==================== design 1
===== config.mk =====
export PLATFORM = sky130hd
export DESIGN_NAME = hyperram_burst_tester
export DESIGN_NICKNAME = d
export VERILOG_FILES = /design/src/rtl/hyperram_burst_tester.sv
export SDC_FILE = /design/constraint.sdc
export NUM_CORES = 1
export LEC_CHECK = 0
export ABC_CLOCK_PERIOD_IN_PS = 4600
export CORE_UTILIZATION = 39
export CTS_CLUSTER_DIAMETER = 30
export CTS_CLUSTER_SIZE = 8
export DETAILED_ROUTE_END_ITERATION = 10
export SYNTH_ARGS = -nofsm -noshare
export SYNTH_HDL_FRONTEND = slang
export SYNTH_SLANG_ARGS = --single-unit

===== constraint.sdc =====
create_clock -name sys_clk -period 4.6 [get_ports sys_clk]
set_input_delay 0.92 -clock sys_clk [delete_from_list [all_inputs] [get_ports sys_clk]]
set_output_delay 0.92 -clock sys_clk [all_outputs]
set_load 0.005 [all_outputs]

===== src/rtl/hyperram_burst_tester.sv =====
// hyperram_burst_tester: self-checking write/read-back traffic generator
// for the HyperRAM controller user port.
//
// Optional feature macro: HRAM_TESTER_CR0_INIT_EN (write CR0 before the pass).
//
// Ports:
//   sys_clk, reset_in (sync, active-high), start, mmcm_locked
//   controller side: cs, rd_sel, wr_sel, mem_sel, reg_sel, num_words,
//     latency, addr_in, wr_data_in, wr_data_next, rd_data_out, rd_data_valid
//   status: busy, done, pass, err_count, first_err_addr, timeout
module hyperram_burst_tester #(
  parameter int                ADDR_W      = 32,
  parameter int                DATA_W      = 32,
  parameter int                NUM_BURSTS  = 16,
  parameter int                BURST_WORDS = 4,
  parameter logic [ADDR_W-1:0] BASE_ADDR   = '0,
  parameter logic [ADDR_W-1:0] ADDR_STRIDE = ADDR_W'(32'h10),
  parameter logic [2:0]        LATENCY     = 3'd4,
  parameter logic [31:0]       PATTERN_XOR = 32'hA5C3_1337,
  parameter int                TIMEOUT     = 1024
) (
  input  logic              sys_clk,
  input  logic              reset_in,
  input  logic              start,
  input  logic              mmcm_locked,
  output logic              cs,
  output logic              rd_sel,
  output logic              wr_sel,
  output logic              mem_sel,
  output logic              reg_sel,
  output logic [7:0]        num_words,
  output logic [2:0]        latency,
  output logic [ADDR_W-1:0] addr_in,
  output logic [DATA_W-1:0] wr_data_in,
  input  logic              wr_data_next,
  input  logic [DATA_W-1:0] rd_data_out,
  input  logic              rd_data_valid,
  output logic              busy,
  output logic              done,
  output logic              pass,
  output logic [15:0]       err_count,
  output logic [ADDR_W-1:0] first_err_addr,
  output logic              timeout
);

  localparam int BW = (NUM_BURSTS > 1) ? $clog2(NUM_BURSTS) : 1;
  localparam int TW = $clog2(TIMEOUT + 1);
  localparam logic [7:0]    WORDS  = 8'(BURST_WORDS);
  localparam logic [BW-1:0] LAST_B = BW'(NUM_BURSTS - 1);
  localparam logic [TW-1:0] LAST_T = TW'(TIMEOUT - 1);

`ifdef HRAM_TESTER_CR0_INIT_EN
  localparam logic [ADDR_W-1:0] CR0_ADDR = ADDR_W'(32'h0000_0800);
  localparam logic [15:0] CR0_BASE  = 16'h8F1F;
  localparam logic [15:0] CR0_VALUE =
    {CR0_BASE[15:8], 1'b0, LATENCY, CR0_BASE[3:0]};
`endif

  typedef enum logic [3:0] {
    S_IDLE,
    S_LOCK,
    S_CFG_ISSUE,
    S_CFG_DATA,
    S_WR_ISSUE,
    S_WR_DATA,
    S_GAP,
    S_RD_ISSUE,
    S_RD_DATA,
    S_DONE
  } state_t;

  state_t            state_q, state_d;
  logic [ADDR_W-1:0] addr_q;
  logic [BW-1:0]     burst_q;
  logic [7:0]        word_q;
  logic [TW-1:0]     timer_q;
  logic              rd_phase_q;
  logic [15:0]       err_q;
  logic [ADDR_W-1:0] ferr_q;
  logic              ferr_set_q;
  logic              pass_q;
  logic              tmo_q;

  logic              abort;
  logic              issue;
  logic              in_data;
  logic              word_last;
  logic              burst_last;
  logic              tmo_hit;
  logic              rd_hit;
  logic              mismatch;
  logic [DATA_W-1:0] pattern;

  assign word_last  = (word_q == WORDS - 8'd1);
  assign burst_last = (burst_q == LAST_B);
  assign tmo_hit    = (timer_q == LAST_T);
  assign in_data    = state_q inside {S_CFG_DATA, S_WR_DATA, S_RD_DATA};
  assign pattern    = DATA_W'(addr_q + ADDR_W'(word_q))
                    ^ DATA_W'(PATTERN_XOR);
  assign rd_hit     = rd_data_valid && (state_q == S_RD_DATA);

  // Read data arriving when no read burst expects it is an error too.
  always_comb begin
    mismatch = 1'b0;
    if (rd_hit)
      mismatch = (rd_data_out != pattern);
    else if (rd_data_valid)
      mismatch = !(state_q inside {S_IDLE, S_DONE});
  end

  always_comb begin
    state_d = state_q;
    abort   = 1'b0;
    unique case (state_q)
      S_IDLE: if (start) state_d = S_LOCK;
      S_LOCK:
        if (mmcm_locked)
`ifdef HRAM_TESTER_CR0_INIT_EN
          state_d = S_CFG_ISSUE;
`else
          state_d = S_WR_ISSUE;
`endif
      S_DONE: state_d = S_IDLE;
      default: begin
        if (!mmcm_locked) begin
          abort = 1'b1;
        end else begin
          unique case (state_q)
`ifdef HRAM_TESTER_CR0_INIT_EN
            S_CFG_ISSUE: state_d = S_CFG_DATA;
            S_CFG_DATA:
              if (wr_data_next) state_d = S_GAP;
              else if (tmo_hit) abort = 1'b1;
`endif
            S_WR_ISSUE: state_d = S_WR_DATA;
            S_WR_DATA:
              if (wr_data_next && word_last) state_d = S_GAP;
              else if (tmo_hit) abort = 1'b1;
            S_GAP:
              state_d = rd_phase_q ? S_RD_ISSUE : S_WR_ISSUE;
            S_RD_ISSUE: state_d = S_RD_DATA;
            S_RD_DATA:
              if (rd_data_valid && word_last)
                state_d = burst_last ? S_DONE : S_GAP;
              else if (tmo_hit) abort = 1'b1;
            default: state_d = S_IDLE;
          endcase
        end
        if (abort) state_d = S_DONE;
      end
    endcase
  end

  always_comb begin
    issue      = 1'b0;
    wr_sel     = 1'b0;
    rd_sel     = 1'b0;
    mem_sel    = 1'b1;
    reg_sel    = 1'b0;
    num_words  = WORDS;
    addr_in    = addr_q;
    wr_data_in = '0;
    unique case (state_q)
`ifdef HRAM_TESTER_CR0_INIT_EN
      S_CFG_ISSUE, S_CFG_DATA: begin
        issue      = (state_q == S_CFG_ISSUE);
        wr_sel     = 1'b1;
        mem_sel    = 1'b0;
        reg_sel    = 1'b1;
        num_words  = 8'd1;
        addr_in    = CR0_ADDR;
        wr_data_in = DATA_W'({16'h0, CR0_VALUE});
      end
`endif
      S_WR_ISSUE, S_WR_DATA: begin
        issue      = (state_q == S_WR_ISSUE);
        wr_sel     = 1'b1;
        wr_data_in = pattern;
      end
      S_RD_ISSUE, S_RD_DATA: begin
        issue  = (state_q == S_RD_ISSUE);
        rd_sel = 1'b1;
      end
      default: ;
    endcase
  end

  // The strobe must never escape in a cycle where reset is applied.
  assign cs             = issue & ~reset_in;
  assign latency        = LATENCY;
  assign busy           = (state_q != S_IDLE);
  assign done           = (state_q == S_DONE);
  assign pass           = pass_q;
  assign err_count      = err_q;
  assign first_err_addr = ferr_q;
  assign timeout        = tmo_q;

  always_ff @(posedge sys_clk) begin
    if (reset_in) begin
      state_q    <= S_IDLE;
      addr_q     <= '0;
      burst_q    <= '0;
      word_q     <= '0;
      timer_q    <= '0;
      rd_phase_q <= 1'b0;
      err_q      <= '0;
      ferr_q     <= '0;
      ferr_set_q <= 1'b0;
      pass_q     <= 1'b0;
      tmo_q      <= 1'b0;
    end else begin
      state_q <= state_d;
      timer_q <= in_data ? timer_q + TW'(1) : '0;

      if (state_q == S_IDLE && start) begin
        addr_q     <= BASE_ADDR;
        burst_q    <= '0;
        word_q     <= '0;
        rd_phase_q <= 1'b0;
        err_q      <= '0;
        ferr_q     <= '0;
        ferr_set_q <= 1'b0;
        pass_q     <= 1'b0;
        tmo_q      <= 1'b0;
      end

      if ((wr_data_next && state_q == S_WR_DATA) || rd_hit)
        word_q <= word_last ? 8'd0 : word_q + 8'd1;

      if (state_q == S_WR_DATA && state_d == S_GAP) begin
        if (burst_last) begin
          burst_q    <= '0;
          addr_q     <= BASE_ADDR;
          rd_phase_q <= 1'b1;
        end else begin
          burst_q <= burst_q + BW'(1);
          addr_q  <= addr_q + ADDR_STRIDE;
        end
      end

      if (state_q == S_RD_DATA && state_d == S_GAP) begin
        burst_q <= burst_q + BW'(1);
        addr_q  <= addr_q + ADDR_STRIDE;
      end

      if (mismatch && err_q != 16'hFFFF)
        err_q <= err_q + 16'd1;

      if (rd_hit && mismatch && !ferr_set_q) begin
        ferr_q     <= addr_q + ADDR_W'(word_q);
        ferr_set_q <= 1'b1;
      end

      if (abort) tmo_q <= 1'b1;

      // Include this cycle's compare so pass is valid in the done cycle.
      if (state_d == S_DONE && state_q != S_DONE)
        pass_q <= !abort && (err_q == 16'd0) && !mismatch;
    end
  end

endmodule


==================== design 2
==> src/rtl/branch_sequencer.sv <==
// Conditional-branch sequencer (brzr/brnz/brpl/brmi): drives CON FF
// evaluation and the PC <= PC + C micro-steps, keeps debug counters.
//
// Ports:
//   clock, clear        : clock and synchronous active-high reset
//   start, cond_in      : branch request and IR condition field C2[1:0]
//   con_out             : CON FF result (valid the cycle after con_in)
//   con_cond            : latched condition field for the CON FF
//   con_in, con_clear   : CON FF load / clear
//   gra, r_out          : Ra onto the bus
//   pc_out, y_in        : PC onto the bus, load Y
//   c_out, alu_add, z_in: constant onto the bus, ADD, load Z
//   z_low_out, pc_in    : Z onto the bus, load PC
//   busy, done, taken   : status; taken holds the last completed result
//   taken_cnt,
//   not_taken_cnt       : saturating statistics counters
module branch_sequencer #(
  parameter int CNT_W = 16
) (
  input  logic             clock,
  input  logic             clear,
  input  logic             start,
  input  logic [1:0]       cond_in,
  input  logic             con_out,
  output logic [1:0]       con_cond,
  output logic             con_in,
  output logic             con_clear,
  output logic             gra,
  output logic             r_out,
  output logic             pc_out,
  output logic             y_in,
  output logic             c_out,
  output logic             alu_add,
  output logic             z_in,
  output logic             z_low_out,
  output logic             pc_in,
  output logic             busy,
  output logic             done,
  output logic             taken,
  output logic [CNT_W-1:0] taken_cnt,
  output logic [CNT_W-1:0] not_taken_cnt
);

  typedef enum logic [2:0] {
    S_IDLE,
    S_EVAL,
    S_CHECK,
    S_ADDR_Y,
    S_ADDR_Z,
    S_COMMIT,
    S_DONE
  } state_e;

  state_e state_q, state_d;

  logic [1:0]       cond_q;
  logic             take_q;
  logic             taken_q;
  logic             clr_q;
  logic [CNT_W-1:0] tcnt_q;
  logic [CNT_W-1:0] ncnt_q;

  // State register
  always_ff @(posedge clock) begin
    if (clear) begin
      state_q <= S_IDLE;
    end else begin
      state_q <= state_d;
    end
  end

  // Next-state logic
  always_comb begin
    state_d = state_q;
    unique case (state_q)
      S_IDLE:   if (start) state_d = S_EVAL;
      S_EVAL:   state_d = S_CHECK;
      S_CHECK:  state_d = con_out ? S_ADDR_Y : S_DONE;
      S_ADDR_Y: state_d = S_ADDR_Z;
      S_ADDR_Z: state_d = S_COMMIT;
      S_COMMIT: state_d = S_DONE;
      S_DONE:   state_d = S_IDLE;
      default:  state_d = S_IDLE;
    endcase
  end

  // Condition latch, branch result and statistics.
  // clr_q stretches a clear into one flush cycle for the CON FF.
  always_ff @(posedge clock) begin
    if (clear) begin
      cond_q  <= 2'b00;
      take_q  <= 1'b0;
      taken_q <= 1'b0;
      clr_q   <= 1'b1;
      tcnt_q  <= '0;
      ncnt_q  <= '0;
    end else begin
      clr_q <= 1'b0;
      if (state_q == S_IDLE && start) begin
        cond_q <= cond_in;
      end
      if (state_q == S_CHECK) begin
        take_q <= con_out;
      end
      if (state_q == S_DONE) begin
        taken_q <= take_q;
        if (take_q) begin
          if (tcnt_q != '1) tcnt_q <= tcnt_q + CNT_W'(1);
        end else begin
          if (ncnt_q != '1) ncnt_q <= ncnt_q + CNT_W'(1);
        end
      end
    end
  end

  // Moore strobe decode
  always_comb begin
    con_in    = 1'b0;
    con_clear = clr_q;
    gra       = 1'b0;
    r_out     = 1'b0;
    pc_out    = 1'b0;
    y_in      = 1'b0;
    c_out     = 1'b0;
    alu_add   = 1'b0;
    z_in      = 1'b0;
    z_low_out = 1'b0;
    pc_in     = 1'b0;
    done      = 1'b0;
    busy      = (state_q != S_IDLE);
    unique case (state_q)
      S_IDLE:  ;
      S_EVAL: begin
        gra    = 1'b1;
        r_out  = 1'b1;
        con_in = 1'b1;
      end
      S_CHECK: ;
      S_ADDR_Y: begin
        pc_out = 1'b1;
        y_in   = 1'b1;
      end
      S_ADDR_Z: begin
        c_out   = 1'b1;
        alu_add = 1'b1;
        z_in    = 1'b1;
      end
      S_COMMIT: begin
        z_low_out = 1'b1;
        pc_in     = 1'b1;
      end
      S_DONE: begin
        done      = 1'b1;
        con_clear = 1'b1;
      end
      default: ;
    endcase
  end

  assign con_cond      = cond_q;
  assign taken         = taken_q;
  assign taken_cnt     = tcnt_q;
  assign not_taken_cnt = ncnt_q;

endmodule

==> config.mk <==
export PLATFORM = sky130hd
export DESIGN_NAME = branch_sequencer
export DESIGN_NICKNAME = d
export VERILOG_FILES = /design/src/rtl/branch_sequencer.sv
export SDC_FILE = /design/constraint.sdc
export NUM_CORES = 1
export LEC_CHECK = 0
export CAP_MARGIN = 20
export CORE_MARGIN = 1.5
export CORE_UTILIZATION = 40
export CTS_BUF_LIST = sky130_fd_sc_hd__clkbuf_2 sky130_fd_sc_hd__clkbuf_4 sky130_fd_sc_hd__clkbuf_8
export CTS_CLUSTER_SIZE = 28
export DETAILED_ROUTE_END_ITERATION = 10
export PLACE_DENSITY = 0.68
export REMOVE_ABC_BUFFERS = 1
export SETUP_SLACK_MARGIN = 0.2
export SLEW_MARGIN = 20
export SYNTH_ARGS = -nofsm -noshare
export SYNTH_HDL_FRONTEND = slang
export SYNTH_SLANG_ARGS = --single-unit
==> constraint.sdc <==
create_clock -name clock -period 2 [get_ports clock]
set_input_delay 0.4 -clock clock [delete_from_list [all_inputs] [get_ports clock]]
set_output_delay 0.4 -clock clock [all_outputs]
set_load 0.02 [all_outputs]
==================== design 3
--- src/rtl/spi_pkg.sv ---
// Shared sizes, state encoding and a small helper for the SPI controller slice.
package spi_pkg;

  localparam int WORD_W = 16;
  localparam int DIV_W  = 8;

  typedef enum logic [2:0] {
    IDLE  = 3'd0,
    SETUP = 3'd1,
    SHIFT = 3'd2,
    HOLD  = 3'd3,
    GAP   = 3'd4
  } spi_state_t;

  // Terminal count of a half-period counter for a given divider setting.
  function automatic logic [DIV_W-1:0] div_last(input int half_div);
    return DIV_W'(half_div - 1);
  endfunction

endpackage

--- src/rtl/spi_clk_div.sv ---
// Half-period tick generator: one-cycle tick every HALF_DIV clocks while enabled.
module spi_clk_div #(
  parameter int HALF_DIV = 4
) (
  input  logic clk,
  input  logic resetn,
  input  logic en,
  output logic tick
);
  import spi_pkg::*;

  localparam logic [DIV_W-1:0] LAST_C = div_last(HALF_DIV);
  localparam logic [DIV_W-1:0] ONE_C  = DIV_W'(1);

  logic [DIV_W-1:0] cnt_r;

  // Half-period counter; parked at zero while disabled so every enable starts a full period.
  always_ff @(posedge clk) begin
    if (!resetn) begin
      cnt_r <= {DIV_W{1'b0}};
    end else if (!en) begin
      cnt_r <= {DIV_W{1'b0}};
    end else if (cnt_r == LAST_C) begin
      cnt_r <= {DIV_W{1'b0}};
    end else begin
      cnt_r <= cnt_r + ONE_C;
    end
  end

  assign tick = en && (cnt_r == LAST_C);

endmodule

--- src/rtl/spi_controller.sv ---
// SPI master, mode 0: one word per transfer, MSB first, framed by cs_n with setup/hold/gap phases.
module spi_controller #(
  parameter int HALF_DIV = 4,
  parameter int WORD_W   = spi_pkg::WORD_W
) (
  input  logic              clk,
  input  logic              resetn,
  input  logic [WORD_W-1:0] tx_data,
  input  logic              tx_valid,
  output logic              tx_ready,
  output logic [WORD_W-1:0] rx_data,
  output logic              rx_valid,
  output logic              sclk,
  output logic              sdo,
  input  logic              sdi,
  output logic              cs_n
);
  import spi_pkg::*;

  localparam int               BIT_W    = $clog2(WORD_W);
  localparam logic [BIT_W-1:0] LAST_BIT = BIT_W'(WORD_W - 1);
  localparam logic [BIT_W-1:0] ONE_BIT  = BIT_W'(1);

  spi_state_t        state_r;
  spi_state_t        state_s;
  logic [WORD_W-1:0] tx_sh_r;
  logic [WORD_W-1:0] rx_sh_r;
  logic [WORD_W-1:0] rx_data_r;
  logic [BIT_W-1:0]  bit_cnt_r;
  logic              sclk_r;
  logic              cs_n_r;
  logic              tx_ready_r;
  logic              rx_valid_r;
  logic              div_en_s;
  logic              tick_s;
  logic              accept_s;
  logic              rise_s;
  logic              fall_s;
  logic              finish_s;

  // Every phase lasts a whole number of half-periods, so the divider free-runs until IDLE.
  assign div_en_s = (state_r != IDLE);

  spi_clk_div #(
    .HALF_DIV (HALF_DIV)
  ) u_clk_div (
    .clk    (clk),
    .resetn (resetn),
    .en     (div_en_s),
    .tick   (tick_s)
  );

  // State register.
  always_ff @(posedge clk) begin
    if (!resetn) begin
      state_r <= IDLE;
    end else begin
      state_r <= state_s;
    end
  end

  // Next-state decode and per-cycle datapath strobes.
  always_comb begin
    state_s  = state_r;
    accept_s = 1'b0;
    rise_s   = 1'b0;
    fall_s   = 1'b0;
    finish_s = 1'b0;
    case (state_r)
      IDLE: begin
        if (tx_valid && tx_ready_r) begin
          accept_s = 1'b1;
          state_s  = SETUP;
        end else begin
          state_s  = IDLE;
        end
      end
      SETUP: begin
        if (tick_s) begin
          state_s = SHIFT;
        end else begin
          state_s = SETUP;
        end
      end
      SHIFT: begin
        rise_s = tick_s && !sclk_r;
        fall_s = tick_s && sclk_r;
        if (fall_s && (bit_cnt_r == LAST_BIT)) begin
          state_s = HOLD;
        end else begin
          state_s = SHIFT;
        end
      end
      HOLD: begin
        if (tick_s) begin
          finish_s = 1'b1;
          state_s  = GAP;
        end else begin
          state_s  = HOLD;
        end
      end
      GAP: begin
        if (tick_s) begin
          state_s = IDLE;
        end else begin
          state_s = GAP;
        end
      end
      default: begin
        state_s = IDLE;
      end
    endcase
  end

  // Serial datapath and registered interface outputs; sdo is the MSB of the tx shifter.
  always_ff @(posedge clk) begin
    if (!resetn) begin
      tx_sh_r    <= {WORD_W{1'b0}};
      rx_sh_r    <= {WORD_W{1'b0}};
      rx_data_r  <= {WORD_W{1'b0}};
      bit_cnt_r  <= {BIT_W{1'b0}};
      sclk_r     <= 1'b0;
      cs_n_r     <= 1'b1;
      tx_ready_r <= 1'b0;
      rx_valid_r <= 1'b0;
    end else begin
      tx_ready_r <= (state_s == IDLE);
      rx_valid_r <= finish_s;
      if (accept_s) begin
        tx_sh_r   <= tx_data;
        rx_sh_r   <= {WORD_W{1'b0}};
        bit_cnt_r <= {BIT_W{1'b0}};
        cs_n_r    <= 1'b0;
      end else if (rise_s) begin
        sclk_r  <= 1'b1;
        rx_sh_r <= {rx_sh_r[WORD_W-2:0], sdi};
      end else if (fall_s) begin
        sclk_r    <= 1'b0;
        bit_cnt_r <= bit_cnt_r + ONE_BIT;
        // The last falling edge leaves bit 0 on sdo through HOLD.
        if (bit_cnt_r != LAST_BIT) begin
          tx_sh_r <= {tx_sh_r[WORD_W-2:0], 1'b0};
        end else begin
          tx_sh_r <= tx_sh_r;
        end
      end else if (finish_s) begin
        cs_n_r    <= 1'b1;
        tx_sh_r   <= {WORD_W{1'b0}};
        rx_data_r <= rx_sh_r;
      end else begin
        sclk_r <= sclk_r;
      end
    end
  end

  assign tx_ready = tx_ready_r;
  assign rx_data  = rx_data_r;
  assign rx_valid = rx_valid_r;
  assign sclk     = sclk_r;
  assign sdo      = tx_sh_r[WORD_W-1];
  assign cs_n     = cs_n_r;

endmodule

--- config.mk ---
export PLATFORM = sky130hd
export DESIGN_NAME = spi_controller
export DESIGN_NICKNAME = d
export VERILOG_FILES = /design/src/rtl/spi_pkg.sv /design/src/rtl/spi_clk_div.sv /design/src/rtl/spi_controller.sv
export SDC_FILE = /design/constraint.sdc
export NUM_CORES = 1
export LEC_CHECK = 0
export CAP_MARGIN = 25
export CORE_ASPECT_RATIO = 1.2
export CORE_MARGIN = 2
export CORE_UTILIZATION = 49
export CTS_BUF_LIST = sky130_fd_sc_hd__clkbuf_16
export DETAILED_ROUTE_END_ITERATION = 10
export MAX_ROUTING_LAYER = met4
export PLACE_DENSITY = 0.85
export SLEW_MARGIN = 10
export SYNTH_ARGS = -nofsm -noshare
export SYNTH_HDL_FRONTEND = slang
export SYNTH_SLANG_ARGS = --single-unit
export TNS_END_PERCENT = 20
--- constraint.sdc ---
create_clock -name clk -period 2.3 [get_ports clk]
set_input_delay 0.345 -clock clk [delete_from_list [all_inputs] [get_ports clk]]
set_output_delay 0.345 -clock clk [all_outputs]
set_load 0.01 [all_outputs]
==================== design 4
[config.mk]
export PLATFORM = sky130hd
export DESIGN_NAME = i2c_regbank
export DESIGN_NICKNAME = d
export VERILOG_FILES = /design/src/rtl/i2c_regbank_pkg.sv /design/src/rtl/sync_fifo.sv /design/src/rtl/i2c_regbank.sv
export SDC_FILE = /design/constraint.sdc
export NUM_CORES = 1
export LEC_CHECK = 0
export CORE_AREA = 2 2 113 115
export CTS_CLUSTER_DIAMETER = 120
export CTS_CLUSTER_SIZE = 30
export DETAILED_ROUTE_END_ITERATION = 7
export DIE_AREA = 0 0 115 117
export SLEW_MARGIN = 20
export SYNTH_ARGS = -nofsm -noshare
export SYNTH_HDL_FRONTEND = slang
export SYNTH_SLANG_ARGS = --single-unit
[constraint.sdc]
create_clock -name clk -period 4 [get_ports clk]
set_clock_uncertainty 0.2 [all_clocks]
set_input_delay 0.6 -clock clk [delete_from_list [all_inputs] [get_ports clk]]
set_output_delay 0.6 -clock clk [all_outputs]
set_load 0.005 [all_outputs]
[src/rtl/i2c_regbank_pkg.sv]
// Shared address map and STATUS layout for the I2C register bank.
// Also has a helper that clamps the mailbox count to the 4-bit STATUS field.
package i2c_regbank_pkg;

  localparam logic [7:0] ADDR_ID     = 8'h10;
  localparam logic [7:0] ADDR_STATUS = 8'h11;
  localparam logic [7:0] ADDR_MBOX   = 8'h13;

  localparam int STAT_UNDERRUN  = 0;
  localparam int STAT_EMPTY     = 1;
  localparam int STAT_FULL      = 2;
  localparam int STAT_COUNT_LSB = 4;

  // STATUS reports the count in 4 bits; a 16-deep mailbox can hold 16 bytes.
  function automatic logic [3:0] sat_count(input logic [4:0] c);
    return (c > 5'd15) ? 4'hF : c[3:0];
  endfunction

endpackage

[src/rtl/sync_fifo.sv]
// Single-clock FIFO with a head-of-queue output and a synchronous active-low flush.
// A push while full and a pop while empty are both ignored.
module sync_fifo #(
  parameter int WIDTH = 8,
  parameter int DEPTH = 4
) (
  input  logic                       clk,
  input  logic                       rst_n,
  input  logic                       push,
  input  logic [WIDTH-1:0]           push_data,
  input  logic                       pop,
  output logic [WIDTH-1:0]           head,
  output logic                       full,
  output logic                       empty,
  output logic [$clog2(DEPTH):0]     count
);

  localparam int AW = $clog2(DEPTH);
  localparam logic [AW-1:0] PTR_ONE  = AW'(1);
  localparam logic [AW:0]   CNT_ONE  = (AW+1)'(1);
  localparam logic [AW:0]   CNT_FULL = (AW+1)'(DEPTH);

  logic [WIDTH-1:0] mem [DEPTH];
  logic [AW-1:0]    rd_ptr;
  logic [AW-1:0]    wr_ptr;
  logic             do_push;
  logic             do_pop;

  assign full    = (count == CNT_FULL);
  assign empty   = (count == '0);
  assign do_push = push && !full;
  assign do_pop  = pop && !empty;
  assign head    = mem[rd_ptr];

  // Storage is not reset; only the pointers and count define what is valid.
  always_ff @(posedge clk) begin
    if (do_push) mem[wr_ptr] <= push_data;
  end

  always_ff @(posedge clk) begin
    if (!rst_n) begin
      rd_ptr <= '0;
      wr_ptr <= '0;
      count  <= '0;
    end else begin
      if (do_push) wr_ptr <= wr_ptr + PTR_ONE;
      if (do_pop)  rd_ptr <= rd_ptr + PTR_ONE;
      case ({do_push, do_pop})
        2'b10:   count <= count + CNT_ONE;
        2'b01:   count <= count - CNT_ONE;
        default: count <= count;
      endcase
    end
  end

endmodule

[src/rtl/i2c_regbank.sv]
// Byte-wide register bank behind the I2C slave: config registers, ID, STATUS, mailbox.
// Define I2C_REGBANK_MBOX_EN to build the application-to-I2C mailbox FIFO.
module i2c_regbank
  import i2c_regbank_pkg::*;
#(
  parameter int          NUM_REGS   = 8,
  parameter logic [7:0]  DEVICE_ID  = 8'hA5,
  parameter int          FIFO_DEPTH = 4
) (
  input  logic                  clk,
  input  logic                  rst_n,
  input  logic                  rw,
  input  logic [7:0]            addr,
  input  logic                  wen,
  input  logic [7:0]            wdata,
  input  logic                  rdata_used,
  output logic [7:0]            rdata,
  output logic [8*NUM_REGS-1:0] cfg,
  output logic                  cfg_wr,
  input  logic [7:0]            mb_data,
  input  logic                  mb_valid,
  output logic                  mb_ready
);

  localparam logic [7:0] NUM_REGS_B = 8'(NUM_REGS);

  logic       cfg_hit;
  logic [7:0] status_value;
  logic [7:0] mbox_value;
  logic [7:0] rd_value;

  assign cfg_hit = wen && (addr < NUM_REGS_B);

  always_ff @(posedge clk) begin
    if (!rst_n) begin
      cfg    <= '0;
      cfg_wr <= 1'b0;
    end else begin
      cfg_wr <= cfg_hit;
      for (int i = 0; i < NUM_REGS; i++) begin
        if (wen && addr == 8'(i)) cfg[8*i +: 8] <= wdata;
      end
    end
  end

`ifdef I2C_REGBANK_MBOX_EN
  localparam int CW = $clog2(FIFO_DEPTH) + 1;

  logic [CW-1:0] fifo_count;
  logic [7:0]    fifo_head;
  logic          fifo_full;
  logic          fifo_empty;
  logic          pop_req;
  logic          underrun;

  assign pop_req  = rdata_used && rw && (addr == ADDR_MBOX);
  assign mb_ready = !fifo_full;

  sync_fifo #(
    .WIDTH (8),
    .DEPTH (FIFO_DEPTH)
  ) u_fifo (
    .clk       (clk),
    .rst_n     (rst_n),
    .push      (mb_valid && mb_ready),
    .push_data (mb_data),
    .pop       (pop_req),
    .head      (fifo_head),
    .full      (fifo_full),
    .empty     (fifo_empty),
    .count     (fifo_count)
  );

  // Setting takes priority so an underrun is never lost to a racing clear.
  always_ff @(posedge clk) begin
    if (!rst_n)                                             underrun <= 1'b0;
    else if (pop_req && fifo_empty)                         underrun <= 1'b1;
    else if (wen && addr == ADDR_STATUS && wdata[STAT_UNDERRUN]) underrun <= 1'b0;
  end

  always_comb begin
    status_value = '0;
    status_value[STAT_COUNT_LSB +: 4] = sat_count(5'(fifo_count));
    status_value[STAT_FULL]           = fifo_full;
    status_value[STAT_EMPTY]          = fifo_empty;
    status_value[STAT_UNDERRUN]       = underrun;
  end

  assign mbox_value = fifo_empty ? 8'h00 : fifo_head;
`else
  logic unused_mbox;

  assign unused_mbox = ^{mb_data, mb_valid, rdata_used, rw};
  assign mb_ready    = 1'b0;
  assign mbox_value  = 8'h00;

  always_comb begin
    status_value = '0;
    status_value[STAT_EMPTY] = 1'b1;
  end
`endif

  always_comb begin
    rd_value = 8'h00;
    for (int i = 0; i < NUM_REGS; i++) begin
      if (addr == 8'(i)) rd_value = cfg[8*i +: 8];
    end
    case (addr)
      ADDR_ID:     rd_value = DEVICE_ID;
      ADDR_STATUS: rd_value = status_value;
      ADDR_MBOX:   rd_value = mbox_value;
      default:     ;
    endcase
  end

  always_ff @(posedge clk) begin
    if (!rst_n) rdata <= 8'h00;
    else        rdata <= rd_value;
  end

endmodule
### Cell classes on the final placement, design 3

Drawn at 6 px/um. Fill, decap, tap and diode cells in gray.
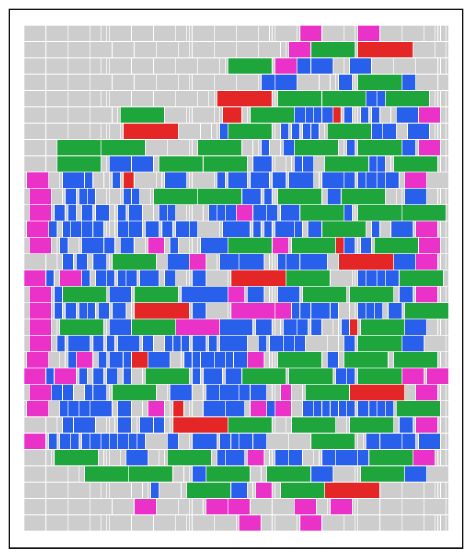
Magenta is other buffers and delay cells, cells 56, share of their area 15%. Blue is all other logic, cells 260, share of their area 42%. Red is clock drivers and dummy loads, cells 16, share of their area 7.1%. Green is flip-flops, cells 67, share of their area 36%.
Final Util: 0.634
# rows: 31
flop share of the area: 0.354
Core Region: 5970 um^2
Finished Cell Area: 3790 um^2

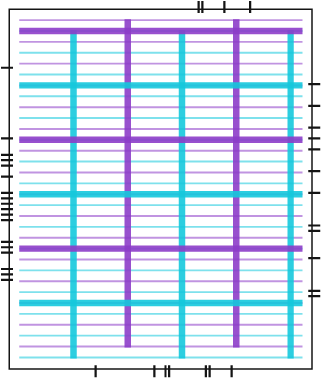
*PDN straps and rails, design 3*
Drawn at 4 px/um. Pins as bars on the die edge.
Cyan is VSS. Purple is VDD.
5 straps on met4. 41 signal pins sit on the boundary.

==> results.txt, design 3 <==
run metrics: Worst-path clk slew around 50 ps, CTS resizes 0, Relative slew margins 0.762, VDD IR max between 400 and 500 uV, Hold Crit Start tx_sh_r[5], P_sw around 550 uW, Worst path top cell family by delay simple AND/OR/NAND/NOR gates, fin cells 481, Slowest cell on crit path or4_1, final hold violations 0, Flop+latch power 1.18 mW, Inverters, non-clock 21, initial DRC count approximately 160, ratio of cells with drive above 1 in the final layout 0.0977, initial antenna violation count 0, WS Path Type register to register, Net Count, Synth 377, Comb power frac 0.061, Total Neg Setup Slack 0 ps, Post-Syn Instances 355, run status finished clean, ClkCell Share 0.0694, Syn-to-layout area delta 26.6%
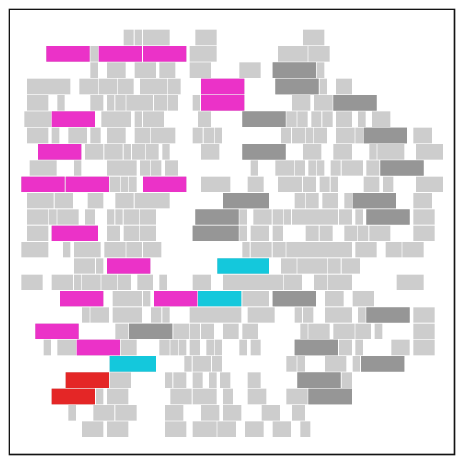
*Register map, names as in the netlist, design 2*
Drawn at 6 px/um. Other sequential cells in the stronger gray, the rest of the logic in the fainter gray.
Cyan is `state_q`, flops 3. Magenta is `taken_cnt`, flops 16. Red is `con_cond`, flops 2.
Another 19 sequential cells are not colored.

==> results.txt, design 2 <==
run metrics: ys cells 233, top-level I/O count 54, CP startpoint state_q[1], Clk power 722 uW, DR WL met3 232 um, Combinational Power 171 uW, Die Wd ~74 um, Comb/total area 0.411, unrepaired setup endpoints after global routing yes, WP data required 2200 ps, # setup viols final 0, Comb area roughly 1200 um^2, Placed Cells 355, htree depth 2, # port buffers 53, register area just over 800 um^2, Cell Type Count 46, Post-synth top flop dfxtp_1, and+or+nand+nor area frac 0.321, Syn-to-layout area delta 41.9%, met2 routed WL 2210 um, leading cell type by number of instances after synthesis dfxtp_1, run status finished clean, Worst path top cell family by delay simple AND/OR/NAND/NOR gates, met1 wire length 2050 um, Final Power roughly 1.7 mW, worst hold endpoint con_cond[1]
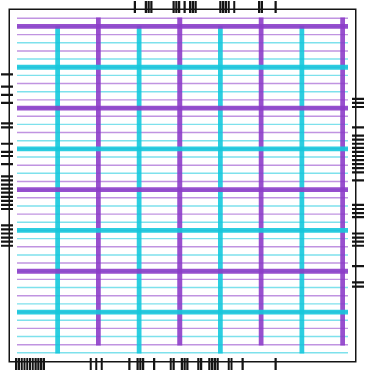
*PDN straps and rails, design 4*
Drawn at 3 px/um. Pins as bars on the die edge.
Purple is VDD. Cyan is VSS.
8 straps on met4. 42 met1 rails follow the rows. The core has 41 rows. 104 signal pins sit on the boundary.
Core Region: 12300 um^2
Die Wd: 115 um
Chip Height: 117 um
VDD IR max: 183 uV

==> results.txt, design 4 <==
run metrics: Remaining Overflow, GRT 0, Comb area 1890 um^2, Cell Type Count 40, ratio of cells with drive above 1 in the final layout 0.107, placed inst area 4550 um^2, initial antenna violation count 0, run status finished clean, first-pass GRT wire length 16300 um, Comb power frac 0.067, stages on the worst setup path 5, unrepaired setup endpoints after global routing no, max cap viols 0, Final Max Slew Viols 0, max reg flops 64, Comb/total area 0.390, gpl congestion slightly above 0.8, htree depth 3, # rows around 40, Flop pwr share 0.437, CTS tree done, HPWL Detailed 7630 um
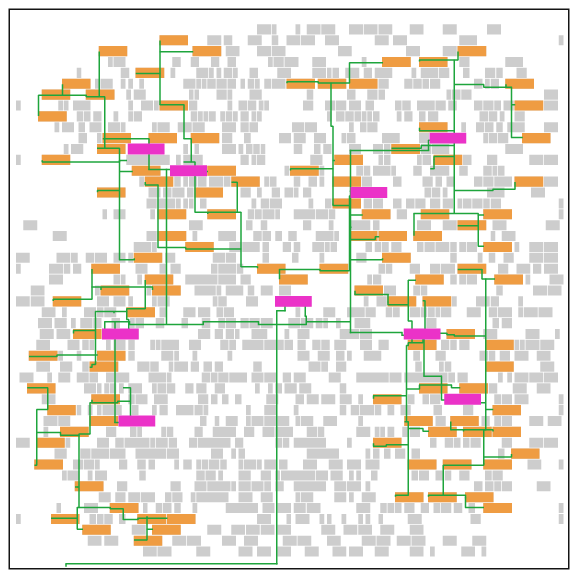
*Clock wires, drivers and flops, design 1*
Drawn at 4 px/um.
Green is clock wires, length 1490 um. Orange is flip-flops, count 107. Magenta is cells driving clock nets, count 9.
There are 10 routed clock nets. Position of the flops: widely spread.
share of power burned in the clock network: 0.394
Latency at later pin: 360 ps
Clk power: 880 uW
Clock Skew: 9.64 ps

==> results.txt, design 1 <==
run metrics: DR WL met3 1460 um, Ys Warns 0, Final Max Slew Viols 0, Chip Height 139 um, buffering overhead 0.175, fp_density 0.403, Top cell excl fill/tap clkdlybuf4s50_1, Max stage delay on crit path 600 ps, crit path time final 4220 ps, GRT Util Overall 0.231, Layout fillers 1788, Die Wd about 140 um, WS Path Type register to output port, crit path to wr_data_in[20], Worst-path clk slew 70 ps, aoi share 0.170, post-synthesis average cell area 7.99 um^2, run status finished clean, Worst path top cell family by delay AND-OR/OR-AND gates, # port buffers between 150 and 200, ClkCell Share 0.0370, Setup crit start kind register, mi-comb count 728, Pwr per Cell Area 244 nW/um^2, sw frac 0.276, DR vias 7177, Max Used Layer met4

==================== design 5
### Register map, names as in the netlist, design 5

Drawn at 4 px/um. Other sequential cells in the stronger gray, the rest of the logic in the fainter gray.
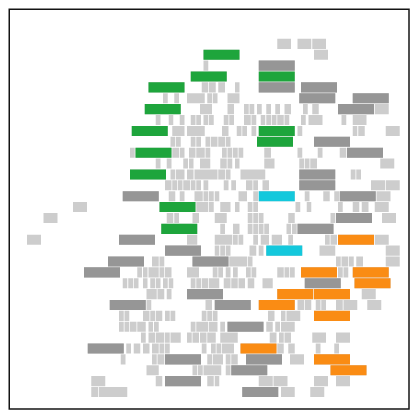

===== src/rtl/pwm_pkg.sv =====
// Shared definitions for the PWM generator/decoder pair: the decoder state
// type and the nominal PWM period used by both sides of the link.
package pwm_pkg;

    localparam int PWM_INTERVAL_DEFAULT = 1200;

    typedef enum logic [1:0] {
        ST_IDLE    = 2'd0,
        ST_MEASURE = 2'd1,
        ST_STUCK   = 2'd2
    } pwm_state_e;

endpackage : pwm_pkg


===== src/rtl/sync_2ff.sv =====
// Two-flop synchronizer bringing the asynchronous PWM line into the clk domain.
module sync_2ff (
    input  logic clk,
    input  logic rst_n,
    input  logic d_i,
    output logic q_o
);

    logic meta_q;
    logic sync_q;

    // Metastability filter: first flop may go metastable, second settles it.
    always_ff @(posedge clk or negedge rst_n) begin
        if (!rst_n) begin
            meta_q <= 1'b0;
            sync_q <= 1'b0;
        end else begin
            meta_q <= d_i;
            sync_q <= meta_q;
        end
    end

    assign q_o = sync_q;

endmodule : sync_2ff


===== src/rtl/pwm_decoder.sv =====
// Measures high time and rise-to-rise period of an asynchronous PWM line and
// flags a static (stuck) line once no rising edge is seen for TIMEOUT cycles.
module pwm_decoder
    import pwm_pkg::*;
#(
    parameter int  PWM_INTERVAL = PWM_INTERVAL_DEFAULT,
    parameter int  TIMEOUT      = 2 * PWM_INTERVAL,
    localparam int W            = $clog2(PWM_INTERVAL),
    localparam int PW           = $clog2(TIMEOUT + 1)
) (
    input  logic          clk,
    input  logic          rst_n,
    input  logic          pwm_in,
    output logic [W-1:0]  duty,
    output logic [PW-1:0] period,
    output logic          sample_valid,
    output logic          locked,
    output logic          stuck
);

    localparam logic [PW-1:0] TIMEOUT_C = PW'(TIMEOUT);
    localparam logic [PW-1:0] ONE_C     = PW'(1);
    localparam logic [W-1:0]  DUTY_MAX  = {W{1'b1}};
    localparam logic [W-1:0]  DUTY_FULL = (PWM_INTERVAL >= (1 << W)) ? DUTY_MAX : W'(PWM_INTERVAL);

    function automatic logic [PW-1:0] sat_inc(input logic [PW-1:0] value);
        if (value >= TIMEOUT_C) begin
            return TIMEOUT_C;
        end else begin
            return value + ONE_C;
        end
    endfunction

    function automatic logic [W-1:0] clamp_duty(input logic [PW-1:0] cnt);
        if (cnt > PW'(DUTY_MAX)) begin
            return DUTY_MAX;
        end else begin
            return W'(cnt);
        end
    endfunction

    logic          s2_s;
    logic          s3_q;
    logic          rise_s;
    logic          fall_s;
    logic          timeout_s;

    pwm_state_e    state_q, state_d;
    logic [PW-1:0] period_cnt_q, period_cnt_d;
    logic [PW-1:0] high_cnt_q, high_cnt_d;
    logic [W-1:0]  duty_q, duty_d;
    logic [PW-1:0] period_q, period_d;
    logic          valid_q, valid_d;
    logic          locked_q, locked_d;
    logic          stuck_q, stuck_d;

    sync_2ff u_sync (
        .clk   (clk),
        .rst_n (rst_n),
        .d_i   (pwm_in),
        .q_o   (s2_s)
    );

    assign rise_s    = s2_s & ~s3_q;
    assign fall_s    = ~s2_s & s3_q;
    // A rise on the timeout cycle is a legal (long) period, not a stuck line.
    assign timeout_s = (period_cnt_q == TIMEOUT_C) && !rise_s;

    // Next-state logic: counters, measurement FSM and output registers.
    always_comb begin
        state_d      = state_q;
        duty_d       = duty_q;
        period_d     = period_q;
        valid_d      = 1'b0;
        locked_d     = locked_q;
        stuck_d      = stuck_q;
        period_cnt_d = period_cnt_q;
        high_cnt_d   = high_cnt_q;

        if (rise_s) begin
            period_cnt_d = ONE_C;
            high_cnt_d   = ONE_C;
        end else begin
            period_cnt_d = sat_inc(period_cnt_q);
            if (s2_s) begin
                high_cnt_d = sat_inc(high_cnt_q);
            end else begin
                high_cnt_d = high_cnt_q;
            end
        end

        case (state_q)
            ST_IDLE, ST_MEASURE: begin
                if (rise_s) begin
                    if (state_q == ST_MEASURE) begin
                        period_d = period_cnt_q;
                        duty_d   = clamp_duty(high_cnt_q);
                        valid_d  = 1'b1;
                        locked_d = 1'b1;
                    end else begin
                        valid_d = 1'b0;
                    end
                    state_d = ST_MEASURE;
                end else if (timeout_s) begin
                    state_d  = ST_STUCK;
                    period_d = TIMEOUT_C;
                    duty_d   = s2_s ? DUTY_FULL : {W{1'b0}};
                    valid_d  = 1'b1;
                    locked_d = 1'b0;
                    stuck_d  = 1'b1;
                end else begin
                    state_d = state_q;
                end
            end
            ST_STUCK: begin
                if (rise_s) begin
                    state_d = ST_MEASURE;
                    stuck_d = 1'b0;
                end else if (fall_s) begin
                    // The line left its static level low; count from this edge.
                    state_d      = ST_IDLE;
                    stuck_d      = 1'b0;
                    period_cnt_d = ONE_C;
                end else begin
                    state_d = ST_STUCK;
                end
            end
            default: begin
                state_d = ST_IDLE;
            end
        endcase
    end

    // State and output registers, cleared immediately by the async reset.
    always_ff @(posedge clk or negedge rst_n) begin
        if (!rst_n) begin
            state_q      <= ST_IDLE;
            s3_q         <= 1'b0;
            period_cnt_q <= {PW{1'b0}};
            high_cnt_q   <= {PW{1'b0}};
            duty_q       <= {W{1'b0}};
            period_q     <= {PW{1'b0}};
            valid_q      <= 1'b0;
            locked_q     <= 1'b0;
            stuck_q      <= 1'b0;
        end else begin
            state_q      <= state_d;
            s3_q         <= s2_s;
            period_cnt_q <= period_cnt_d;
            high_cnt_q   <= high_cnt_d;
            duty_q       <= duty_d;
            period_q     <= period_d;
            valid_q      <= valid_d;
            locked_q     <= locked_d;
            stuck_q      <= stuck_d;
        end
    end

    assign duty         = duty_q;
    assign period       = period_q;
    assign sample_valid = valid_q;
    assign locked       = locked_q;
    assign stuck        = stuck_q;

endmodule : pwm_decoder


===== config.mk =====
export PLATFORM = sky130hd
export DESIGN_NAME = pwm_decoder
export DESIGN_NICKNAME = d
export VERILOG_FILES = /design/src/rtl/pwm_pkg.sv /design/src/rtl/sync_2ff.sv /design/src/rtl/pwm_decoder.sv
export SDC_FILE = /design/constraint.sdc
export NUM_CORES = 1
export LEC_CHECK = 0
export ABC_AREA = 1
export CAP_MARGIN = 20
export CORE_MARGIN = 2
export CORE_UTILIZATION = 30
export CTS_BUF_LIST = sky130_fd_sc_hd__clkbuf_4
export CTS_CLUSTER_SIZE = 10
export DETAILED_ROUTE_END_ITERATION = 8
export SYNTH_ARGS = -nofsm -noshare
export SYNTH_HDL_FRONTEND = slang
export SYNTH_SLANG_ARGS = --single-unit

===== constraint.sdc =====
create_clock -name clk -period 2.16 [get_ports clk]
set_clock_uncertainty 0.05 [all_clocks]
set_input_delay 0.432 -clock clk [delete_from_list [all_inputs] [get_ports clk]]
set_output_delay 0.432 -clock clk [all_outputs]
set_load 0.01 [all_outputs]

==================== design 6
--- config.mk ---
export PLATFORM = sky130hd
export DESIGN_NAME = idli_serial_dcd_m
export DESIGN_NICKNAME = d
export VERILOG_FILES = /design/src/rtl/idli_serial_dcd_m.sv
export SDC_FILE = /design/constraint.sdc
export NUM_CORES = 1
export LEC_CHECK = 0
export CAP_MARGIN = 10
export CELL_PAD_IN_SITES_DETAIL_PLACEMENT = 0
export CELL_PAD_IN_SITES_GLOBAL_PLACEMENT = 1
export CORE_UTILIZATION = 35
export CTS_BUF_LIST = sky130_fd_sc_hd__clkbuf_2
export DETAILED_ROUTE_END_ITERATION = 10
export PLACE_DENSITY = 0.69
export SLEW_MARGIN = 20
export SYNTH_ARGS = -nofsm -noshare
export SYNTH_HDL_FRONTEND = slang
export SYNTH_SLANG_ARGS = --single-unit
export TNS_END_PERCENT = 50
--- constraint.sdc ---
create_clock -name i_dcd_gck -period 5 [get_ports i_dcd_gck]
set_input_delay 1.5 -clock i_dcd_gck [delete_from_list [all_inputs] [get_ports i_dcd_gck]]
set_output_delay 1.5 -clock i_dcd_gck [all_outputs]
set_load 0.01 [all_outputs]
--- src/rtl/idli_serial_dcd_m.sv ---
// idli_serial_dcd_m
// Multi-context serial instruction decoder. Each context assembles a 16-bit
// encoding from BEAT_W-bit beats. Completed ops are offered to execute over a
// valid/ready handshake, with round-robin arbitration between FULL contexts.
// Operand fields are sliced combinationally from the granted context.
module idli_serial_dcd_m #(
  parameter int  BEAT_W   = 4,
  parameter int  NUM_CTX  = 2,
  parameter int  DROP_NOP = 1,
  localparam int CTX_W    = (NUM_CTX > 1) ? $clog2(NUM_CTX) : 1
) (
  input  logic               i_dcd_gck,
  input  logic               i_dcd_rst_n,
  input  logic [BEAT_W-1:0]  i_dcd_enc,
  input  logic [CTX_W-1:0]   i_dcd_enc_ctx,
  input  logic               i_dcd_enc_vld,
  output logic               o_dcd_enc_rdy,
  input  logic [NUM_CTX-1:0] i_dcd_flush,
  output logic               o_dcd_op_vld,
  input  logic               i_dcd_op_rdy,
  output logic [CTX_W-1:0]   o_dcd_op_ctx,
  output logic [15:0]        o_dcd_op_enc,
  output logic [1:0]         o_dcd_op_p,
  output logic [2:0]         o_dcd_op_a,
  output logic [2:0]         o_dcd_op_b,
  output logic [2:0]         o_dcd_op_c,
  output logic               o_dcd_op_c_imm
);

  localparam int BEATS = 16 / BEAT_W;
  localparam int CNT_W = (BEATS > 1) ? $clog2(BEATS) : 1;
  localparam logic [CNT_W-1:0] LAST_CNT = CNT_W'(BEATS - 1);
  localparam logic [CTX_W-1:0] LAST_CTX = CTX_W'(NUM_CTX - 1);

  typedef enum logic [1:0] {
    ST_EMPTY = 2'b00,
    ST_FILL  = 2'b01,
    ST_FULL  = 2'b10
  } ctx_st_e;

  // NOP: zero major opcode with enc[8] clear (enc[8]=1 is branch-on-zero).
  function automatic logic is_nop(input logic [15:0] enc);
    return (enc[15:12] == 4'b0000) && (enc[8] == 1'b0);
  endfunction

  // NOP and branch-on-zero always execute unconditionally (PT).
  function automatic logic [1:0] pred(input logic [15:0] enc);
    return (enc[15:12] == 4'b0000) ? 2'b00 : enc[10:9];
  endfunction

  ctx_st_e            st_r  [NUM_CTX];
  logic [CNT_W-1:0]   cnt_r [NUM_CTX];
  logic [15:0]        sr_r  [NUM_CTX];
  logic [15:0]        asm_s [NUM_CTX];
  logic [NUM_CTX-1:0] full_s;
  logic [CTX_W-1:0]   rr_r;
  logic [CTX_W-1:0]   lock_ctx_r;
  logic               lock_r;
  logic [CTX_W-1:0]   pick_s;
  logic               pick_vld_s;
  logic [CTX_W-1:0]   gnt_s;
  logic               vld_s;
  logic               hs_s;
  logic               accept_s;
  logic [15:0]        op_enc_s;

  // Shift-register image each context would take if the current beat lands in it
  always_comb begin
    for (int k = 0; k < NUM_CTX; k++) begin
      asm_s[k]  = (sr_r[k] << BEAT_W) | 16'(i_dcd_enc);
      full_s[k] = (st_r[k] == ST_FULL);
    end
  end

  // Round-robin pick: scan backwards from the far end so the FULL context nearest the pointer wins
  always_comb begin
    pick_vld_s = 1'b0;
    pick_s     = {CTX_W{1'b0}};
    for (int i = NUM_CTX - 1; i >= 0; i--) begin
      if (full_s[CTX_W'((int'(rr_r) + i) % NUM_CTX)]) begin
        pick_vld_s = 1'b1;
        pick_s     = CTX_W'((int'(rr_r) + i) % NUM_CTX);
      end else begin
        pick_vld_s = pick_vld_s;
      end
    end
  end

  // Grant selection (a locked grant overrides the pick), handshake and beat acceptance
  always_comb begin
    if (lock_r) begin
      gnt_s = lock_ctx_r;
      vld_s = full_s[lock_ctx_r];
    end else begin
      gnt_s = pick_s;
      vld_s = pick_vld_s;
    end
    hs_s          = vld_s && i_dcd_op_rdy;
    // A flushed context takes (and drops) a beat even while it is FULL.
    o_dcd_enc_rdy = (st_r[i_dcd_enc_ctx] != ST_FULL) || i_dcd_flush[i_dcd_enc_ctx];
    accept_s      = i_dcd_enc_vld && o_dcd_enc_rdy;
  end

  // Output fields sliced from the granted context; forced to zero when nothing is offered
  always_comb begin
    if (vld_s) begin
      op_enc_s     = sr_r[gnt_s];
      o_dcd_op_ctx = gnt_s;
    end else begin
      op_enc_s     = 16'h0000;
      o_dcd_op_ctx = {CTX_W{1'b0}};
    end
    o_dcd_op_vld   = vld_s;
    o_dcd_op_enc   = op_enc_s;
    o_dcd_op_p     = pred(op_enc_s);
    o_dcd_op_a     = op_enc_s[8:6];
    o_dcd_op_b     = op_enc_s[5:3];
    o_dcd_op_c     = op_enc_s[2:0];
    o_dcd_op_c_imm = &op_enc_s[2:0];
  end

  // Per-context assembly state: beat shifting, completion, NOP squash, release on handshake, flush
  always_ff @(posedge i_dcd_gck or negedge i_dcd_rst_n) begin
    if (!i_dcd_rst_n) begin
      for (int k = 0; k < NUM_CTX; k++) begin
        st_r[k]  <= ST_EMPTY;
        cnt_r[k] <= {CNT_W{1'b0}};
        sr_r[k]  <= 16'h0000;
      end
    end else begin
      for (int k = 0; k < NUM_CTX; k++) begin
        if (i_dcd_flush[k]) begin
          st_r[k]  <= ST_EMPTY;
          cnt_r[k] <= {CNT_W{1'b0}};
          sr_r[k]  <= 16'h0000;
        end else begin
          case (st_r[k])
            ST_EMPTY, ST_FILL: begin
              if (accept_s && (i_dcd_enc_ctx == CTX_W'(k))) begin
                sr_r[k] <= asm_s[k];
                if (cnt_r[k] == LAST_CNT) begin
                  cnt_r[k] <= {CNT_W{1'b0}};
                  st_r[k]  <= ((DROP_NOP != 0) && is_nop(asm_s[k])) ? ST_EMPTY : ST_FULL;
                end else begin
                  cnt_r[k] <= cnt_r[k] + CNT_W'(1);
                  st_r[k]  <= ST_FILL;
                end
              end else begin
                st_r[k] <= st_r[k];
              end
            end
            ST_FULL: begin
              if (hs_s && (gnt_s == CTX_W'(k))) begin
                st_r[k] <= ST_EMPTY;
              end else begin
                st_r[k] <= ST_FULL;
              end
            end
            default: begin
              st_r[k]  <= ST_EMPTY;
              cnt_r[k] <= {CNT_W{1'b0}};
            end
          endcase
        end
      end
    end
  end

  // Arbitration state: pointer advances past the granted ctx on handshake; grant locks while stalled
  always_ff @(posedge i_dcd_gck or negedge i_dcd_rst_n) begin
    if (!i_dcd_rst_n) begin
      rr_r       <= {CTX_W{1'b0}};
      lock_r     <= 1'b0;
      lock_ctx_r <= {CTX_W{1'b0}};
    end else begin
      if (hs_s) begin
        rr_r <= (gnt_s == LAST_CTX) ? {CTX_W{1'b0}} : gnt_s + CTX_W'(1);
      end else begin
        rr_r <= rr_r;
      end
      // Flushing the granted ctx withdraws its op, so the lock must not survive it.
      lock_r     <= vld_s && !i_dcd_op_rdy && !i_dcd_flush[gnt_s];
      lock_ctx_r <= gnt_s;
    end
  end

endmodule

### Cell classes on the final placement, design 5

Drawn at 4 px/um. Fill, decap, tap and diode cells in gray.
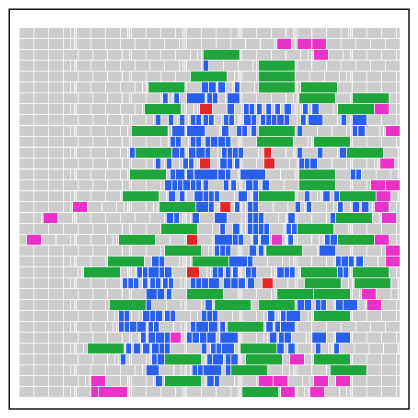
Magenta is other buffers and delay cells, cells 32, share of their area 10%. Blue is all other logic, cells 273, share of their area 43%. Green is flip-flops, cells 55, share of their area 45%. Red is clock drivers and dummy loads, cells 8, share of their area 2.0%.
Final Util: 0.364
# rows: 34
Core Region: 8810 um^2
Finished Cell Area: 3200 um^2
flop share of the area: 0.430

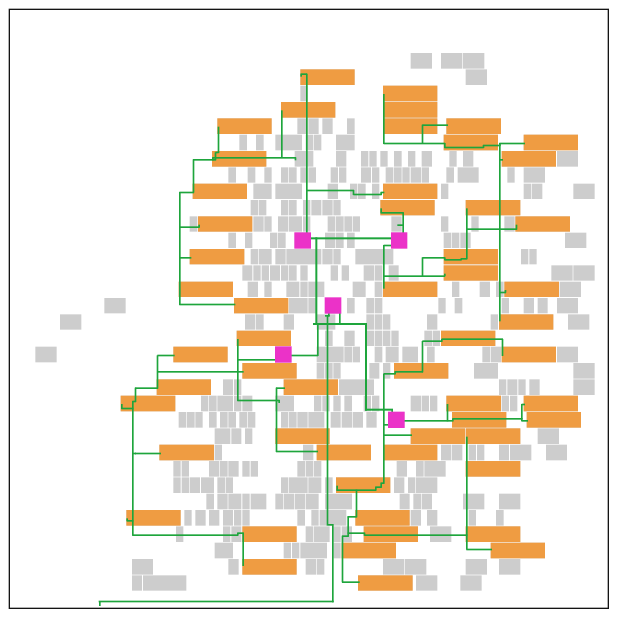
*Clock wires, drivers and flops, design 5*
Drawn at 6 px/um.
Green is clock wires, length 689 um. Orange is flip-flops, count 55. Magenta is cells driving clock nets, count 5.
There are 6 routed clock nets.

## Picture notes: 'Register map, names as in the netlist' of design 5
Green is `period_cnt_q`, flops 12. Orange is `duty`, flops 11. Cyan is `state_q`, flops 2.
Another 30 sequential cells are not colored.
Flop+latch power: 1.30 mW
register area: 1380 um^2

==> results.txt, design 5 <==
run metrics: stages on the worst setup path 1, WS Path Type register to output port, vias in the first global route 2113, worst min path class register to register, Inverters, non-clock 36, yosys stat chip area ~2700 um^2, Layout fillers 906, register share after synthesis 0.502, Latency at later pin 380 ps, HPWL Detailed 4270 um, Top logic family simple AND/OR/NAND/NOR gates, Worst path top cell family by delay buffers and inverters, CP startpoint period[5], Well Taps around 110, Slew @ Worst Pin 486 ps, run status finished clean
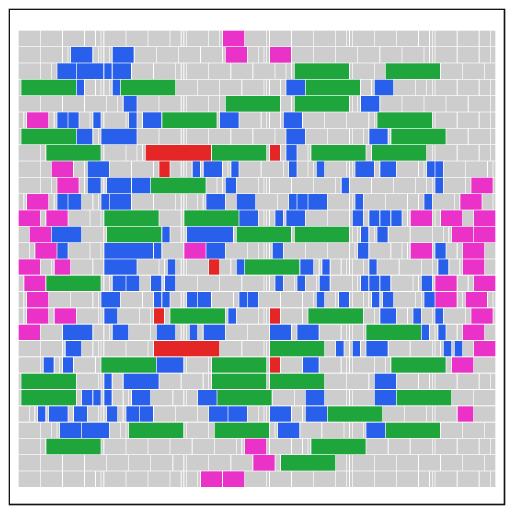
*Cell classes on the final placement, design 6*
Drawn at 6 px/um. Fill, decap, tap and diode cells in gray.
Magenta is other buffers and delay cells, cells 42, share of their area 16%. Blue is all other logic, cells 148, share of their area 39%. Green is flip-flops, cells 43, share of their area 42%. Red is clock drivers and dummy loads, cells 8, share of their area 3.5%.

==> results.txt, design 6 <==
run metrics: register share after synthesis 0.477, Relative slew margins 0.528, Most flops, register sr_r, Top Layout Cells dfrtp_1 (43), clkdlybuf4s50_1 (40), nand2_1 (36), VDD IR max 163 uV, Cell Type Count 38, drt wl/cell 16.5 um, met1 wire length 2460 um, max cap viols 0, synthesis-stage register bit count 43, stages on the worst setup path 4, clock buffer count 6, P_sw about 150 uW, Die Area 6770 um^2, run status finished clean, Clk power 250 uW, Worst-path clk slew 210 ps, DR vias 1710, Combinational Power 49.2 uW, worst min path class register to register, Hold WS 547 ps, post-synthesis average cell area around 11 um^2, FMAX roughly 220 MHz, Top cell area share 0.477, fin cells approximately 320, first-pass GRT wire length 8550 um

==================== design 7
==> src/rtl/alu_control_muldiv.sv <==
// rtl/alu_control_muldiv.sv - ALU op decoder with start/done sequencing for an iterative mul/div unit
//
// Decodes {funct7, ALU_Op, funct3} into an ALU operation code. Single-cycle ops
// pass straight through with no stall. M-extension ops launch the mul/div unit
// with a one-cycle start pulse, hold the pipeline while it runs, and flag the
// writeback mux for one cycle when the result is ready. A watchdog ends a
// stuck operation and sets a sticky error.
//
// Ports:
//   clk             core clock, rising edge
//   reset           asynchronous, active-high reset
//   valid_i         instruction fields are valid this cycle
//   funct7_i        instruction[31:25]
//   ALU_Op_i        instruction class from main control
//   funct3_i        instruction[14:12]
//   muldiv_done_i   one-cycle result-ready pulse from the mul/div unit
//   ALU_Operation_o operation code (zero-extended to OP_WIDTH)
//   muldiv_start_o  one-cycle start pulse to the mul/div unit
//   muldiv_sel_o    writeback selects the mul/div result
//   stall_o         hold PC and instruction register
//   illegal_o       unrecognised encoding while valid_i=1
//   error_o         sticky watchdog timeout flag
module alu_control_muldiv #(
    parameter int OP_WIDTH  = 4,
    parameter int TIMEOUT   = 64,
    parameter int CNT_WIDTH = $clog2(TIMEOUT) + 1
) (
    input  logic                clk,
    input  logic                reset,
    input  logic                valid_i,
    input  logic [6:0]          funct7_i,
    input  logic [2:0]          ALU_Op_i,
    input  logic [2:0]          funct3_i,
    input  logic                muldiv_done_i,
    output logic [OP_WIDTH-1:0] ALU_Operation_o,
    output logic                muldiv_start_o,
    output logic                muldiv_sel_o,
    output logic                stall_o,
    output logic                illegal_o,
    output logic                error_o
);

    typedef enum logic [1:0] {
        IDLE = 2'd0,
        BUSY = 2'd1,
        DONE = 2'd2
    } state_t;

    state_t               state;
    logic [3:0]           op_q;
    logic [CNT_WIDTH-1:0] cnt;

    logic [3:0] dec_code;
    logic       dec_legal;
    logic       dec_multi;
    logic       launch;

    always_comb begin
        dec_code  = 4'b0000;
        dec_legal = 1'b0;
        dec_multi = 1'b0;
        case (ALU_Op_i)
            3'b000: begin
                case (funct7_i)
                    7'b0000000: begin
                        dec_legal = 1'b1;
                        case (funct3_i)
                            3'b000:  dec_code = 4'b0000;
                            3'b001:  dec_code = 4'b0011;
                            3'b100:  dec_code = 4'b0111;
                            3'b101:  dec_code = 4'b0100;
                            3'b110:  dec_code = 4'b0010;
                            3'b111:  dec_code = 4'b0110;
                            default: dec_legal = 1'b0;
                        endcase
                    end
                    7'b0100000: begin
                        dec_legal = 1'b1;
                        case (funct3_i)
                            3'b000:  dec_code = 4'b0101;
                            3'b101:  dec_code = 4'b1000;
                            default: dec_legal = 1'b0;
                        endcase
                    end
                    7'b0000001: begin
                        dec_legal = 1'b1;
                        dec_multi = 1'b1;
                        case (funct3_i)
                            3'b000: dec_code = 4'b1001;
                            3'b001: dec_code = 4'b1100;
                            3'b100: dec_code = 4'b1010;
                            3'b101: dec_code = 4'b1101;
                            3'b110: dec_code = 4'b1011;
                            3'b111: dec_code = 4'b1110;
                            default: begin
                                dec_legal = 1'b0;
                                dec_multi = 1'b0;
                            end
                        endcase
                    end
                    default: dec_legal = 1'b0;
                endcase
            end
            3'b001: begin
                dec_legal = 1'b1;
                case (funct3_i)
                    3'b000: dec_code = 4'b0000;
                    3'b100: dec_code = 4'b0111;
                    3'b110: dec_code = 4'b0010;
                    3'b111: dec_code = 4'b0110;
                    3'b001: begin
                        if (funct7_i == 7'b0000000) dec_code = 4'b0011;
                        else dec_legal = 1'b0;
                    end
                    3'b101: begin
                        if (funct7_i == 7'b0000000)      dec_code = 4'b0100;
                        else if (funct7_i == 7'b0100000) dec_code = 4'b1000;
                        else                             dec_legal = 1'b0;
                    end
                    default: dec_legal = 1'b0;
                endcase
            end
            3'b010: begin
                dec_legal = 1'b1;
                dec_code  = 4'b0001;
            end
            3'b011: begin
                dec_legal = 1'b1;
                dec_code  = 4'b0000;
            end
            3'b100: begin
                dec_legal = 1'b1;
                dec_code  = 4'b0101;
            end
            default: dec_legal = 1'b0;
        endcase
    end

    // A new M op may only launch from IDLE; DONE deliberately blocks it so the
    // retiring instruction's writeback cycle is never overlapped.
    assign launch = (state == IDLE) && valid_i && dec_multi;

    assign muldiv_start_o  = launch;
    assign stall_o         = launch || (state == BUSY);
    assign muldiv_sel_o    = (state == DONE);
    assign illegal_o       = valid_i && !dec_legal;
    assign ALU_Operation_o = OP_WIDTH'((state == IDLE) ? dec_code : op_q);

    always_ff @(posedge clk or posedge reset) begin
        if (reset) begin
            state   <= IDLE;
            op_q    <= 4'b0000;
            cnt     <= '0;
            error_o <= 1'b0;
        end else begin
            case (state)
                IDLE: begin
                    if (launch) begin
                        op_q  <= dec_code;
                        cnt   <= '0;
                        state <= BUSY;
                    end
                end
                BUSY: begin
                    // done is tested first so it wins over a same-cycle timeout
                    if (muldiv_done_i) begin
                        state <= DONE;
                    end else if (cnt == CNT_WIDTH'(TIMEOUT - 1)) begin
                        error_o <= 1'b1;
                        state   <= IDLE;
                    end else begin
                        cnt <= cnt + CNT_WIDTH'(1);
                    end
                end
                DONE: state <= IDLE;
                default: state <= IDLE;
            endcase
        end
    end

endmodule

==> config.mk <==
export PLATFORM = sky130hd
export DESIGN_NAME = alu_control_muldiv
export DESIGN_NICKNAME = d
export VERILOG_FILES = /design/src/rtl/alu_control_muldiv.sv
export SDC_FILE = /design/constraint.sdc
export NUM_CORES = 1
export LEC_CHECK = 0
export CORE_MARGIN = 4
export CORE_UTILIZATION = 49
export CTS_CLUSTER_SIZE = 12
export DETAILED_ROUTE_END_ITERATION = 8
export GPL_TIMING_DRIVEN = 0
export PLACE_DENSITY = 0.88
export SYNTH_ARGS = -nofsm -noshare
export SYNTH_HDL_FRONTEND = slang
export SYNTH_SLANG_ARGS = --single-unit
export TNS_END_PERCENT = 50
==> constraint.sdc <==
create_clock -name clk -period 2.4 [get_ports clk]
set_clock_uncertainty 0.05 [all_clocks]
set_input_delay 0.48 -clock clk [delete_from_list [all_inputs] [get_ports clk]]
set_output_delay 0.48 -clock clk [all_outputs]
set_load 0.01 [all_outputs]
==================== design 8
File: src/rtl/usr_irq_responder.sv
// User interrupt responder: captures a held interrupt request, validates it, waits a fixed
// service latency, issues one downstream message and answers the requester with ack or fail.
module usr_irq_responder #(
   parameter int NUM_FUNC = 4,
   parameter int LATENCY  = 4,
   parameter int TIMEOUT  = 255
) (
   input  logic        axis_aclk,
   input  logic        mod_rst,
   input  logic        usr_irq_in_vld,
   input  logic [4:0]  usr_irq_in_vec,
   input  logic [7:0]  usr_irq_in_fnc,
   output logic        usr_irq_out_ack,
   output logic        usr_irq_out_fail,
   input  logic [31:0] vec_mask,
   output logic        msg_vld,
   output logic [4:0]  msg_vec,
   output logic [7:0]  msg_fnc,
   input  logic        msg_rdy,
   output logic [31:0] ack_cnt,
   output logic [31:0] fail_cnt,
   output logic        busy
);

   typedef enum logic [2:0] {
      IDLE,
      WAIT,
      ISSUE,
      RESP,
      DRAIN
   } state_t;

   localparam logic [15:0] LAT_L = 16'(LATENCY);
   localparam logic [15:0] TO_L  = 16'(TIMEOUT);
   localparam logic [31:0] NF_L  = NUM_FUNC;

   state_t      state;
   state_t      state_nxt;
   logic [15:0] cnt;
   logic [15:0] cnt_nxt;
   logic        ack_nxt;
   logic        fail_nxt;
   logic        msg_vld_nxt;
   logic [4:0]  msg_vec_nxt;
   logic [7:0]  msg_fnc_nxt;
   logic        cap_en;
   logic        req_bad;
   logic [4:0]  cap_vec;
   logic [7:0]  cap_fnc;

   function automatic logic [31:0] sat_inc(input logic [31:0] v);
      return (v == 32'hFFFF_FFFF) ? v : v + 32'd1;
   endfunction

   // Rejection is decided on the live inputs in the capture cycle only.
   assign req_bad = ({24'd0, usr_irq_in_fnc} >= NF_L) || vec_mask[usr_irq_in_vec];

   always_comb begin
      state_nxt   = state;
      cnt_nxt     = cnt;
      ack_nxt     = 1'b0;
      fail_nxt    = 1'b0;
      msg_vld_nxt = msg_vld;
      msg_vec_nxt = msg_vec;
      msg_fnc_nxt = msg_fnc;
      cap_en      = 1'b0;
      case (state)
         IDLE: begin
            if (usr_irq_in_vld) begin
               cap_en = 1'b1;
               if (req_bad) begin
                  state_nxt = RESP;
                  fail_nxt  = 1'b1;
               end else if (LAT_L == 16'd0) begin
                  state_nxt   = ISSUE;
                  cnt_nxt     = 16'd0;
                  msg_vld_nxt = 1'b1;
                  msg_vec_nxt = usr_irq_in_vec;
                  msg_fnc_nxt = usr_irq_in_fnc;
               end else begin
                  state_nxt = WAIT;
                  cnt_nxt   = LAT_L;
               end
            end
         end
         WAIT: begin
            if (cnt <= 16'd1) begin
               state_nxt   = ISSUE;
               cnt_nxt     = 16'd0;
               msg_vld_nxt = 1'b1;
               msg_vec_nxt = cap_vec;
               msg_fnc_nxt = cap_fnc;
            end else begin
               cnt_nxt = cnt - 16'd1;
            end
         end
         ISSUE: begin
            // A transfer on the same edge as the timeout still counts as delivered.
            if (msg_rdy) begin
               state_nxt   = RESP;
               ack_nxt     = 1'b1;
               msg_vld_nxt = 1'b0;
               cnt_nxt     = 16'd0;
            end else if ((cnt + 16'd1) >= TO_L) begin
               state_nxt   = RESP;
               fail_nxt    = 1'b1;
               msg_vld_nxt = 1'b0;
               cnt_nxt     = 16'd0;
            end else begin
               cnt_nxt = cnt + 16'd1;
            end
         end
         RESP: begin
            state_nxt = DRAIN;
         end
         DRAIN: begin
            if (!usr_irq_in_vld) begin
               state_nxt = IDLE;
            end
         end
         default: begin
            state_nxt = IDLE;
         end
      endcase
   end

   always_ff @(posedge axis_aclk or posedge mod_rst) begin
      if (mod_rst) begin
         state            <= IDLE;
         cnt              <= 16'd0;
         usr_irq_out_ack  <= 1'b0;
         usr_irq_out_fail <= 1'b0;
         msg_vld          <= 1'b0;
         msg_vec          <= 5'd0;
         msg_fnc          <= 8'd0;
         busy             <= 1'b0;
         ack_cnt          <= 32'd0;
         fail_cnt         <= 32'd0;
      end else begin
         state            <= state_nxt;
         cnt              <= cnt_nxt;
         usr_irq_out_ack  <= ack_nxt;
         usr_irq_out_fail <= fail_nxt;
         msg_vld          <= msg_vld_nxt;
         msg_vec          <= msg_vec_nxt;
         msg_fnc          <= msg_fnc_nxt;
         busy             <= (state_nxt != IDLE);
         if (ack_nxt) begin
            ack_cnt <= sat_inc(ack_cnt);
         end
         if (fail_nxt) begin
            fail_cnt <= sat_inc(fail_cnt);
         end
      end
   end

   // Holding registers are pure data: only meaningful after a capture.
   always_ff @(posedge axis_aclk) begin
      if (cap_en) begin
         cap_vec <= usr_irq_in_vec;
         cap_fnc <= usr_irq_in_fnc;
      end
   end

endmodule
File: config.mk
export PLATFORM = sky130hd
export DESIGN_NAME = usr_irq_responder
export DESIGN_NICKNAME = d
export VERILOG_FILES = /design/src/rtl/usr_irq_responder.sv
export SDC_FILE = /design/constraint.sdc
export NUM_CORES = 1
export LEC_CHECK = 0
export ABC_AREA = 1
export ABC_CLOCK_PERIOD_IN_PS = 3660
export CAP_MARGIN = 10
export CORE_MARGIN = 2
export CORE_UTILIZATION = 40
export DETAILED_ROUTE_END_ITERATION = 10
export GPL_TIMING_DRIVEN = 0
export PLACE_DENSITY = 0.66
export SYNTH_ARGS = -nofsm -noshare
export SYNTH_HDL_FRONTEND = slang
export SYNTH_SLANG_ARGS = --single-unit
export TNS_END_PERCENT = 20
File: constraint.sdc
create_clock -name axis_aclk -period 3.66 [get_ports axis_aclk]
set_clock_uncertainty 0.2 [all_clocks]
set_input_delay 0.732 -clock axis_aclk [delete_from_list [all_inputs] [get_ports axis_aclk]]
set_output_delay 0.732 -clock axis_aclk [all_outputs]
set_load 0.02 [all_outputs]
==================== design 9
## config.mk

```make
export PLATFORM = sky130hd
export DESIGN_NAME = hazard_ctrl
export DESIGN_NICKNAME = d
export VERILOG_FILES = /design/src/rtl/hazard_pkg.sv /design/src/rtl/hazard_ctrl_fwd_sel.sv /design/src/rtl/hazard_ctrl.sv
export SDC_FILE = /design/constraint.sdc
export NUM_CORES = 1
export LEC_CHECK = 0
export ABC_AREA = 1
export CORE_MARGIN = 5
export CORE_UTILIZATION = 43
export DETAILED_ROUTE_END_ITERATION = 12
export MAX_ROUTING_LAYER = met4
export PLACE_DENSITY = 0.85
export SYNTH_ARGS = -nofsm -noshare
export SYNTH_HDL_FRONTEND = slang
export SYNTH_SLANG_ARGS = --single-unit
export TNS_END_PERCENT = 50
```

## constraint.sdc

```tcl
create_clock -name clk -period 2.9 [get_ports clk]
set_input_delay 0.29 -clock clk [delete_from_list [all_inputs] [get_ports clk]]
set_output_delay 0.29 -clock clk [all_outputs]
set_load 0.02 [all_outputs]
```

## src/rtl/hazard_pkg.sv

```systemverilog
// Shared encodings for the pipeline hazard controller: forwarding selects,
// FSM state encoding and the multi-cycle counter width.
package hazard_pkg;

  localparam logic [1:0] FWD_RF  = 2'b00;
  localparam logic [1:0] FWD_WB  = 2'b01;
  localparam logic [1:0] FWD_MEM = 2'b10;

  localparam int MC_CNT_W = 8;

  typedef enum logic {
    RUN    = 1'b0,
    MCBUSY = 1'b1
  } hz_state_e;

endpackage

```

## src/rtl/hazard_ctrl_fwd_sel.sv

```systemverilog
// Per-operand forwarding comparator: the youngest in-flight writer wins,
// and register 0 is never forwarded.
module fwd_sel
  import hazard_pkg::*;
#(
  parameter int AW = 5
) (
  input  logic [AW-1:0] rs,
  input  logic [AW-1:0] rd_m,
  input  logic          regwrite_m,
  input  logic [AW-1:0] rd_w,
  input  logic          regwrite_w,
  output logic [1:0]    sel
);

  always_comb begin
    sel = FWD_RF;
    if (regwrite_m && (rd_m != '0) && (rd_m == rs)) begin
      sel = FWD_MEM;
    end else if (regwrite_w && (rd_w != '0) && (rd_w == rs)) begin
      sel = FWD_WB;
    end
  end

endmodule

```

## src/rtl/hazard_ctrl.sv

```systemverilog
// Pipeline hazard controller: operand forwarding, load-use stall, multi-cycle
// stall with timeout, redirect flush. Optional HAZARD_PERF_EN adds perf counters.
module hazard_ctrl
  import hazard_pkg::*;
#(
  parameter int REG_AW         = 5,
  parameter int REDIRECT_STAGE = 3,
  parameter int MC_MAX         = 34
) (
  input  logic              clk,
  input  logic              reset,
  input  logic [REG_AW-1:0] rs1_d,
  input  logic [REG_AW-1:0] rs2_d,
  input  logic [REG_AW-1:0] rs1_e,
  input  logic [REG_AW-1:0] rs2_e,
  input  logic [REG_AW-1:0] rd_e,
  input  logic [REG_AW-1:0] rd_m,
  input  logic [REG_AW-1:0] rd_w,
  input  logic              regwrite_m,
  input  logic              regwrite_w,
  input  logic              load_e,
  input  logic              redirect,
  input  logic              mc_start_e,
  input  logic              mc_done,
  output logic [1:0]        fwd_a_e,
  output logic [1:0]        fwd_b_e,
  output logic              en_f,
  output logic              en_d,
  output logic              en_e,
  output logic              flush_d,
  output logic              flush_e,
  output logic              flush_m,
  output logic              mc_timeout,
`ifdef HAZARD_PERF_EN
  output logic [31:0]       perf_stall_cnt,
  output logic [31:0]       perf_flush_cnt,
`endif
  output hz_state_e         dbg_state
);

  localparam logic [MC_CNT_W-1:0] MC_MAX_C            = MC_CNT_W'(MC_MAX);
  localparam logic                FLUSH_M_ON_REDIRECT = (REDIRECT_STAGE == 3);

  hz_state_e             state, next_state;
  logic [MC_CNT_W-1:0]   mc_cnt, mc_cnt_next;
  logic                  load_use;

  fwd_sel #(.AW(REG_AW)) u_fwd_a (
    .rs(rs1_e), .rd_m(rd_m), .regwrite_m(regwrite_m),
    .rd_w(rd_w), .regwrite_w(regwrite_w), .sel(fwd_a_e)
  );

  fwd_sel #(.AW(REG_AW)) u_fwd_b (
    .rs(rs2_e), .rd_m(rd_m), .regwrite_m(regwrite_m),
    .rd_w(rd_w), .regwrite_w(regwrite_w), .sel(fwd_b_e)
  );

  assign load_use  = load_e && (rd_e != '0) && ((rd_e == rs1_d) || (rd_e == rs2_d));
  assign dbg_state = state;

  always_ff @(posedge clk or negedge reset) begin
    if (!reset) begin
      state  <= RUN;
      mc_cnt <= '0;
    end else begin
      state  <= next_state;
      mc_cnt <= mc_cnt_next;
    end
  end

  // mc_start_e is sampled only in RUN; once MCBUSY is entered the unit holds
  // until mc_done, a timeout at mc_cnt == MC_MAX, or a redirect.
  always_comb begin
    next_state  = state;
    mc_cnt_next = mc_cnt;
    en_f        = 1'b1;
    en_d        = 1'b1;
    en_e        = 1'b1;
    flush_d     = 1'b0;
    flush_e     = 1'b0;
    flush_m     = 1'b0;
    mc_timeout  = 1'b0;
    if (redirect) begin
      flush_d     = 1'b1;
      flush_e     = 1'b1;
      flush_m     = FLUSH_M_ON_REDIRECT;
      next_state  = RUN;
      mc_cnt_next = '0;
    end else begin
      unique case (state)
        RUN: begin
          if (mc_start_e && !mc_done) begin
            en_f        = 1'b0;
            en_d        = 1'b0;
            en_e        = 1'b0;
            flush_m     = 1'b1;
            next_state  = MCBUSY;
            mc_cnt_next = MC_CNT_W'(1);
          end else if (load_use) begin
            en_f    = 1'b0;
            en_d    = 1'b0;
            flush_e = 1'b1;
          end
        end
        MCBUSY: begin
          if (mc_done) begin
            next_state  = RUN;
            mc_cnt_next = '0;
          end else if (mc_cnt == MC_MAX_C) begin
            mc_timeout  = 1'b1;
            next_state  = RUN;
            mc_cnt_next = '0;
          end else begin
            en_f        = 1'b0;
            en_d        = 1'b0;
            en_e        = 1'b0;
            flush_m     = 1'b1;
            mc_cnt_next = mc_cnt + MC_CNT_W'(1);
          end
        end
        default: next_state = RUN;
      endcase
    end
    // Reset is asynchronous, so the control outputs release immediately too.
    if (!reset) begin
      en_f       = 1'b1;
      en_d       = 1'b1;
      en_e       = 1'b1;
      flush_d    = 1'b0;
      flush_e    = 1'b0;
      flush_m    = 1'b0;
      mc_timeout = 1'b0;
    end
  end

`ifdef HAZARD_PERF_EN
  always_ff @(posedge clk or negedge reset) begin
    if (!reset) begin
      perf_stall_cnt <= '0;
      perf_flush_cnt <= '0;
    end else begin
      if (!en_f && (perf_stall_cnt != '1)) perf_stall_cnt <= perf_stall_cnt + 32'd1;
      if (redirect && (perf_flush_cnt != '1)) perf_flush_cnt <= perf_flush_cnt + 32'd1;
    end
  end
`endif

endmodule
```

==================== design 10
--- config.mk ---
export PLATFORM = sky130hd
export DESIGN_NAME = sig_buf_flat
export DESIGN_NICKNAME = d
export VERILOG_FILES = /design/src/rtl/sig_pkg.sv /design/src/rtl/sig_buf_if.sv /design/src/rtl/sig_buf_mem.sv /design/src/rtl/sig_buf.sv /design/src/flat_wrapper.sv
export SDC_FILE = /design/constraint.sdc
export NUM_CORES = 1
export LEC_CHECK = 0
export CORE_ASPECT_RATIO = 0.8
export CORE_MARGIN = 2
export CORE_UTILIZATION = 55
export CTS_CLUSTER_DIAMETER = 100
export DETAILED_ROUTE_END_ITERATION = 12
export PLACE_DENSITY = 0.79
export SYNTH_ARGS = -nofsm -noshare
export SYNTH_HDL_FRONTEND = slang
export SYNTH_SLANG_ARGS = --single-unit
--- constraint.sdc ---
create_clock -name clk -period 5.2 [get_ports clk]
set_input_delay 0.78 -clock clk [delete_from_list [all_inputs] [get_ports clk]]
set_output_delay 0.78 -clock clk [all_outputs]
set_load 0.02 [all_outputs]
--- src/rtl/sig_pkg.sv ---
// Shared constants and helpers for the sig_buf elastic buffer.
package sig_pkg;

   localparam int OVF_CNT_W = 16;

   // Occupancy spans 0..depth inclusive, so it needs one bit more than an address.
   function automatic int lvl_w(input int depth);
      return $clog2(depth) + 1;
   endfunction

endpackage

--- src/rtl/sig_buf_if.sv ---
// Upstream valid-only strobe and downstream valid/ready handshake of sig_buf.
interface sig_buf_if #(
   parameter int WIDTH = 1
) ();

   logic             sig_in_vld;
   logic [WIDTH-1:0] sig_in;
   logic             sig_out_vld;
   logic             sig_out_rdy;
   logic [WIDTH-1:0] sig_out;

   modport master (
      output sig_in_vld, sig_in, sig_out_rdy,
      input  sig_out_vld, sig_out
   );

   modport slave (
      input  sig_in_vld, sig_in, sig_out_rdy,
      output sig_out_vld, sig_out
   );

endinterface

--- src/rtl/sig_buf_mem.sv ---
// Unreset register-array storage: one synchronous write port, one asynchronous read port.
module sig_buf_mem import sig_pkg::*; #(
   parameter int WIDTH = 1,
   parameter int DEPTH = 4
) (
   input  logic                     clk,
   input  logic                     we_i,
   input  logic [$clog2(DEPTH)-1:0] waddr_i,
   input  logic [WIDTH-1:0]         wdata_i,
   input  logic [$clog2(DEPTH)-1:0] raddr_i,
   output logic [WIDTH-1:0]         rdata_o
);

   logic [WIDTH-1:0] mem_q [DEPTH];

   always_ff @(posedge clk) begin
      if (we_i) mem_q[waddr_i] <= wdata_i;
   end

   assign rdata_o = mem_q[raddr_i];

endmodule

--- src/rtl/sig_buf.sv ---
// First-word fall-through buffer with level, almost-full and sticky overflow reporting.
// Defining SIG_BUF_OVF_CNT_EN adds the saturating dropped-write counter port ovf_cnt.
module sig_buf import sig_pkg::*; #(
   parameter int WIDTH     = 1,
   parameter int DEPTH     = 4,
   parameter int AFULL_LVL = DEPTH - 1
) (
   input  logic                       clk,
   input  logic                       rstn,
   sig_buf_if.slave                   bus,
   output logic [lvl_w(DEPTH)-1:0]    level,
   output logic                       afull,
   output logic                       ovf,
   input  logic                       ovf_clr
`ifdef SIG_BUF_OVF_CNT_EN
   ,output logic [OVF_CNT_W-1:0]      ovf_cnt
`endif
);

   localparam int AW = $clog2(DEPTH);
   localparam int PW = lvl_w(DEPTH);

   logic [PW-1:0] wr_ptr_q, wr_ptr_d;
   logic [PW-1:0] rd_ptr_q, rd_ptr_d;
   logic [PW-1:0] level_q, level_d;
   logic          afull_q, afull_d;
   logic          ovf_q, ovf_d;
   logic          empty, full, pop, wr_ok, drop;
   logic [WIDTH-1:0] rdata;

   assign empty = (wr_ptr_q == rd_ptr_q);
   assign full  = (wr_ptr_q[PW-1] != rd_ptr_q[PW-1]) &&
                  (wr_ptr_q[AW-1:0] == rd_ptr_q[AW-1:0]);
   assign pop   = !empty && bus.sig_out_rdy;
   // A pop frees the head slot this cycle, so a write into a full buffer still lands.
   assign wr_ok = bus.sig_in_vld && (!full || pop);
   assign drop  = bus.sig_in_vld && full && !pop;

   always_comb begin
      wr_ptr_d = wr_ptr_q;
      rd_ptr_d = rd_ptr_q;
      level_d  = level_q;
      if (wr_ok) wr_ptr_d = wr_ptr_q + PW'(1);
      if (pop)   rd_ptr_d = rd_ptr_q + PW'(1);
      case ({wr_ok, pop})
         2'b10:   level_d = level_q + PW'(1);
         2'b01:   level_d = level_q - PW'(1);
         default: level_d = level_q;
      endcase
      afull_d = (level_d >= PW'(AFULL_LVL));
      ovf_d   = drop ? 1'b1 : (ovf_clr ? 1'b0 : ovf_q);
   end

   always_ff @(posedge clk or negedge rstn) begin
      if (!rstn) begin
         wr_ptr_q <= '0;
         rd_ptr_q <= '0;
         level_q  <= '0;
         afull_q  <= 1'b0;
         ovf_q    <= 1'b0;
      end else begin
         wr_ptr_q <= wr_ptr_d;
         rd_ptr_q <= rd_ptr_d;
         level_q  <= level_d;
         afull_q  <= afull_d;
         ovf_q    <= ovf_d;
      end
   end

`ifdef SIG_BUF_OVF_CNT_EN
   logic [OVF_CNT_W-1:0] ovf_cnt_q, ovf_cnt_d;

   // A clear coinciding with a drop restarts the count at one rather than losing the drop.
   always_comb begin
      ovf_cnt_d = ovf_cnt_q;
      if (ovf_clr)
         ovf_cnt_d = drop ? OVF_CNT_W'(1) : '0;
      else if (drop && (ovf_cnt_q != '1))
         ovf_cnt_d = ovf_cnt_q + OVF_CNT_W'(1);
   end

   always_ff @(posedge clk or negedge rstn) begin
      if (!rstn) ovf_cnt_q <= '0;
      else       ovf_cnt_q <= ovf_cnt_d;
   end

   assign ovf_cnt = ovf_cnt_q;
`endif

   sig_buf_mem #(
      .WIDTH (WIDTH),
      .DEPTH (DEPTH)
   ) u_mem (
      .clk     (clk),
      .we_i    (wr_ok),
      .waddr_i (wr_ptr_q[AW-1:0]),
      .wdata_i (bus.sig_in),
      .raddr_i (rd_ptr_q[AW-1:0]),
      .rdata_o (rdata)
   );

   assign bus.sig_out_vld = !empty;
   assign bus.sig_out     = empty ? '0 : rdata;
   assign level           = level_q;
   assign afull           = afull_q;
   assign ovf             = ovf_q;

endmodule

--- src/flat_wrapper.sv ---
// flat-port wrapper written by rule: the top's interface ports become plain ports
module sig_buf_flat import sig_pkg::*;
#(
   parameter int WIDTH     = 1,
   parameter int DEPTH     = 4,
   parameter int AFULL_LVL = DEPTH - 1
)
  (clk, rstn, level, afull, ovf, ovf_clr, bus_sig_in_vld, bus_sig_in, bus_sig_out_rdy, bus_sig_out_vld, bus_sig_out);
  sig_buf_if #(.WIDTH(WIDTH)) bus_i ();
  input  logic clk;
  input  logic rstn;
  output logic [lvl_w(DEPTH)-1:0] level;
  output logic afull;
  output logic ovf;
  input  logic ovf_clr;
  input wire logic [$bits(bus_i.sig_in_vld)-1:0] bus_sig_in_vld;
  input wire logic [$bits(bus_i.sig_in)-1:0] bus_sig_in;
  input wire logic [$bits(bus_i.sig_out_rdy)-1:0] bus_sig_out_rdy;
  output wire logic [$bits(bus_i.sig_out_vld)-1:0] bus_sig_out_vld;
  output wire logic [$bits(bus_i.sig_out)-1:0] bus_sig_out;
  assign bus_i.sig_in_vld = bus_sig_in_vld;
  assign bus_i.sig_in = bus_sig_in;
  assign bus_i.sig_out_rdy = bus_sig_out_rdy;
  assign bus_sig_out_vld = bus_i.sig_out_vld;
  assign bus_sig_out = bus_i.sig_out;
  sig_buf #(.WIDTH(WIDTH), .DEPTH(DEPTH), .AFULL_LVL(AFULL_LVL)) u_core (.clk(clk), .rstn(rstn), .bus(bus_i), .level(level), .afull(afull), .ovf(ovf), .ovf_clr(ovf_clr));
endmodule

==> notes/layouts.md <==
Pictures saved along the way, in no particular order.

Cell classes on the final placement.
shot_01.png
Drawn at 8 px/um. Fill, decap, tap and diode cells in gray.
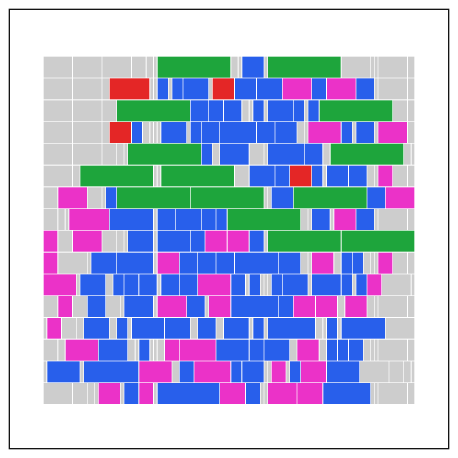
shot_02.png
Drawn at 3 px/um. Fill, decap, tap and diode cells in gray.
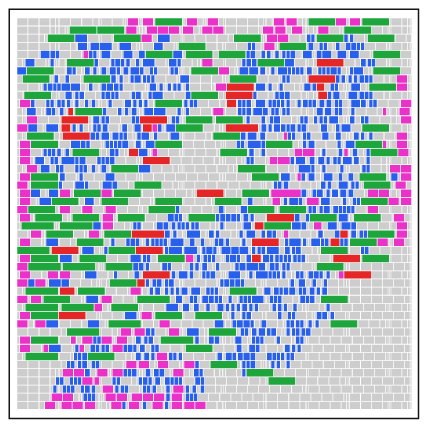
shot_03.png
Drawn at 8 px/um. Fill, decap, tap and diode cells in gray.
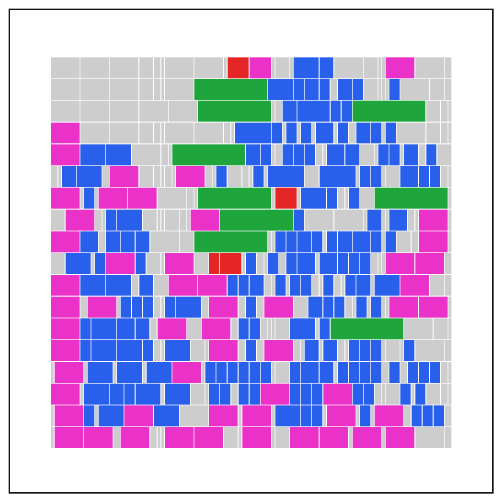
shot_04.png
Drawn at 10 px/um. Fill, decap, tap and diode cells in gray.
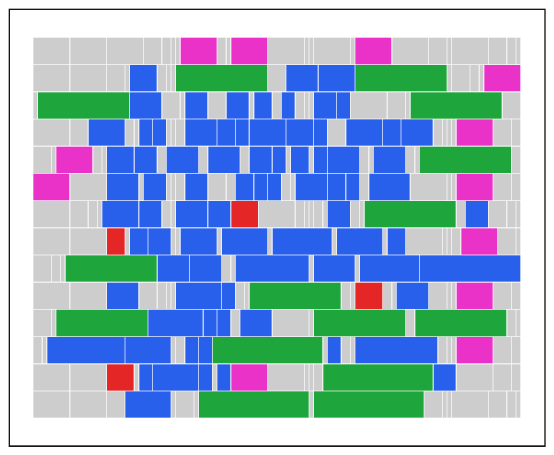
shot_01.png is design 7.
shot_03.png is design 9.
shot_02.png is design 8.
shot_04.png is design 10.
The one with the smallest die is shot_04.png.
The one with the most sequential cells is shot_02.png.

### Register map, names as in the netlist, design 10

Drawn at 10 px/um. Other sequential cells in the stronger gray, the rest of the logic in the fainter gray.
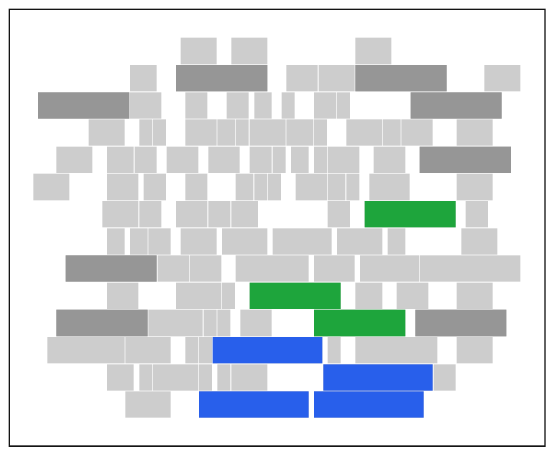
Green is `u_core.rd_ptr_q`, flops 3. Blue is `u_core.u_mem.mem_q`, flops 4, where bottom center.
Another 8 sequential cells are not colored.
Flop+latch power: 251 uW
Final Util: 0.662

==> results.txt, design 10 <==
run metrics: run status finished clean, # Post-CTS Setup Buffers 0, initial DRC count 19, clk buf depth 2, Max Used Layer met4, Post-Syn Instances 100, RR Startpoint u_core.wr_ptr_q[2], met2 routed WL 996 um, GRT Util Overall 0.222, critical path fanouts, max 18, top-level I/O count 13, Hold WS 513 ps, # hold bufs at CTS 0, Cell Type Count approximately 52, register share after synthesis 0.368, Finished Cell Area 1230 um^2, Total Neg Setup Slack 0 ps, Critical Path AT 3490 ps, and+or+nand+nor area frac 0.158, Worst-path clk slew roughly 90 ps, flop share of the area 0.322, CTS tree done, Reg2Reg Setup Slack ~2500 ps, Die Wd 53.4 um, ratio of cells with drive above 1 in the final layout 0.116, placed inst area about 1200 um^2, met1 wire length 985 um, Core Region roughly 1900 um^2
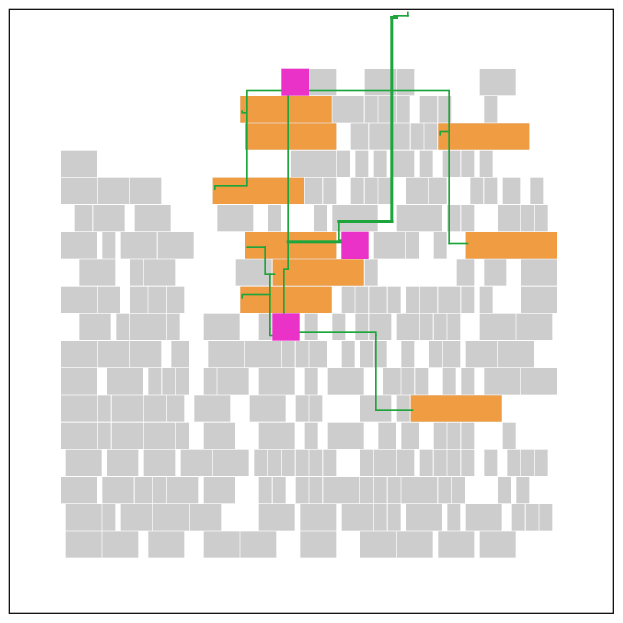
*Clock wires, drivers and flops, design 9*
Drawn at 10 px/um.
Green is clock wires, length 152 um. Magenta is cells driving clock nets, count 3. Orange is flip-flops, count 9.
There are 4 routed clock nets.
Clock Skew: 8.30 ps
Clk power: 99.4 uW
Latency at later pin: 260 ps
share of power burned in the clock network: 0.243

==> results.txt, design 9 <==
run metrics: run status finished clean, max reg flops 8, Tool Warnings 27, leading cell type by number of instances after synthesis nand2_1, Critical Path AT 2040 ps, Top cell area share 0.207, # Post-CTS Setup Buffers 0, ANT nets after route 0, Top Layout Cells clkdlybuf4s50_1 (54), nand2_1 (52), inv_1 (29), ratio of cells with drive above 1 in the final layout 0.0506, vias in the first global route between 1000 and 1500, CTS tree done, initial antenna violation count 0, asr flop ratio synth 1.00, clock buffer count 4, htree depth 1, unrepaired setup endpoints after global routing no, GRT met3 Usage 0.0324, Remaining Overflow, GRT 0, # rows 18
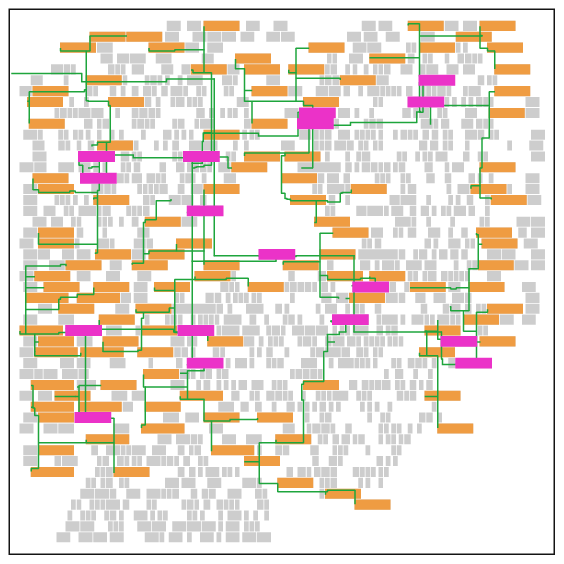
*Clock wires, drivers and flops, design 8*
Drawn at 4 px/um.
Magenta is cells driving clock nets, count 17. Orange is flip-flops, count 113. Green is clock wires, length 1650 um.
There are 18 routed clock nets.
Latency at later pin: 420 ps
Clk power: 1.66 mW
share of power burned in the clock network: 0.313

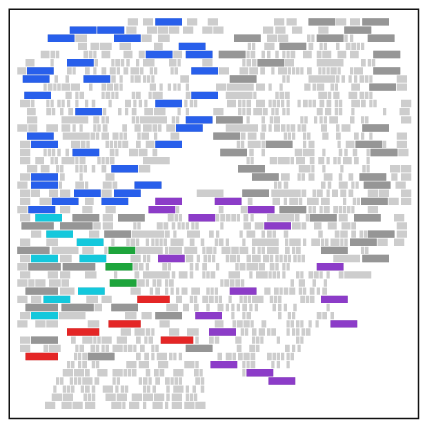
*Register map, names as in the netlist, design 8*
Drawn at 3 px/um. Other sequential cells in the stronger gray, the rest of the logic in the fainter gray.
Green is `state`, flops 3. Blue is `ack_cnt`, flops 32. Cyan is `msg_fnc`, flops 8, where middle left. Red is `cap_vec`, flops 5. Purple is `cnt`, flops 16.
flop share of the area: 0.316
Final Util: 0.533

==> results.txt, design 8 <==
run metrics: Combinational Power between 1.5 and 2 mW, drt pass-1 iters 5, clk sinks 113, Hold WS 261 ps, run status finished clean, Leak roughly 4.2 nW, WS Path Type input port to register, top-level I/O count 130, Final Power approximately 5.3 mW, Comb power frac 0.359, nets between 1000 and 1500, Flop+latch power 1.74 mW, # hold bufs at CTS 0, ratio of cells with drive above 1 in the final layout 0.0826, Critical Path AT between 2000 and 3000 ps, mi-comb count ~700, most common cell type on the critical path nand2_1, fp_density 0.405, GRT busiest layer met2, Leading cell kind combinational gates, vias in the first global route 6413
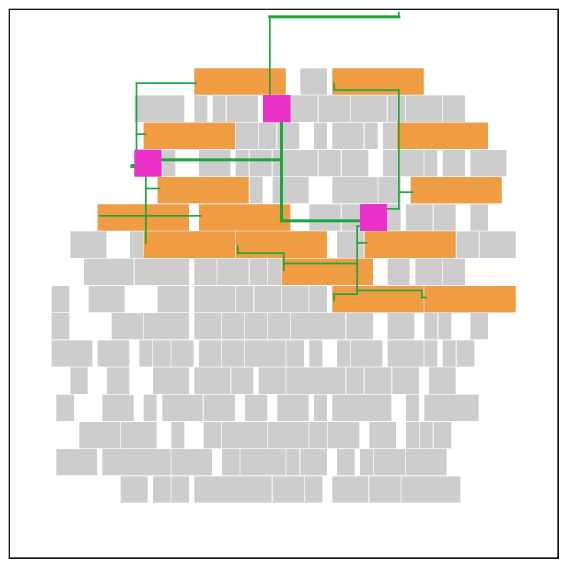
*Clock wires, drivers and flops, design 7*
Drawn at 10 px/um.
Magenta is cells driving clock nets, count 3. Green is clock wires, length 149 um. Orange is flip-flops, count 14.
There are 4 routed clock nets.
Clk power: 167 uW
share of power burned in the clock network: 0.307
Latency at later pin: 280 ps

==> results.txt, design 7 <==
run metrics: run status finished clean, Die Wd 54.8 um, Cell area leaders dfrtp_1 (33%), nor2_1 (6.0%), nand2_1 (3.9%), post-synthesis average cell area 8.71 um^2, Net Count, Synth 141, fin cells 188, top-level I/O count 26, synthesis-stage register bit count 14, hold depth 1, Top logic family simple AND/OR/NAND/NOR gates, ys cells 123, worst hold endpoint op_q[3], area fraction in mux cells 0.0678, mi-comb count 100, aoi share 0.172, Internal 394 uW, fp_density 0.530, flop share of the area 0.234, synthesized area 1070 um^2, sw frac 0.276

==================== design 11
### Track usage over the die, design 11

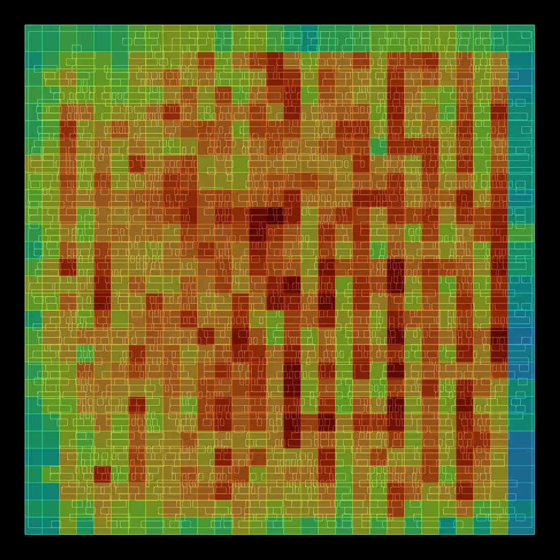

--- config.mk ---
export PLATFORM = sky130hd
export DESIGN_NAME = decode_stage
export DESIGN_NICKNAME = d
export VERILOG_FILES = /design/src/rtl/decode_stage.sv
export SDC_FILE = /design/constraint.sdc
export NUM_CORES = 1
export LEC_CHECK = 0
export ABC_CLOCK_PERIOD_IN_PS = 13100
export CAP_MARGIN = 0
export CELL_PAD_IN_SITES_DETAIL_PLACEMENT = 1
export CELL_PAD_IN_SITES_GLOBAL_PLACEMENT = 1
export CORE_UTILIZATION = 45
export DETAILED_ROUTE_END_ITERATION = 7
export GPL_TIMING_DRIVEN = 1
export PLACE_DENSITY_LB_ADDON = 0.1
export REMOVE_ABC_BUFFERS = 1
export SYNTH_ARGS = -nofsm -noshare
export SYNTH_HDL_FRONTEND = slang
export SYNTH_SLANG_ARGS = --single-unit
--- constraint.sdc ---
create_clock -name clk -period 13.1 [get_ports clk]
set_input_delay 2.62 -clock clk [delete_from_list [all_inputs] [get_ports clk]]
set_output_delay 2.62 -clock clk [all_outputs]
set_load 0.05 [all_outputs]
--- src/rtl/decode_stage.sv ---
// Instruction-decode stage: register file, control/immediate decode, hazard stalls,
// branch resolution and the ID/EX pipeline register feeding execute.
module decode_stage (
    input  logic        clk,
    input  logic        rst,
    input  logic        ifid_valid,
    input  logic [15:0] ifid_instr,
    input  logic [15:0] ifid_pc2,
    input  logic        wb_we,
    input  logic [3:0]  wb_rd,
    input  logic [15:0] wb_data,
    input  logic [2:0]  ex_flags,
    input  logic        exmem_valid,
    input  logic        exmem_reg_write,
    input  logic [3:0]  exmem_rd,
    output logic        stall,
    output logic        branch_taken,
    output logic [15:0] branch_target,
    output logic        halted,
    output logic        idex_valid,
    output logic [3:0]  idex_opcode,
    output logic [15:0] idex_pc2,
    output logic [15:0] idex_rs_data,
    output logic [15:0] idex_rt_data,
    output logic [15:0] idex_imm,
    output logic [3:0]  idex_rs,
    output logic [3:0]  idex_rt,
    output logic [3:0]  idex_rd,
    output logic        idex_alu_src,
    output logic        idex_reg_write,
    output logic        idex_mem_read,
    output logic        idex_mem_write,
    output logic        idex_halt,
    output logic [2:0]  idex_flag_en
);
    localparam logic [3:0] OP_ADD = 4'h0, OP_SUB = 4'h1, OP_XOR = 4'h2, OP_RED = 4'h3,
                           OP_SLL = 4'h4, OP_SRA = 4'h5, OP_ROR = 4'h6, OP_PADDSB = 4'h7,
                           OP_LW  = 4'h8, OP_SW  = 4'h9, OP_LHB = 4'hA, OP_LLB = 4'hB,
                           OP_B   = 4'hC, OP_BR  = 4'hD, OP_PCS = 4'hE, OP_HLT = 4'hF;

    logic [15:0] rf_q [16];
    logic        halted_q;

    logic        idex_valid_q, idex_alu_src_q, idex_reg_write_q, idex_mem_read_q;
    logic        idex_mem_write_q, idex_halt_q;
    logic [3:0]  idex_opcode_q, idex_rs_q, idex_rt_q, idex_rd_q;
    logic [15:0] idex_pc2_q, idex_rs_data_q, idex_rt_data_q, idex_imm_q;
    logic [2:0]  idex_flag_en_q;

    logic [3:0]  opcode, src1, src2, rs_num, rt_num;
    logic        uses_src1, uses_src2, reg_write, alu_src, mem_read, mem_write;
    logic        is_b, is_br, is_hlt, cond_true;
    logic [15:0] imm, rs_val, rt_val;
    logic [2:0]  flag_en, ccc;
    logic        active, load_use, flag_haz, br_haz, load;

    always_comb begin
        opcode    = ifid_instr[15:12];
        src1      = ifid_instr[7:4];
        src2      = ifid_instr[3:0];
        uses_src1 = 1'b0;
        uses_src2 = 1'b0;
        reg_write = 1'b0;
        alu_src   = 1'b0;
        mem_read  = 1'b0;
        mem_write = 1'b0;
        is_b      = 1'b0;
        is_br     = 1'b0;
        is_hlt    = 1'b0;
        imm       = 16'h0000;
        flag_en   = 3'b000;
        case (opcode)
            OP_ADD, OP_SUB: begin
                uses_src1 = 1'b1; uses_src2 = 1'b1; reg_write = 1'b1; flag_en = 3'b111;
            end
            OP_XOR: begin
                uses_src1 = 1'b1; uses_src2 = 1'b1; reg_write = 1'b1; flag_en = 3'b010;
            end
            OP_RED, OP_PADDSB: begin
                uses_src1 = 1'b1; uses_src2 = 1'b1; reg_write = 1'b1;
            end
            OP_SLL, OP_SRA, OP_ROR: begin
                uses_src1 = 1'b1; reg_write = 1'b1; alu_src = 1'b1; flag_en = 3'b010;
                imm = {12'h000, ifid_instr[3:0]};
            end
            OP_LW: begin
                uses_src1 = 1'b1; reg_write = 1'b1; alu_src = 1'b1; mem_read = 1'b1;
                imm = {{11{ifid_instr[3]}}, ifid_instr[3:0], 1'b0};
            end
            OP_SW: begin
                uses_src1 = 1'b1; uses_src2 = 1'b1; alu_src = 1'b1; mem_write = 1'b1;
                src2 = ifid_instr[11:8];
                imm = {{11{ifid_instr[3]}}, ifid_instr[3:0], 1'b0};
            end
            OP_LHB, OP_LLB: begin
                uses_src1 = 1'b1; reg_write = 1'b1; alu_src = 1'b1;
                src1 = ifid_instr[11:8];
                imm = {8'h00, ifid_instr[7:0]};
            end
            OP_B:    is_b = 1'b1;
            OP_BR:   begin is_br = 1'b1; uses_src1 = 1'b1; end
            OP_PCS:  reg_write = 1'b1;
            OP_HLT:  is_hlt = 1'b1;
            default: ;
        endcase
        // Unused source slots read as R0 so they never trip hazards or forwarding.
        rs_num = uses_src1 ? src1 : 4'd0;
        rt_num = uses_src2 ? src2 : 4'd0;
    end

    always_comb begin
        rs_val = rf_q[rs_num];
        if (rs_num == 4'd0)                 rs_val = 16'h0000;
        else if (wb_we && wb_rd == rs_num)  rs_val = wb_data;
        rt_val = rf_q[rt_num];
        if (rt_num == 4'd0)                 rt_val = 16'h0000;
        else if (wb_we && wb_rd == rt_num)  rt_val = wb_data;
    end

    // ex_flags = {N,Z,V}
    always_comb begin
        ccc = ifid_instr[11:9];
        case (ccc)
            3'b000:  cond_true = ~ex_flags[1];
            3'b001:  cond_true = ex_flags[1];
            3'b010:  cond_true = ~ex_flags[1] & ~ex_flags[2];
            3'b011:  cond_true = ex_flags[2];
            3'b100:  cond_true = ex_flags[1] | ~ex_flags[2];
            3'b101:  cond_true = ex_flags[2] | ex_flags[1];
            3'b110:  cond_true = ex_flags[0];
            default: cond_true = 1'b1;
        endcase
    end

    assign active   = ifid_valid & ~halted_q;
    assign load_use = idex_valid_q & idex_mem_read_q & (idex_rd_q != 4'd0) &
                      ((idex_rd_q == rs_num) | (idex_rd_q == rt_num));
    assign flag_haz = (is_b | is_br) & (ccc != 3'b111) & idex_valid_q & (|idex_flag_en_q);
    assign br_haz   = is_br & (rs_num != 4'd0) &
                      ((idex_valid_q & idex_reg_write_q & (idex_rd_q == rs_num)) |
                       (exmem_valid & exmem_reg_write & (exmem_rd == rs_num)));

    assign stall         = halted_q | (active & (load_use | flag_haz | br_haz));
    assign branch_taken  = active & ~stall & (is_b | is_br) & cond_true;
    assign branch_target = is_br ? rs_val
                                 : ifid_pc2 + {{6{ifid_instr[8]}}, ifid_instr[8:0], 1'b0};
    assign load          = active & ~stall & ~is_b & ~is_br;

    always_ff @(posedge clk or posedge rst) begin
        if (rst) begin
            for (int i = 0; i < 16; i++) rf_q[i] <= 16'h0000;
        end else if (wb_we && wb_rd != 4'd0) begin
            rf_q[wb_rd] <= wb_data;
        end
    end

    always_ff @(posedge clk or posedge rst) begin
        if (rst) begin
            halted_q         <= 1'b0;
            idex_valid_q     <= 1'b0;
            idex_opcode_q    <= 4'd0;
            idex_pc2_q       <= 16'h0000;
            idex_rs_data_q   <= 16'h0000;
            idex_rt_data_q   <= 16'h0000;
            idex_imm_q       <= 16'h0000;
            idex_rs_q        <= 4'd0;
            idex_rt_q        <= 4'd0;
            idex_rd_q        <= 4'd0;
            idex_alu_src_q   <= 1'b0;
            idex_reg_write_q <= 1'b0;
            idex_mem_read_q  <= 1'b0;
            idex_mem_write_q <= 1'b0;
            idex_halt_q      <= 1'b0;
            idex_flag_en_q   <= 3'b000;
        end else begin
            halted_q         <= halted_q | (load & is_hlt);
            idex_valid_q     <= load;
            idex_opcode_q    <= opcode;
            idex_pc2_q       <= ifid_pc2;
            idex_rs_data_q   <= rs_val;
            idex_rt_data_q   <= rt_val;
            idex_imm_q       <= imm;
            idex_rs_q        <= rs_num;
            idex_rt_q        <= rt_num;
            idex_rd_q        <= ifid_instr[11:8];
            idex_alu_src_q   <= load & alu_src;
            idex_reg_write_q <= load & reg_write;
            idex_mem_read_q  <= load & mem_read;
            idex_mem_write_q <= load & mem_write;
            idex_halt_q      <= load & is_hlt;
            idex_flag_en_q   <= load ? flag_en : 3'b000;
        end
    end

    assign halted         = halted_q;
    assign idex_valid     = idex_valid_q;
    assign idex_opcode    = idex_opcode_q;
    assign idex_pc2       = idex_pc2_q;
    assign idex_rs_data   = idex_rs_data_q;
    assign idex_rt_data   = idex_rt_data_q;
    assign idex_imm       = idex_imm_q;
    assign idex_rs        = idex_rs_q;
    assign idex_rt        = idex_rt_q;
    assign idex_rd        = idex_rd_q;
    assign idex_alu_src   = idex_alu_src_q;
    assign idex_reg_write = idex_reg_write_q;
    assign idex_mem_read  = idex_mem_read_q;
    assign idex_mem_write = idex_mem_write_q;
    assign idex_halt      = idex_halt_q;
    assign idex_flag_en   = idex_flag_en_q;
endmodule

==================== design 12
### config.mk
export PLATFORM = sky130hd
export DESIGN_NAME = knn_data_feeder_flat
export DESIGN_NICKNAME = d
export VERILOG_FILES = /design/src/rtl/knn_data_feeder_if.sv /design/src/rtl/knn_data_feeder.sv /design/src/flat_wrapper.sv
export SDC_FILE = /design/constraint.sdc
export NUM_CORES = 2
export LEC_CHECK = 0
export ABC_CLOCK_PERIOD_IN_PS = 11800
export CORE_MARGIN = 5
export CORE_UTILIZATION = 51
export DETAILED_ROUTE_END_ITERATION = 8
export PLACE_DENSITY = 0.74
export SLEW_MARGIN = 20
export SYNTH_ARGS = -nofsm -noshare
export SYNTH_HDL_FRONTEND = slang
export SYNTH_SLANG_ARGS = --single-unit
export TNS_END_PERCENT = 5
### constraint.sdc
create_clock -name clk -period 11.8 [get_ports clk]
set_input_delay 2.95 -clock clk [delete_from_list [all_inputs] [get_ports clk]]
set_output_delay 2.95 -clock clk [all_outputs]
set_load 0.02 [all_outputs]
### src/rtl/knn_data_feeder_if.sv
`timescale 1ns/1ps
// knn_data_feeder_if: loader, query and serving handshake bundle of the KNN
// training-sample feeder. The master side is the host loader plus the KNN
// datapath; the slave side is the feeder itself.
interface knn_data_feeder_if #(
  parameter int M            = 4,
  parameter int N            = 4,
  parameter int W            = 8,
  parameter int MAX_ELEMENTS = 16,
  parameter int TYPE_W       = 4
) ();
  localparam int PW = W * M * N;
  localparam int CW = $clog2(MAX_ELEMENTS + 1);

  logic              clear;
  logic              load_valid;
  logic              load_ready;
  logic [PW-1:0]     load_data;
  logic [TYPE_W-1:0] load_type;
  logic              load_last;
  logic              input_valid;
  logic [PW-1:0]     input_pixels;
  logic              start;
  logic              data_request;
  logic              read_done;
  logic [PW-1:0]     training_data;
  logic [TYPE_W-1:0] training_data_type;
  logic [PW-1:0]     input_data;
  logic [CW-1:0]     sample_count;
  logic              pass_done;

  modport master (
    output clear, load_valid, load_data, load_type, load_last,
    output input_valid, input_pixels, start, data_request,
    input  load_ready, read_done, training_data, training_data_type,
    input  input_data, sample_count, pass_done
  );

  modport slave (
    input  clear, load_valid, load_data, load_type, load_last,
    input  input_valid, input_pixels, start, data_request,
    output load_ready, read_done, training_data, training_data_type,
    output input_data, sample_count, pass_done
  );
endinterface

### src/rtl/knn_data_feeder.sv
`timescale 1ns/1ps
// knn_data_feeder: buffers up to MAX_ELEMENTS labelled training images and one
// query image, then serves the stored samples one per data_request to the KNN
// distance datapath, pulsing read_done per sample and pass_done on the last.
module knn_data_feeder #(
  parameter int M            = 4,
  parameter int N            = 4,
  parameter int W            = 8,
  parameter int MAX_ELEMENTS = 16,
  parameter int TYPE_W       = 4
) (
  input  logic             clk,
  input  logic             rst,
  knn_data_feeder_if.slave bus
);
  localparam int PW = W * M * N;
  localparam int CW = $clog2(MAX_ELEMENTS + 1);
  localparam int AW = (MAX_ELEMENTS > 1) ? $clog2(MAX_ELEMENTS) : 1;
  localparam int DW = PW + TYPE_W;
  localparam logic [CW-1:0] MAX_CNT = CW'(MAX_ELEMENTS);

  typedef enum logic [2:0] {S_IDLE, S_LOADED, S_WAIT, S_FETCH, S_HOLD} state_t;

  state_t            r_state;
  state_t            w_state_next;
  logic [DW-1:0]     r_mem [MAX_ELEMENTS];
  logic [CW-1:0]     r_count;
  logic [CW-1:0]     r_rd_ptr;
  logic [CW-1:0]     w_rd_ptr_inc;
  logic              w_load_ready;
  logic              w_accept;
  logic              w_latch_input;
  logic              r_read_done;
  logic              r_pass_done;
  logic [PW-1:0]     r_training_data;
  logic [TYPE_W-1:0] r_training_type;
  logic [PW-1:0]     r_input_data;

  // Beats are only taken while loading with room left; clear drops a beat.
  assign w_load_ready  = (r_state == S_IDLE) && (r_count < MAX_CNT);
  assign w_accept      = bus.load_valid && w_load_ready && !bus.clear;
  // The query may only change between passes so a pass sees one query.
  assign w_latch_input = bus.input_valid && !bus.clear &&
                         ((r_state == S_IDLE) || (r_state == S_LOADED));
  assign w_rd_ptr_inc  = r_rd_ptr + 1'b1;

  // State register.
  always_ff @(posedge clk or posedge rst) begin
    if (rst) r_state <= S_IDLE;
    else     r_state <= w_state_next;
  end

  // Next-state logic; clear overrides everything and aborts any pass.
  always_comb begin
    w_state_next = r_state;
    if (bus.clear) begin
      w_state_next = S_IDLE;
    end else begin
      case (r_state)
        S_IDLE:   if (w_accept && (bus.load_last || (r_count == MAX_CNT - 1'b1)))
                    w_state_next = S_LOADED;
        S_LOADED: if (bus.start) w_state_next = S_WAIT;
        S_WAIT:   if (bus.data_request) w_state_next = S_FETCH;
        S_FETCH:  w_state_next = S_HOLD;
        S_HOLD:   w_state_next = (r_rd_ptr == r_count) ? S_LOADED : S_WAIT;
        default:  w_state_next = S_IDLE;
      endcase
    end
  end

  // Sample buffer write port; contents are deliberately not reset or cleared.
  always_ff @(posedge clk) begin
    if (w_accept) r_mem[r_count[AW-1:0]] <= {bus.load_data, bus.load_type};
  end

  // Counters, fetch register, handshake pulses and query register.
  always_ff @(posedge clk or posedge rst) begin
    if (rst) begin
      r_count         <= '0;
      r_rd_ptr        <= '0;
      r_read_done     <= 1'b0;
      r_pass_done     <= 1'b0;
      r_training_data <= '0;
      r_training_type <= '0;
      r_input_data    <= '0;
    end else begin
      r_read_done <= 1'b0;
      r_pass_done <= 1'b0;
      if (w_latch_input) r_input_data <= bus.input_pixels;
      if (bus.clear) begin
        r_count  <= '0;
        r_rd_ptr <= '0;
      end else begin
        if (w_accept) r_count <= r_count + 1'b1;
        if ((r_state == S_LOADED) && bus.start) r_rd_ptr <= '0;
        if (r_state == S_FETCH) begin
          {r_training_data, r_training_type} <= r_mem[r_rd_ptr[AW-1:0]];
          r_read_done <= 1'b1;
          // pass_done rides on the read_done of the final stored sample.
          r_pass_done <= (w_rd_ptr_inc == r_count);
          r_rd_ptr    <= w_rd_ptr_inc;
        end
      end
    end
  end

  assign bus.load_ready         = w_load_ready;
  assign bus.read_done          = r_read_done;
  assign bus.pass_done          = r_pass_done;
  assign bus.training_data      = r_training_data;
  assign bus.training_data_type = r_training_type;
  assign bus.input_data         = r_input_data;
  assign bus.sample_count       = r_count;
endmodule

### src/flat_wrapper.sv
// flat-port wrapper written by rule: the top's interface ports become plain ports
module knn_data_feeder_flat 
#(
  parameter int M            = 4,
  parameter int N            = 4,
  parameter int W            = 8,
  parameter int MAX_ELEMENTS = 16,
  parameter int TYPE_W       = 4
)
  (clk, rst, bus_clear, bus_load_valid, bus_load_data, bus_load_type, bus_load_last, bus_input_valid, bus_input_pixels, bus_start, bus_data_request, bus_load_ready, bus_read_done, bus_training_data, bus_training_data_type, bus_input_data, bus_sample_count, bus_pass_done);
  knn_data_feeder_if #(.M(M), .N(N), .W(W), .MAX_ELEMENTS(MAX_ELEMENTS), .TYPE_W(TYPE_W)) bus_i ();
  input  logic clk;
  input  logic rst;
  input wire logic [$bits(bus_i.clear)-1:0] bus_clear;
  input wire logic [$bits(bus_i.load_valid)-1:0] bus_load_valid;
  input wire logic [$bits(bus_i.load_data)-1:0] bus_load_data;
  input wire logic [$bits(bus_i.load_type)-1:0] bus_load_type;
  input wire logic [$bits(bus_i.load_last)-1:0] bus_load_last;
  input wire logic [$bits(bus_i.input_valid)-1:0] bus_input_valid;
  input wire logic [$bits(bus_i.input_pixels)-1:0] bus_input_pixels;
  input wire logic [$bits(bus_i.start)-1:0] bus_start;
  input wire logic [$bits(bus_i.data_request)-1:0] bus_data_request;
  output wire logic [$bits(bus_i.load_ready)-1:0] bus_load_ready;
  output wire logic [$bits(bus_i.read_done)-1:0] bus_read_done;
  output wire logic [$bits(bus_i.training_data)-1:0] bus_training_data;
  output wire logic [$bits(bus_i.training_data_type)-1:0] bus_training_data_type;
  output wire logic [$bits(bus_i.input_data)-1:0] bus_input_data;
  output wire logic [$bits(bus_i.sample_count)-1:0] bus_sample_count;
  output wire logic [$bits(bus_i.pass_done)-1:0] bus_pass_done;
  assign bus_i.clear = bus_clear;
  assign bus_i.load_valid = bus_load_valid;
  assign bus_i.load_data = bus_load_data;
  assign bus_i.load_type = bus_load_type;
  assign bus_i.load_last = bus_load_last;
  assign bus_i.input_valid = bus_input_valid;
  assign bus_i.input_pixels = bus_input_pixels;
  assign bus_i.start = bus_start;
  assign bus_i.data_request = bus_data_request;
  assign bus_load_ready = bus_i.load_ready;
  assign bus_read_done = bus_i.read_done;
  assign bus_training_data = bus_i.training_data;
  assign bus_training_data_type = bus_i.training_data_type;
  assign bus_input_data = bus_i.input_data;
  assign bus_sample_count = bus_i.sample_count;
  assign bus_pass_done = bus_i.pass_done;
  knn_data_feeder #(.M(M), .N(N), .W(W), .MAX_ELEMENTS(MAX_ELEMENTS), .TYPE_W(TYPE_W)) u_core (.clk(clk), .rst(rst), .bus(bus_i));
endmodule
### Track usage over the die, design 12

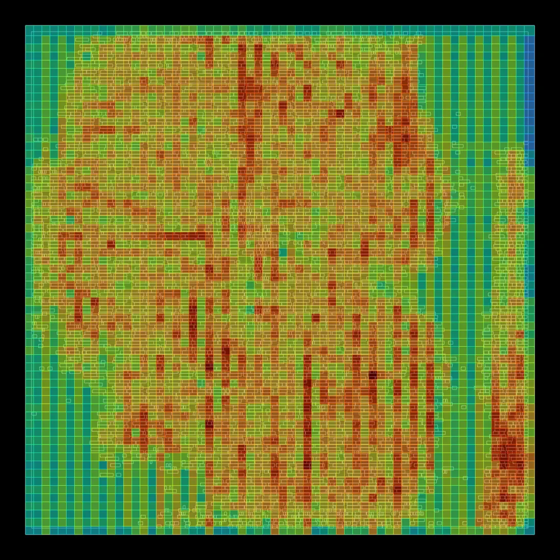
GRT met3 Usage: 0.0394
drt wl/cell: 30.3 um
GRT Util Overall: 0.232
met1 usage: 0.291
Final Util: 0.600

==> results.txt, design 12 <==
run metrics: run status finished clean, clock buffer count between 200 and 300, Worst-path clk slew about 60 ps, vias in the first global route 44600, Top cell area share 0.707, crit path time final 6130 ps, GRT busiest layer met2, reg2reg end u_core.r_mem[15][90], critical path fanouts, max 37, Latency at later pin 880 ps, Total Neg Setup Slack 0 ps, register area 70300 um^2, Top Layout Cells edfxtp_1 (2112), clkdlybuf4s50_1 (535), mux4_2 (524), Setup crit start kind input port, CTS tree done, Ys Warns 0, DRC violations left 0, sw frac 0.210, Relative slew margins 0.216, Seq cells 2387, Core Region between 150000 and 200000 um^2, gpl congestion between 0.7 and 0.8
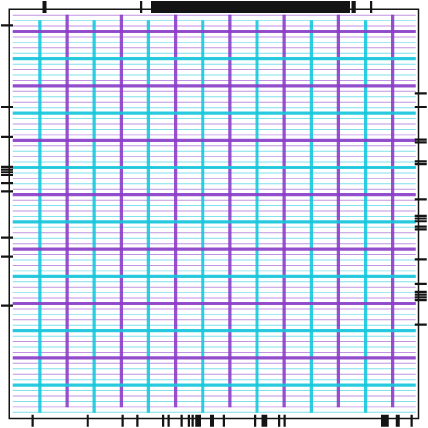
*PDN straps and rails, design 11*
Drawn at 2 px/um. Pins as bars on the die edge.
Cyan is VSS. Purple is VDD.
The core has 73 rows. 74 met1 rails follow the rows. 14 straps on met4. 173 signal pins sit on the boundary.

About 'Track usage over the die' of design 11:
Final Util: 0.542
GRT Util Overall: 0.328
GRT busiest layer: met2
drt wl/cell: 26.2 um
met1 usage: 0.435

==> results.txt, design 11 <==
run metrics: Layout fillers 4446, CP startpoint ifid_instr[13], bufs w/o clock 201, Combinational Power 930 uW, post-synthesis average cell area 9.47 um^2, DRC violations left 0, Reg2Reg Setup Slack 10700 ps, Core Region 40000 um^2, top-level I/O count around 170, Post-synth EDFFs 0, P_sw 1.17 mW, VDD IR max 100 uV, first-pass GRT wire length approximately 100000 um, run status finished clean, Cell Type Count 69


==> notes/layouts.md <==
Pictures saved along the way, in no particular order.

Register map, names as in the netlist.
panel A
Drawn at 6 px/um. Other sequential cells in the stronger gray, the rest of the logic in the fainter gray.
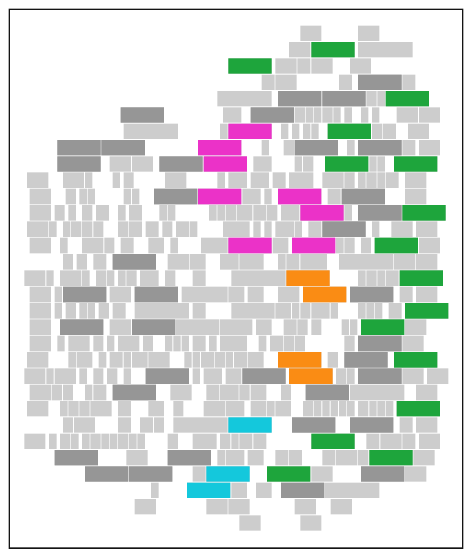
panel B
Drawn at 8 px/um. Other sequential cells in the stronger gray, the rest of the logic in the fainter gray.
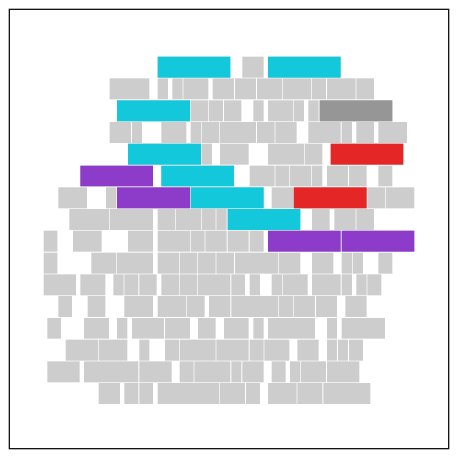
panel C
Drawn at 2 px/um. Other sequential cells in the stronger gray, the rest of the logic in the fainter gray.
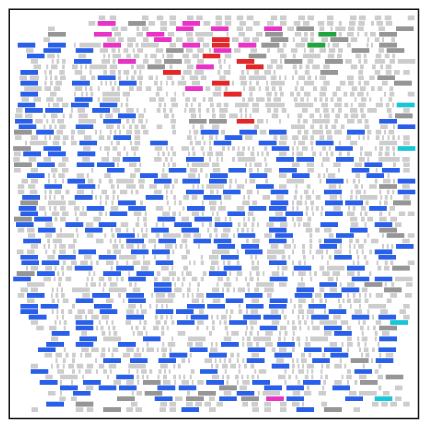
panel D
Drawn at 6 px/um. Other sequential cells in the stronger gray, the rest of the logic in the fainter gray.
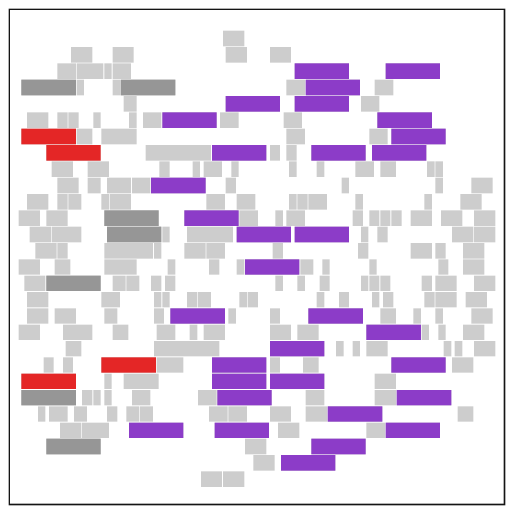
panel E
Drawn at 3 px/um. Other sequential cells in the stronger gray, the rest of the logic in the fainter gray.
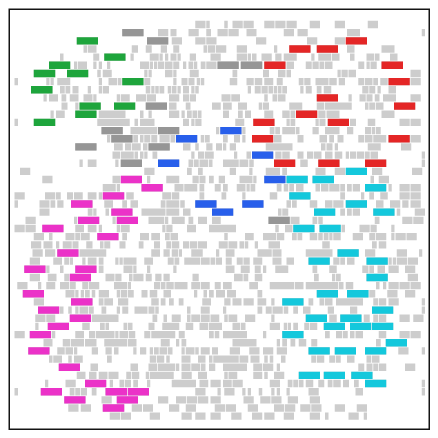
panel F
Drawn at 1 px/um. Other sequential cells in the stronger gray, the rest of the logic in the fainter gray.
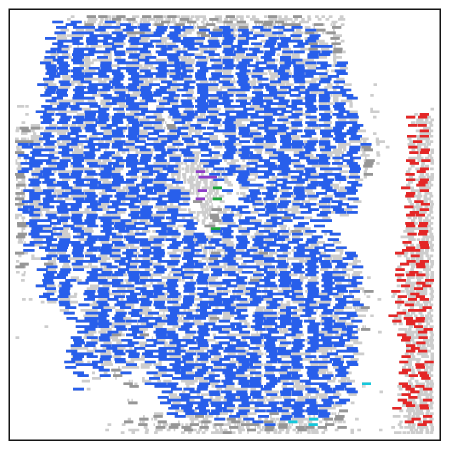
Of these, smallest die: panel B
Of these, fewest sequential cells: panel B
Panel B is design 7.
Panel A is design 3.
Panel D is design 6.
Panel E is design 1.
Panel F is design 12.
Panel C is design 11.


==> screenshots <==
Cell classes on the final placement.
image #1
Drawn at 6 px/um. Fill, decap, tap and diode cells in gray.
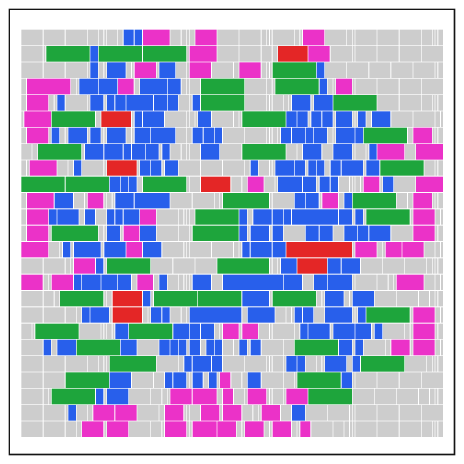
image #2
Drawn at 3 px/um. Fill, decap, tap and diode cells in gray.
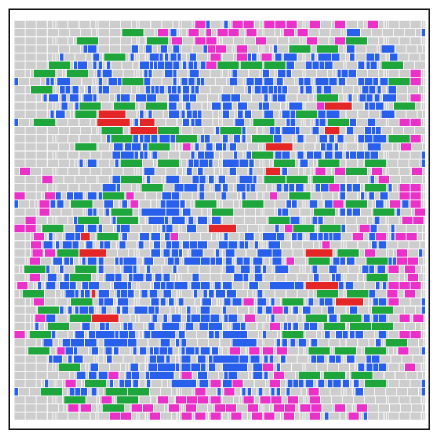
image #3
Drawn at 1 px/um. Fill, decap, tap and diode cells in gray.
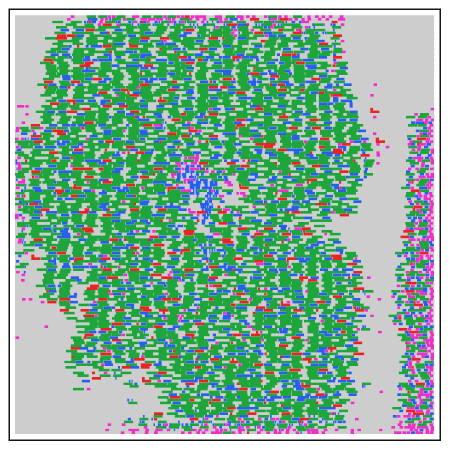
image #4
Drawn at 4 px/um. Fill, decap, tap and diode cells in gray.
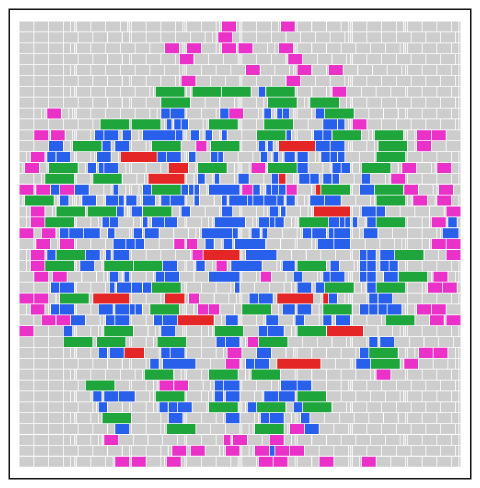
image #5
Drawn at 2 px/um. Fill, decap, tap and diode cells in gray.
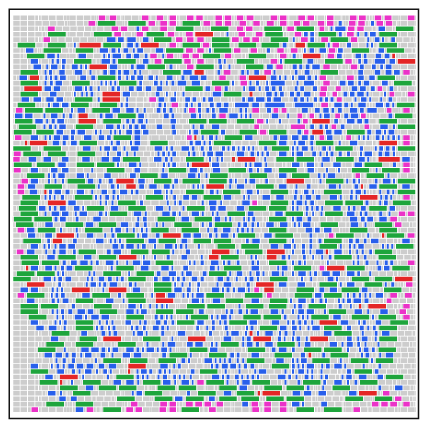
| from | picture |
|---|---|
| design 4 | image #4 |
| design 1 | image #2 |
| design 2 | image #1 |
| design 11 | image #5 |
| design 12 | image #3 |

No activity file was given, so power comes from the tool's default toggle rates.
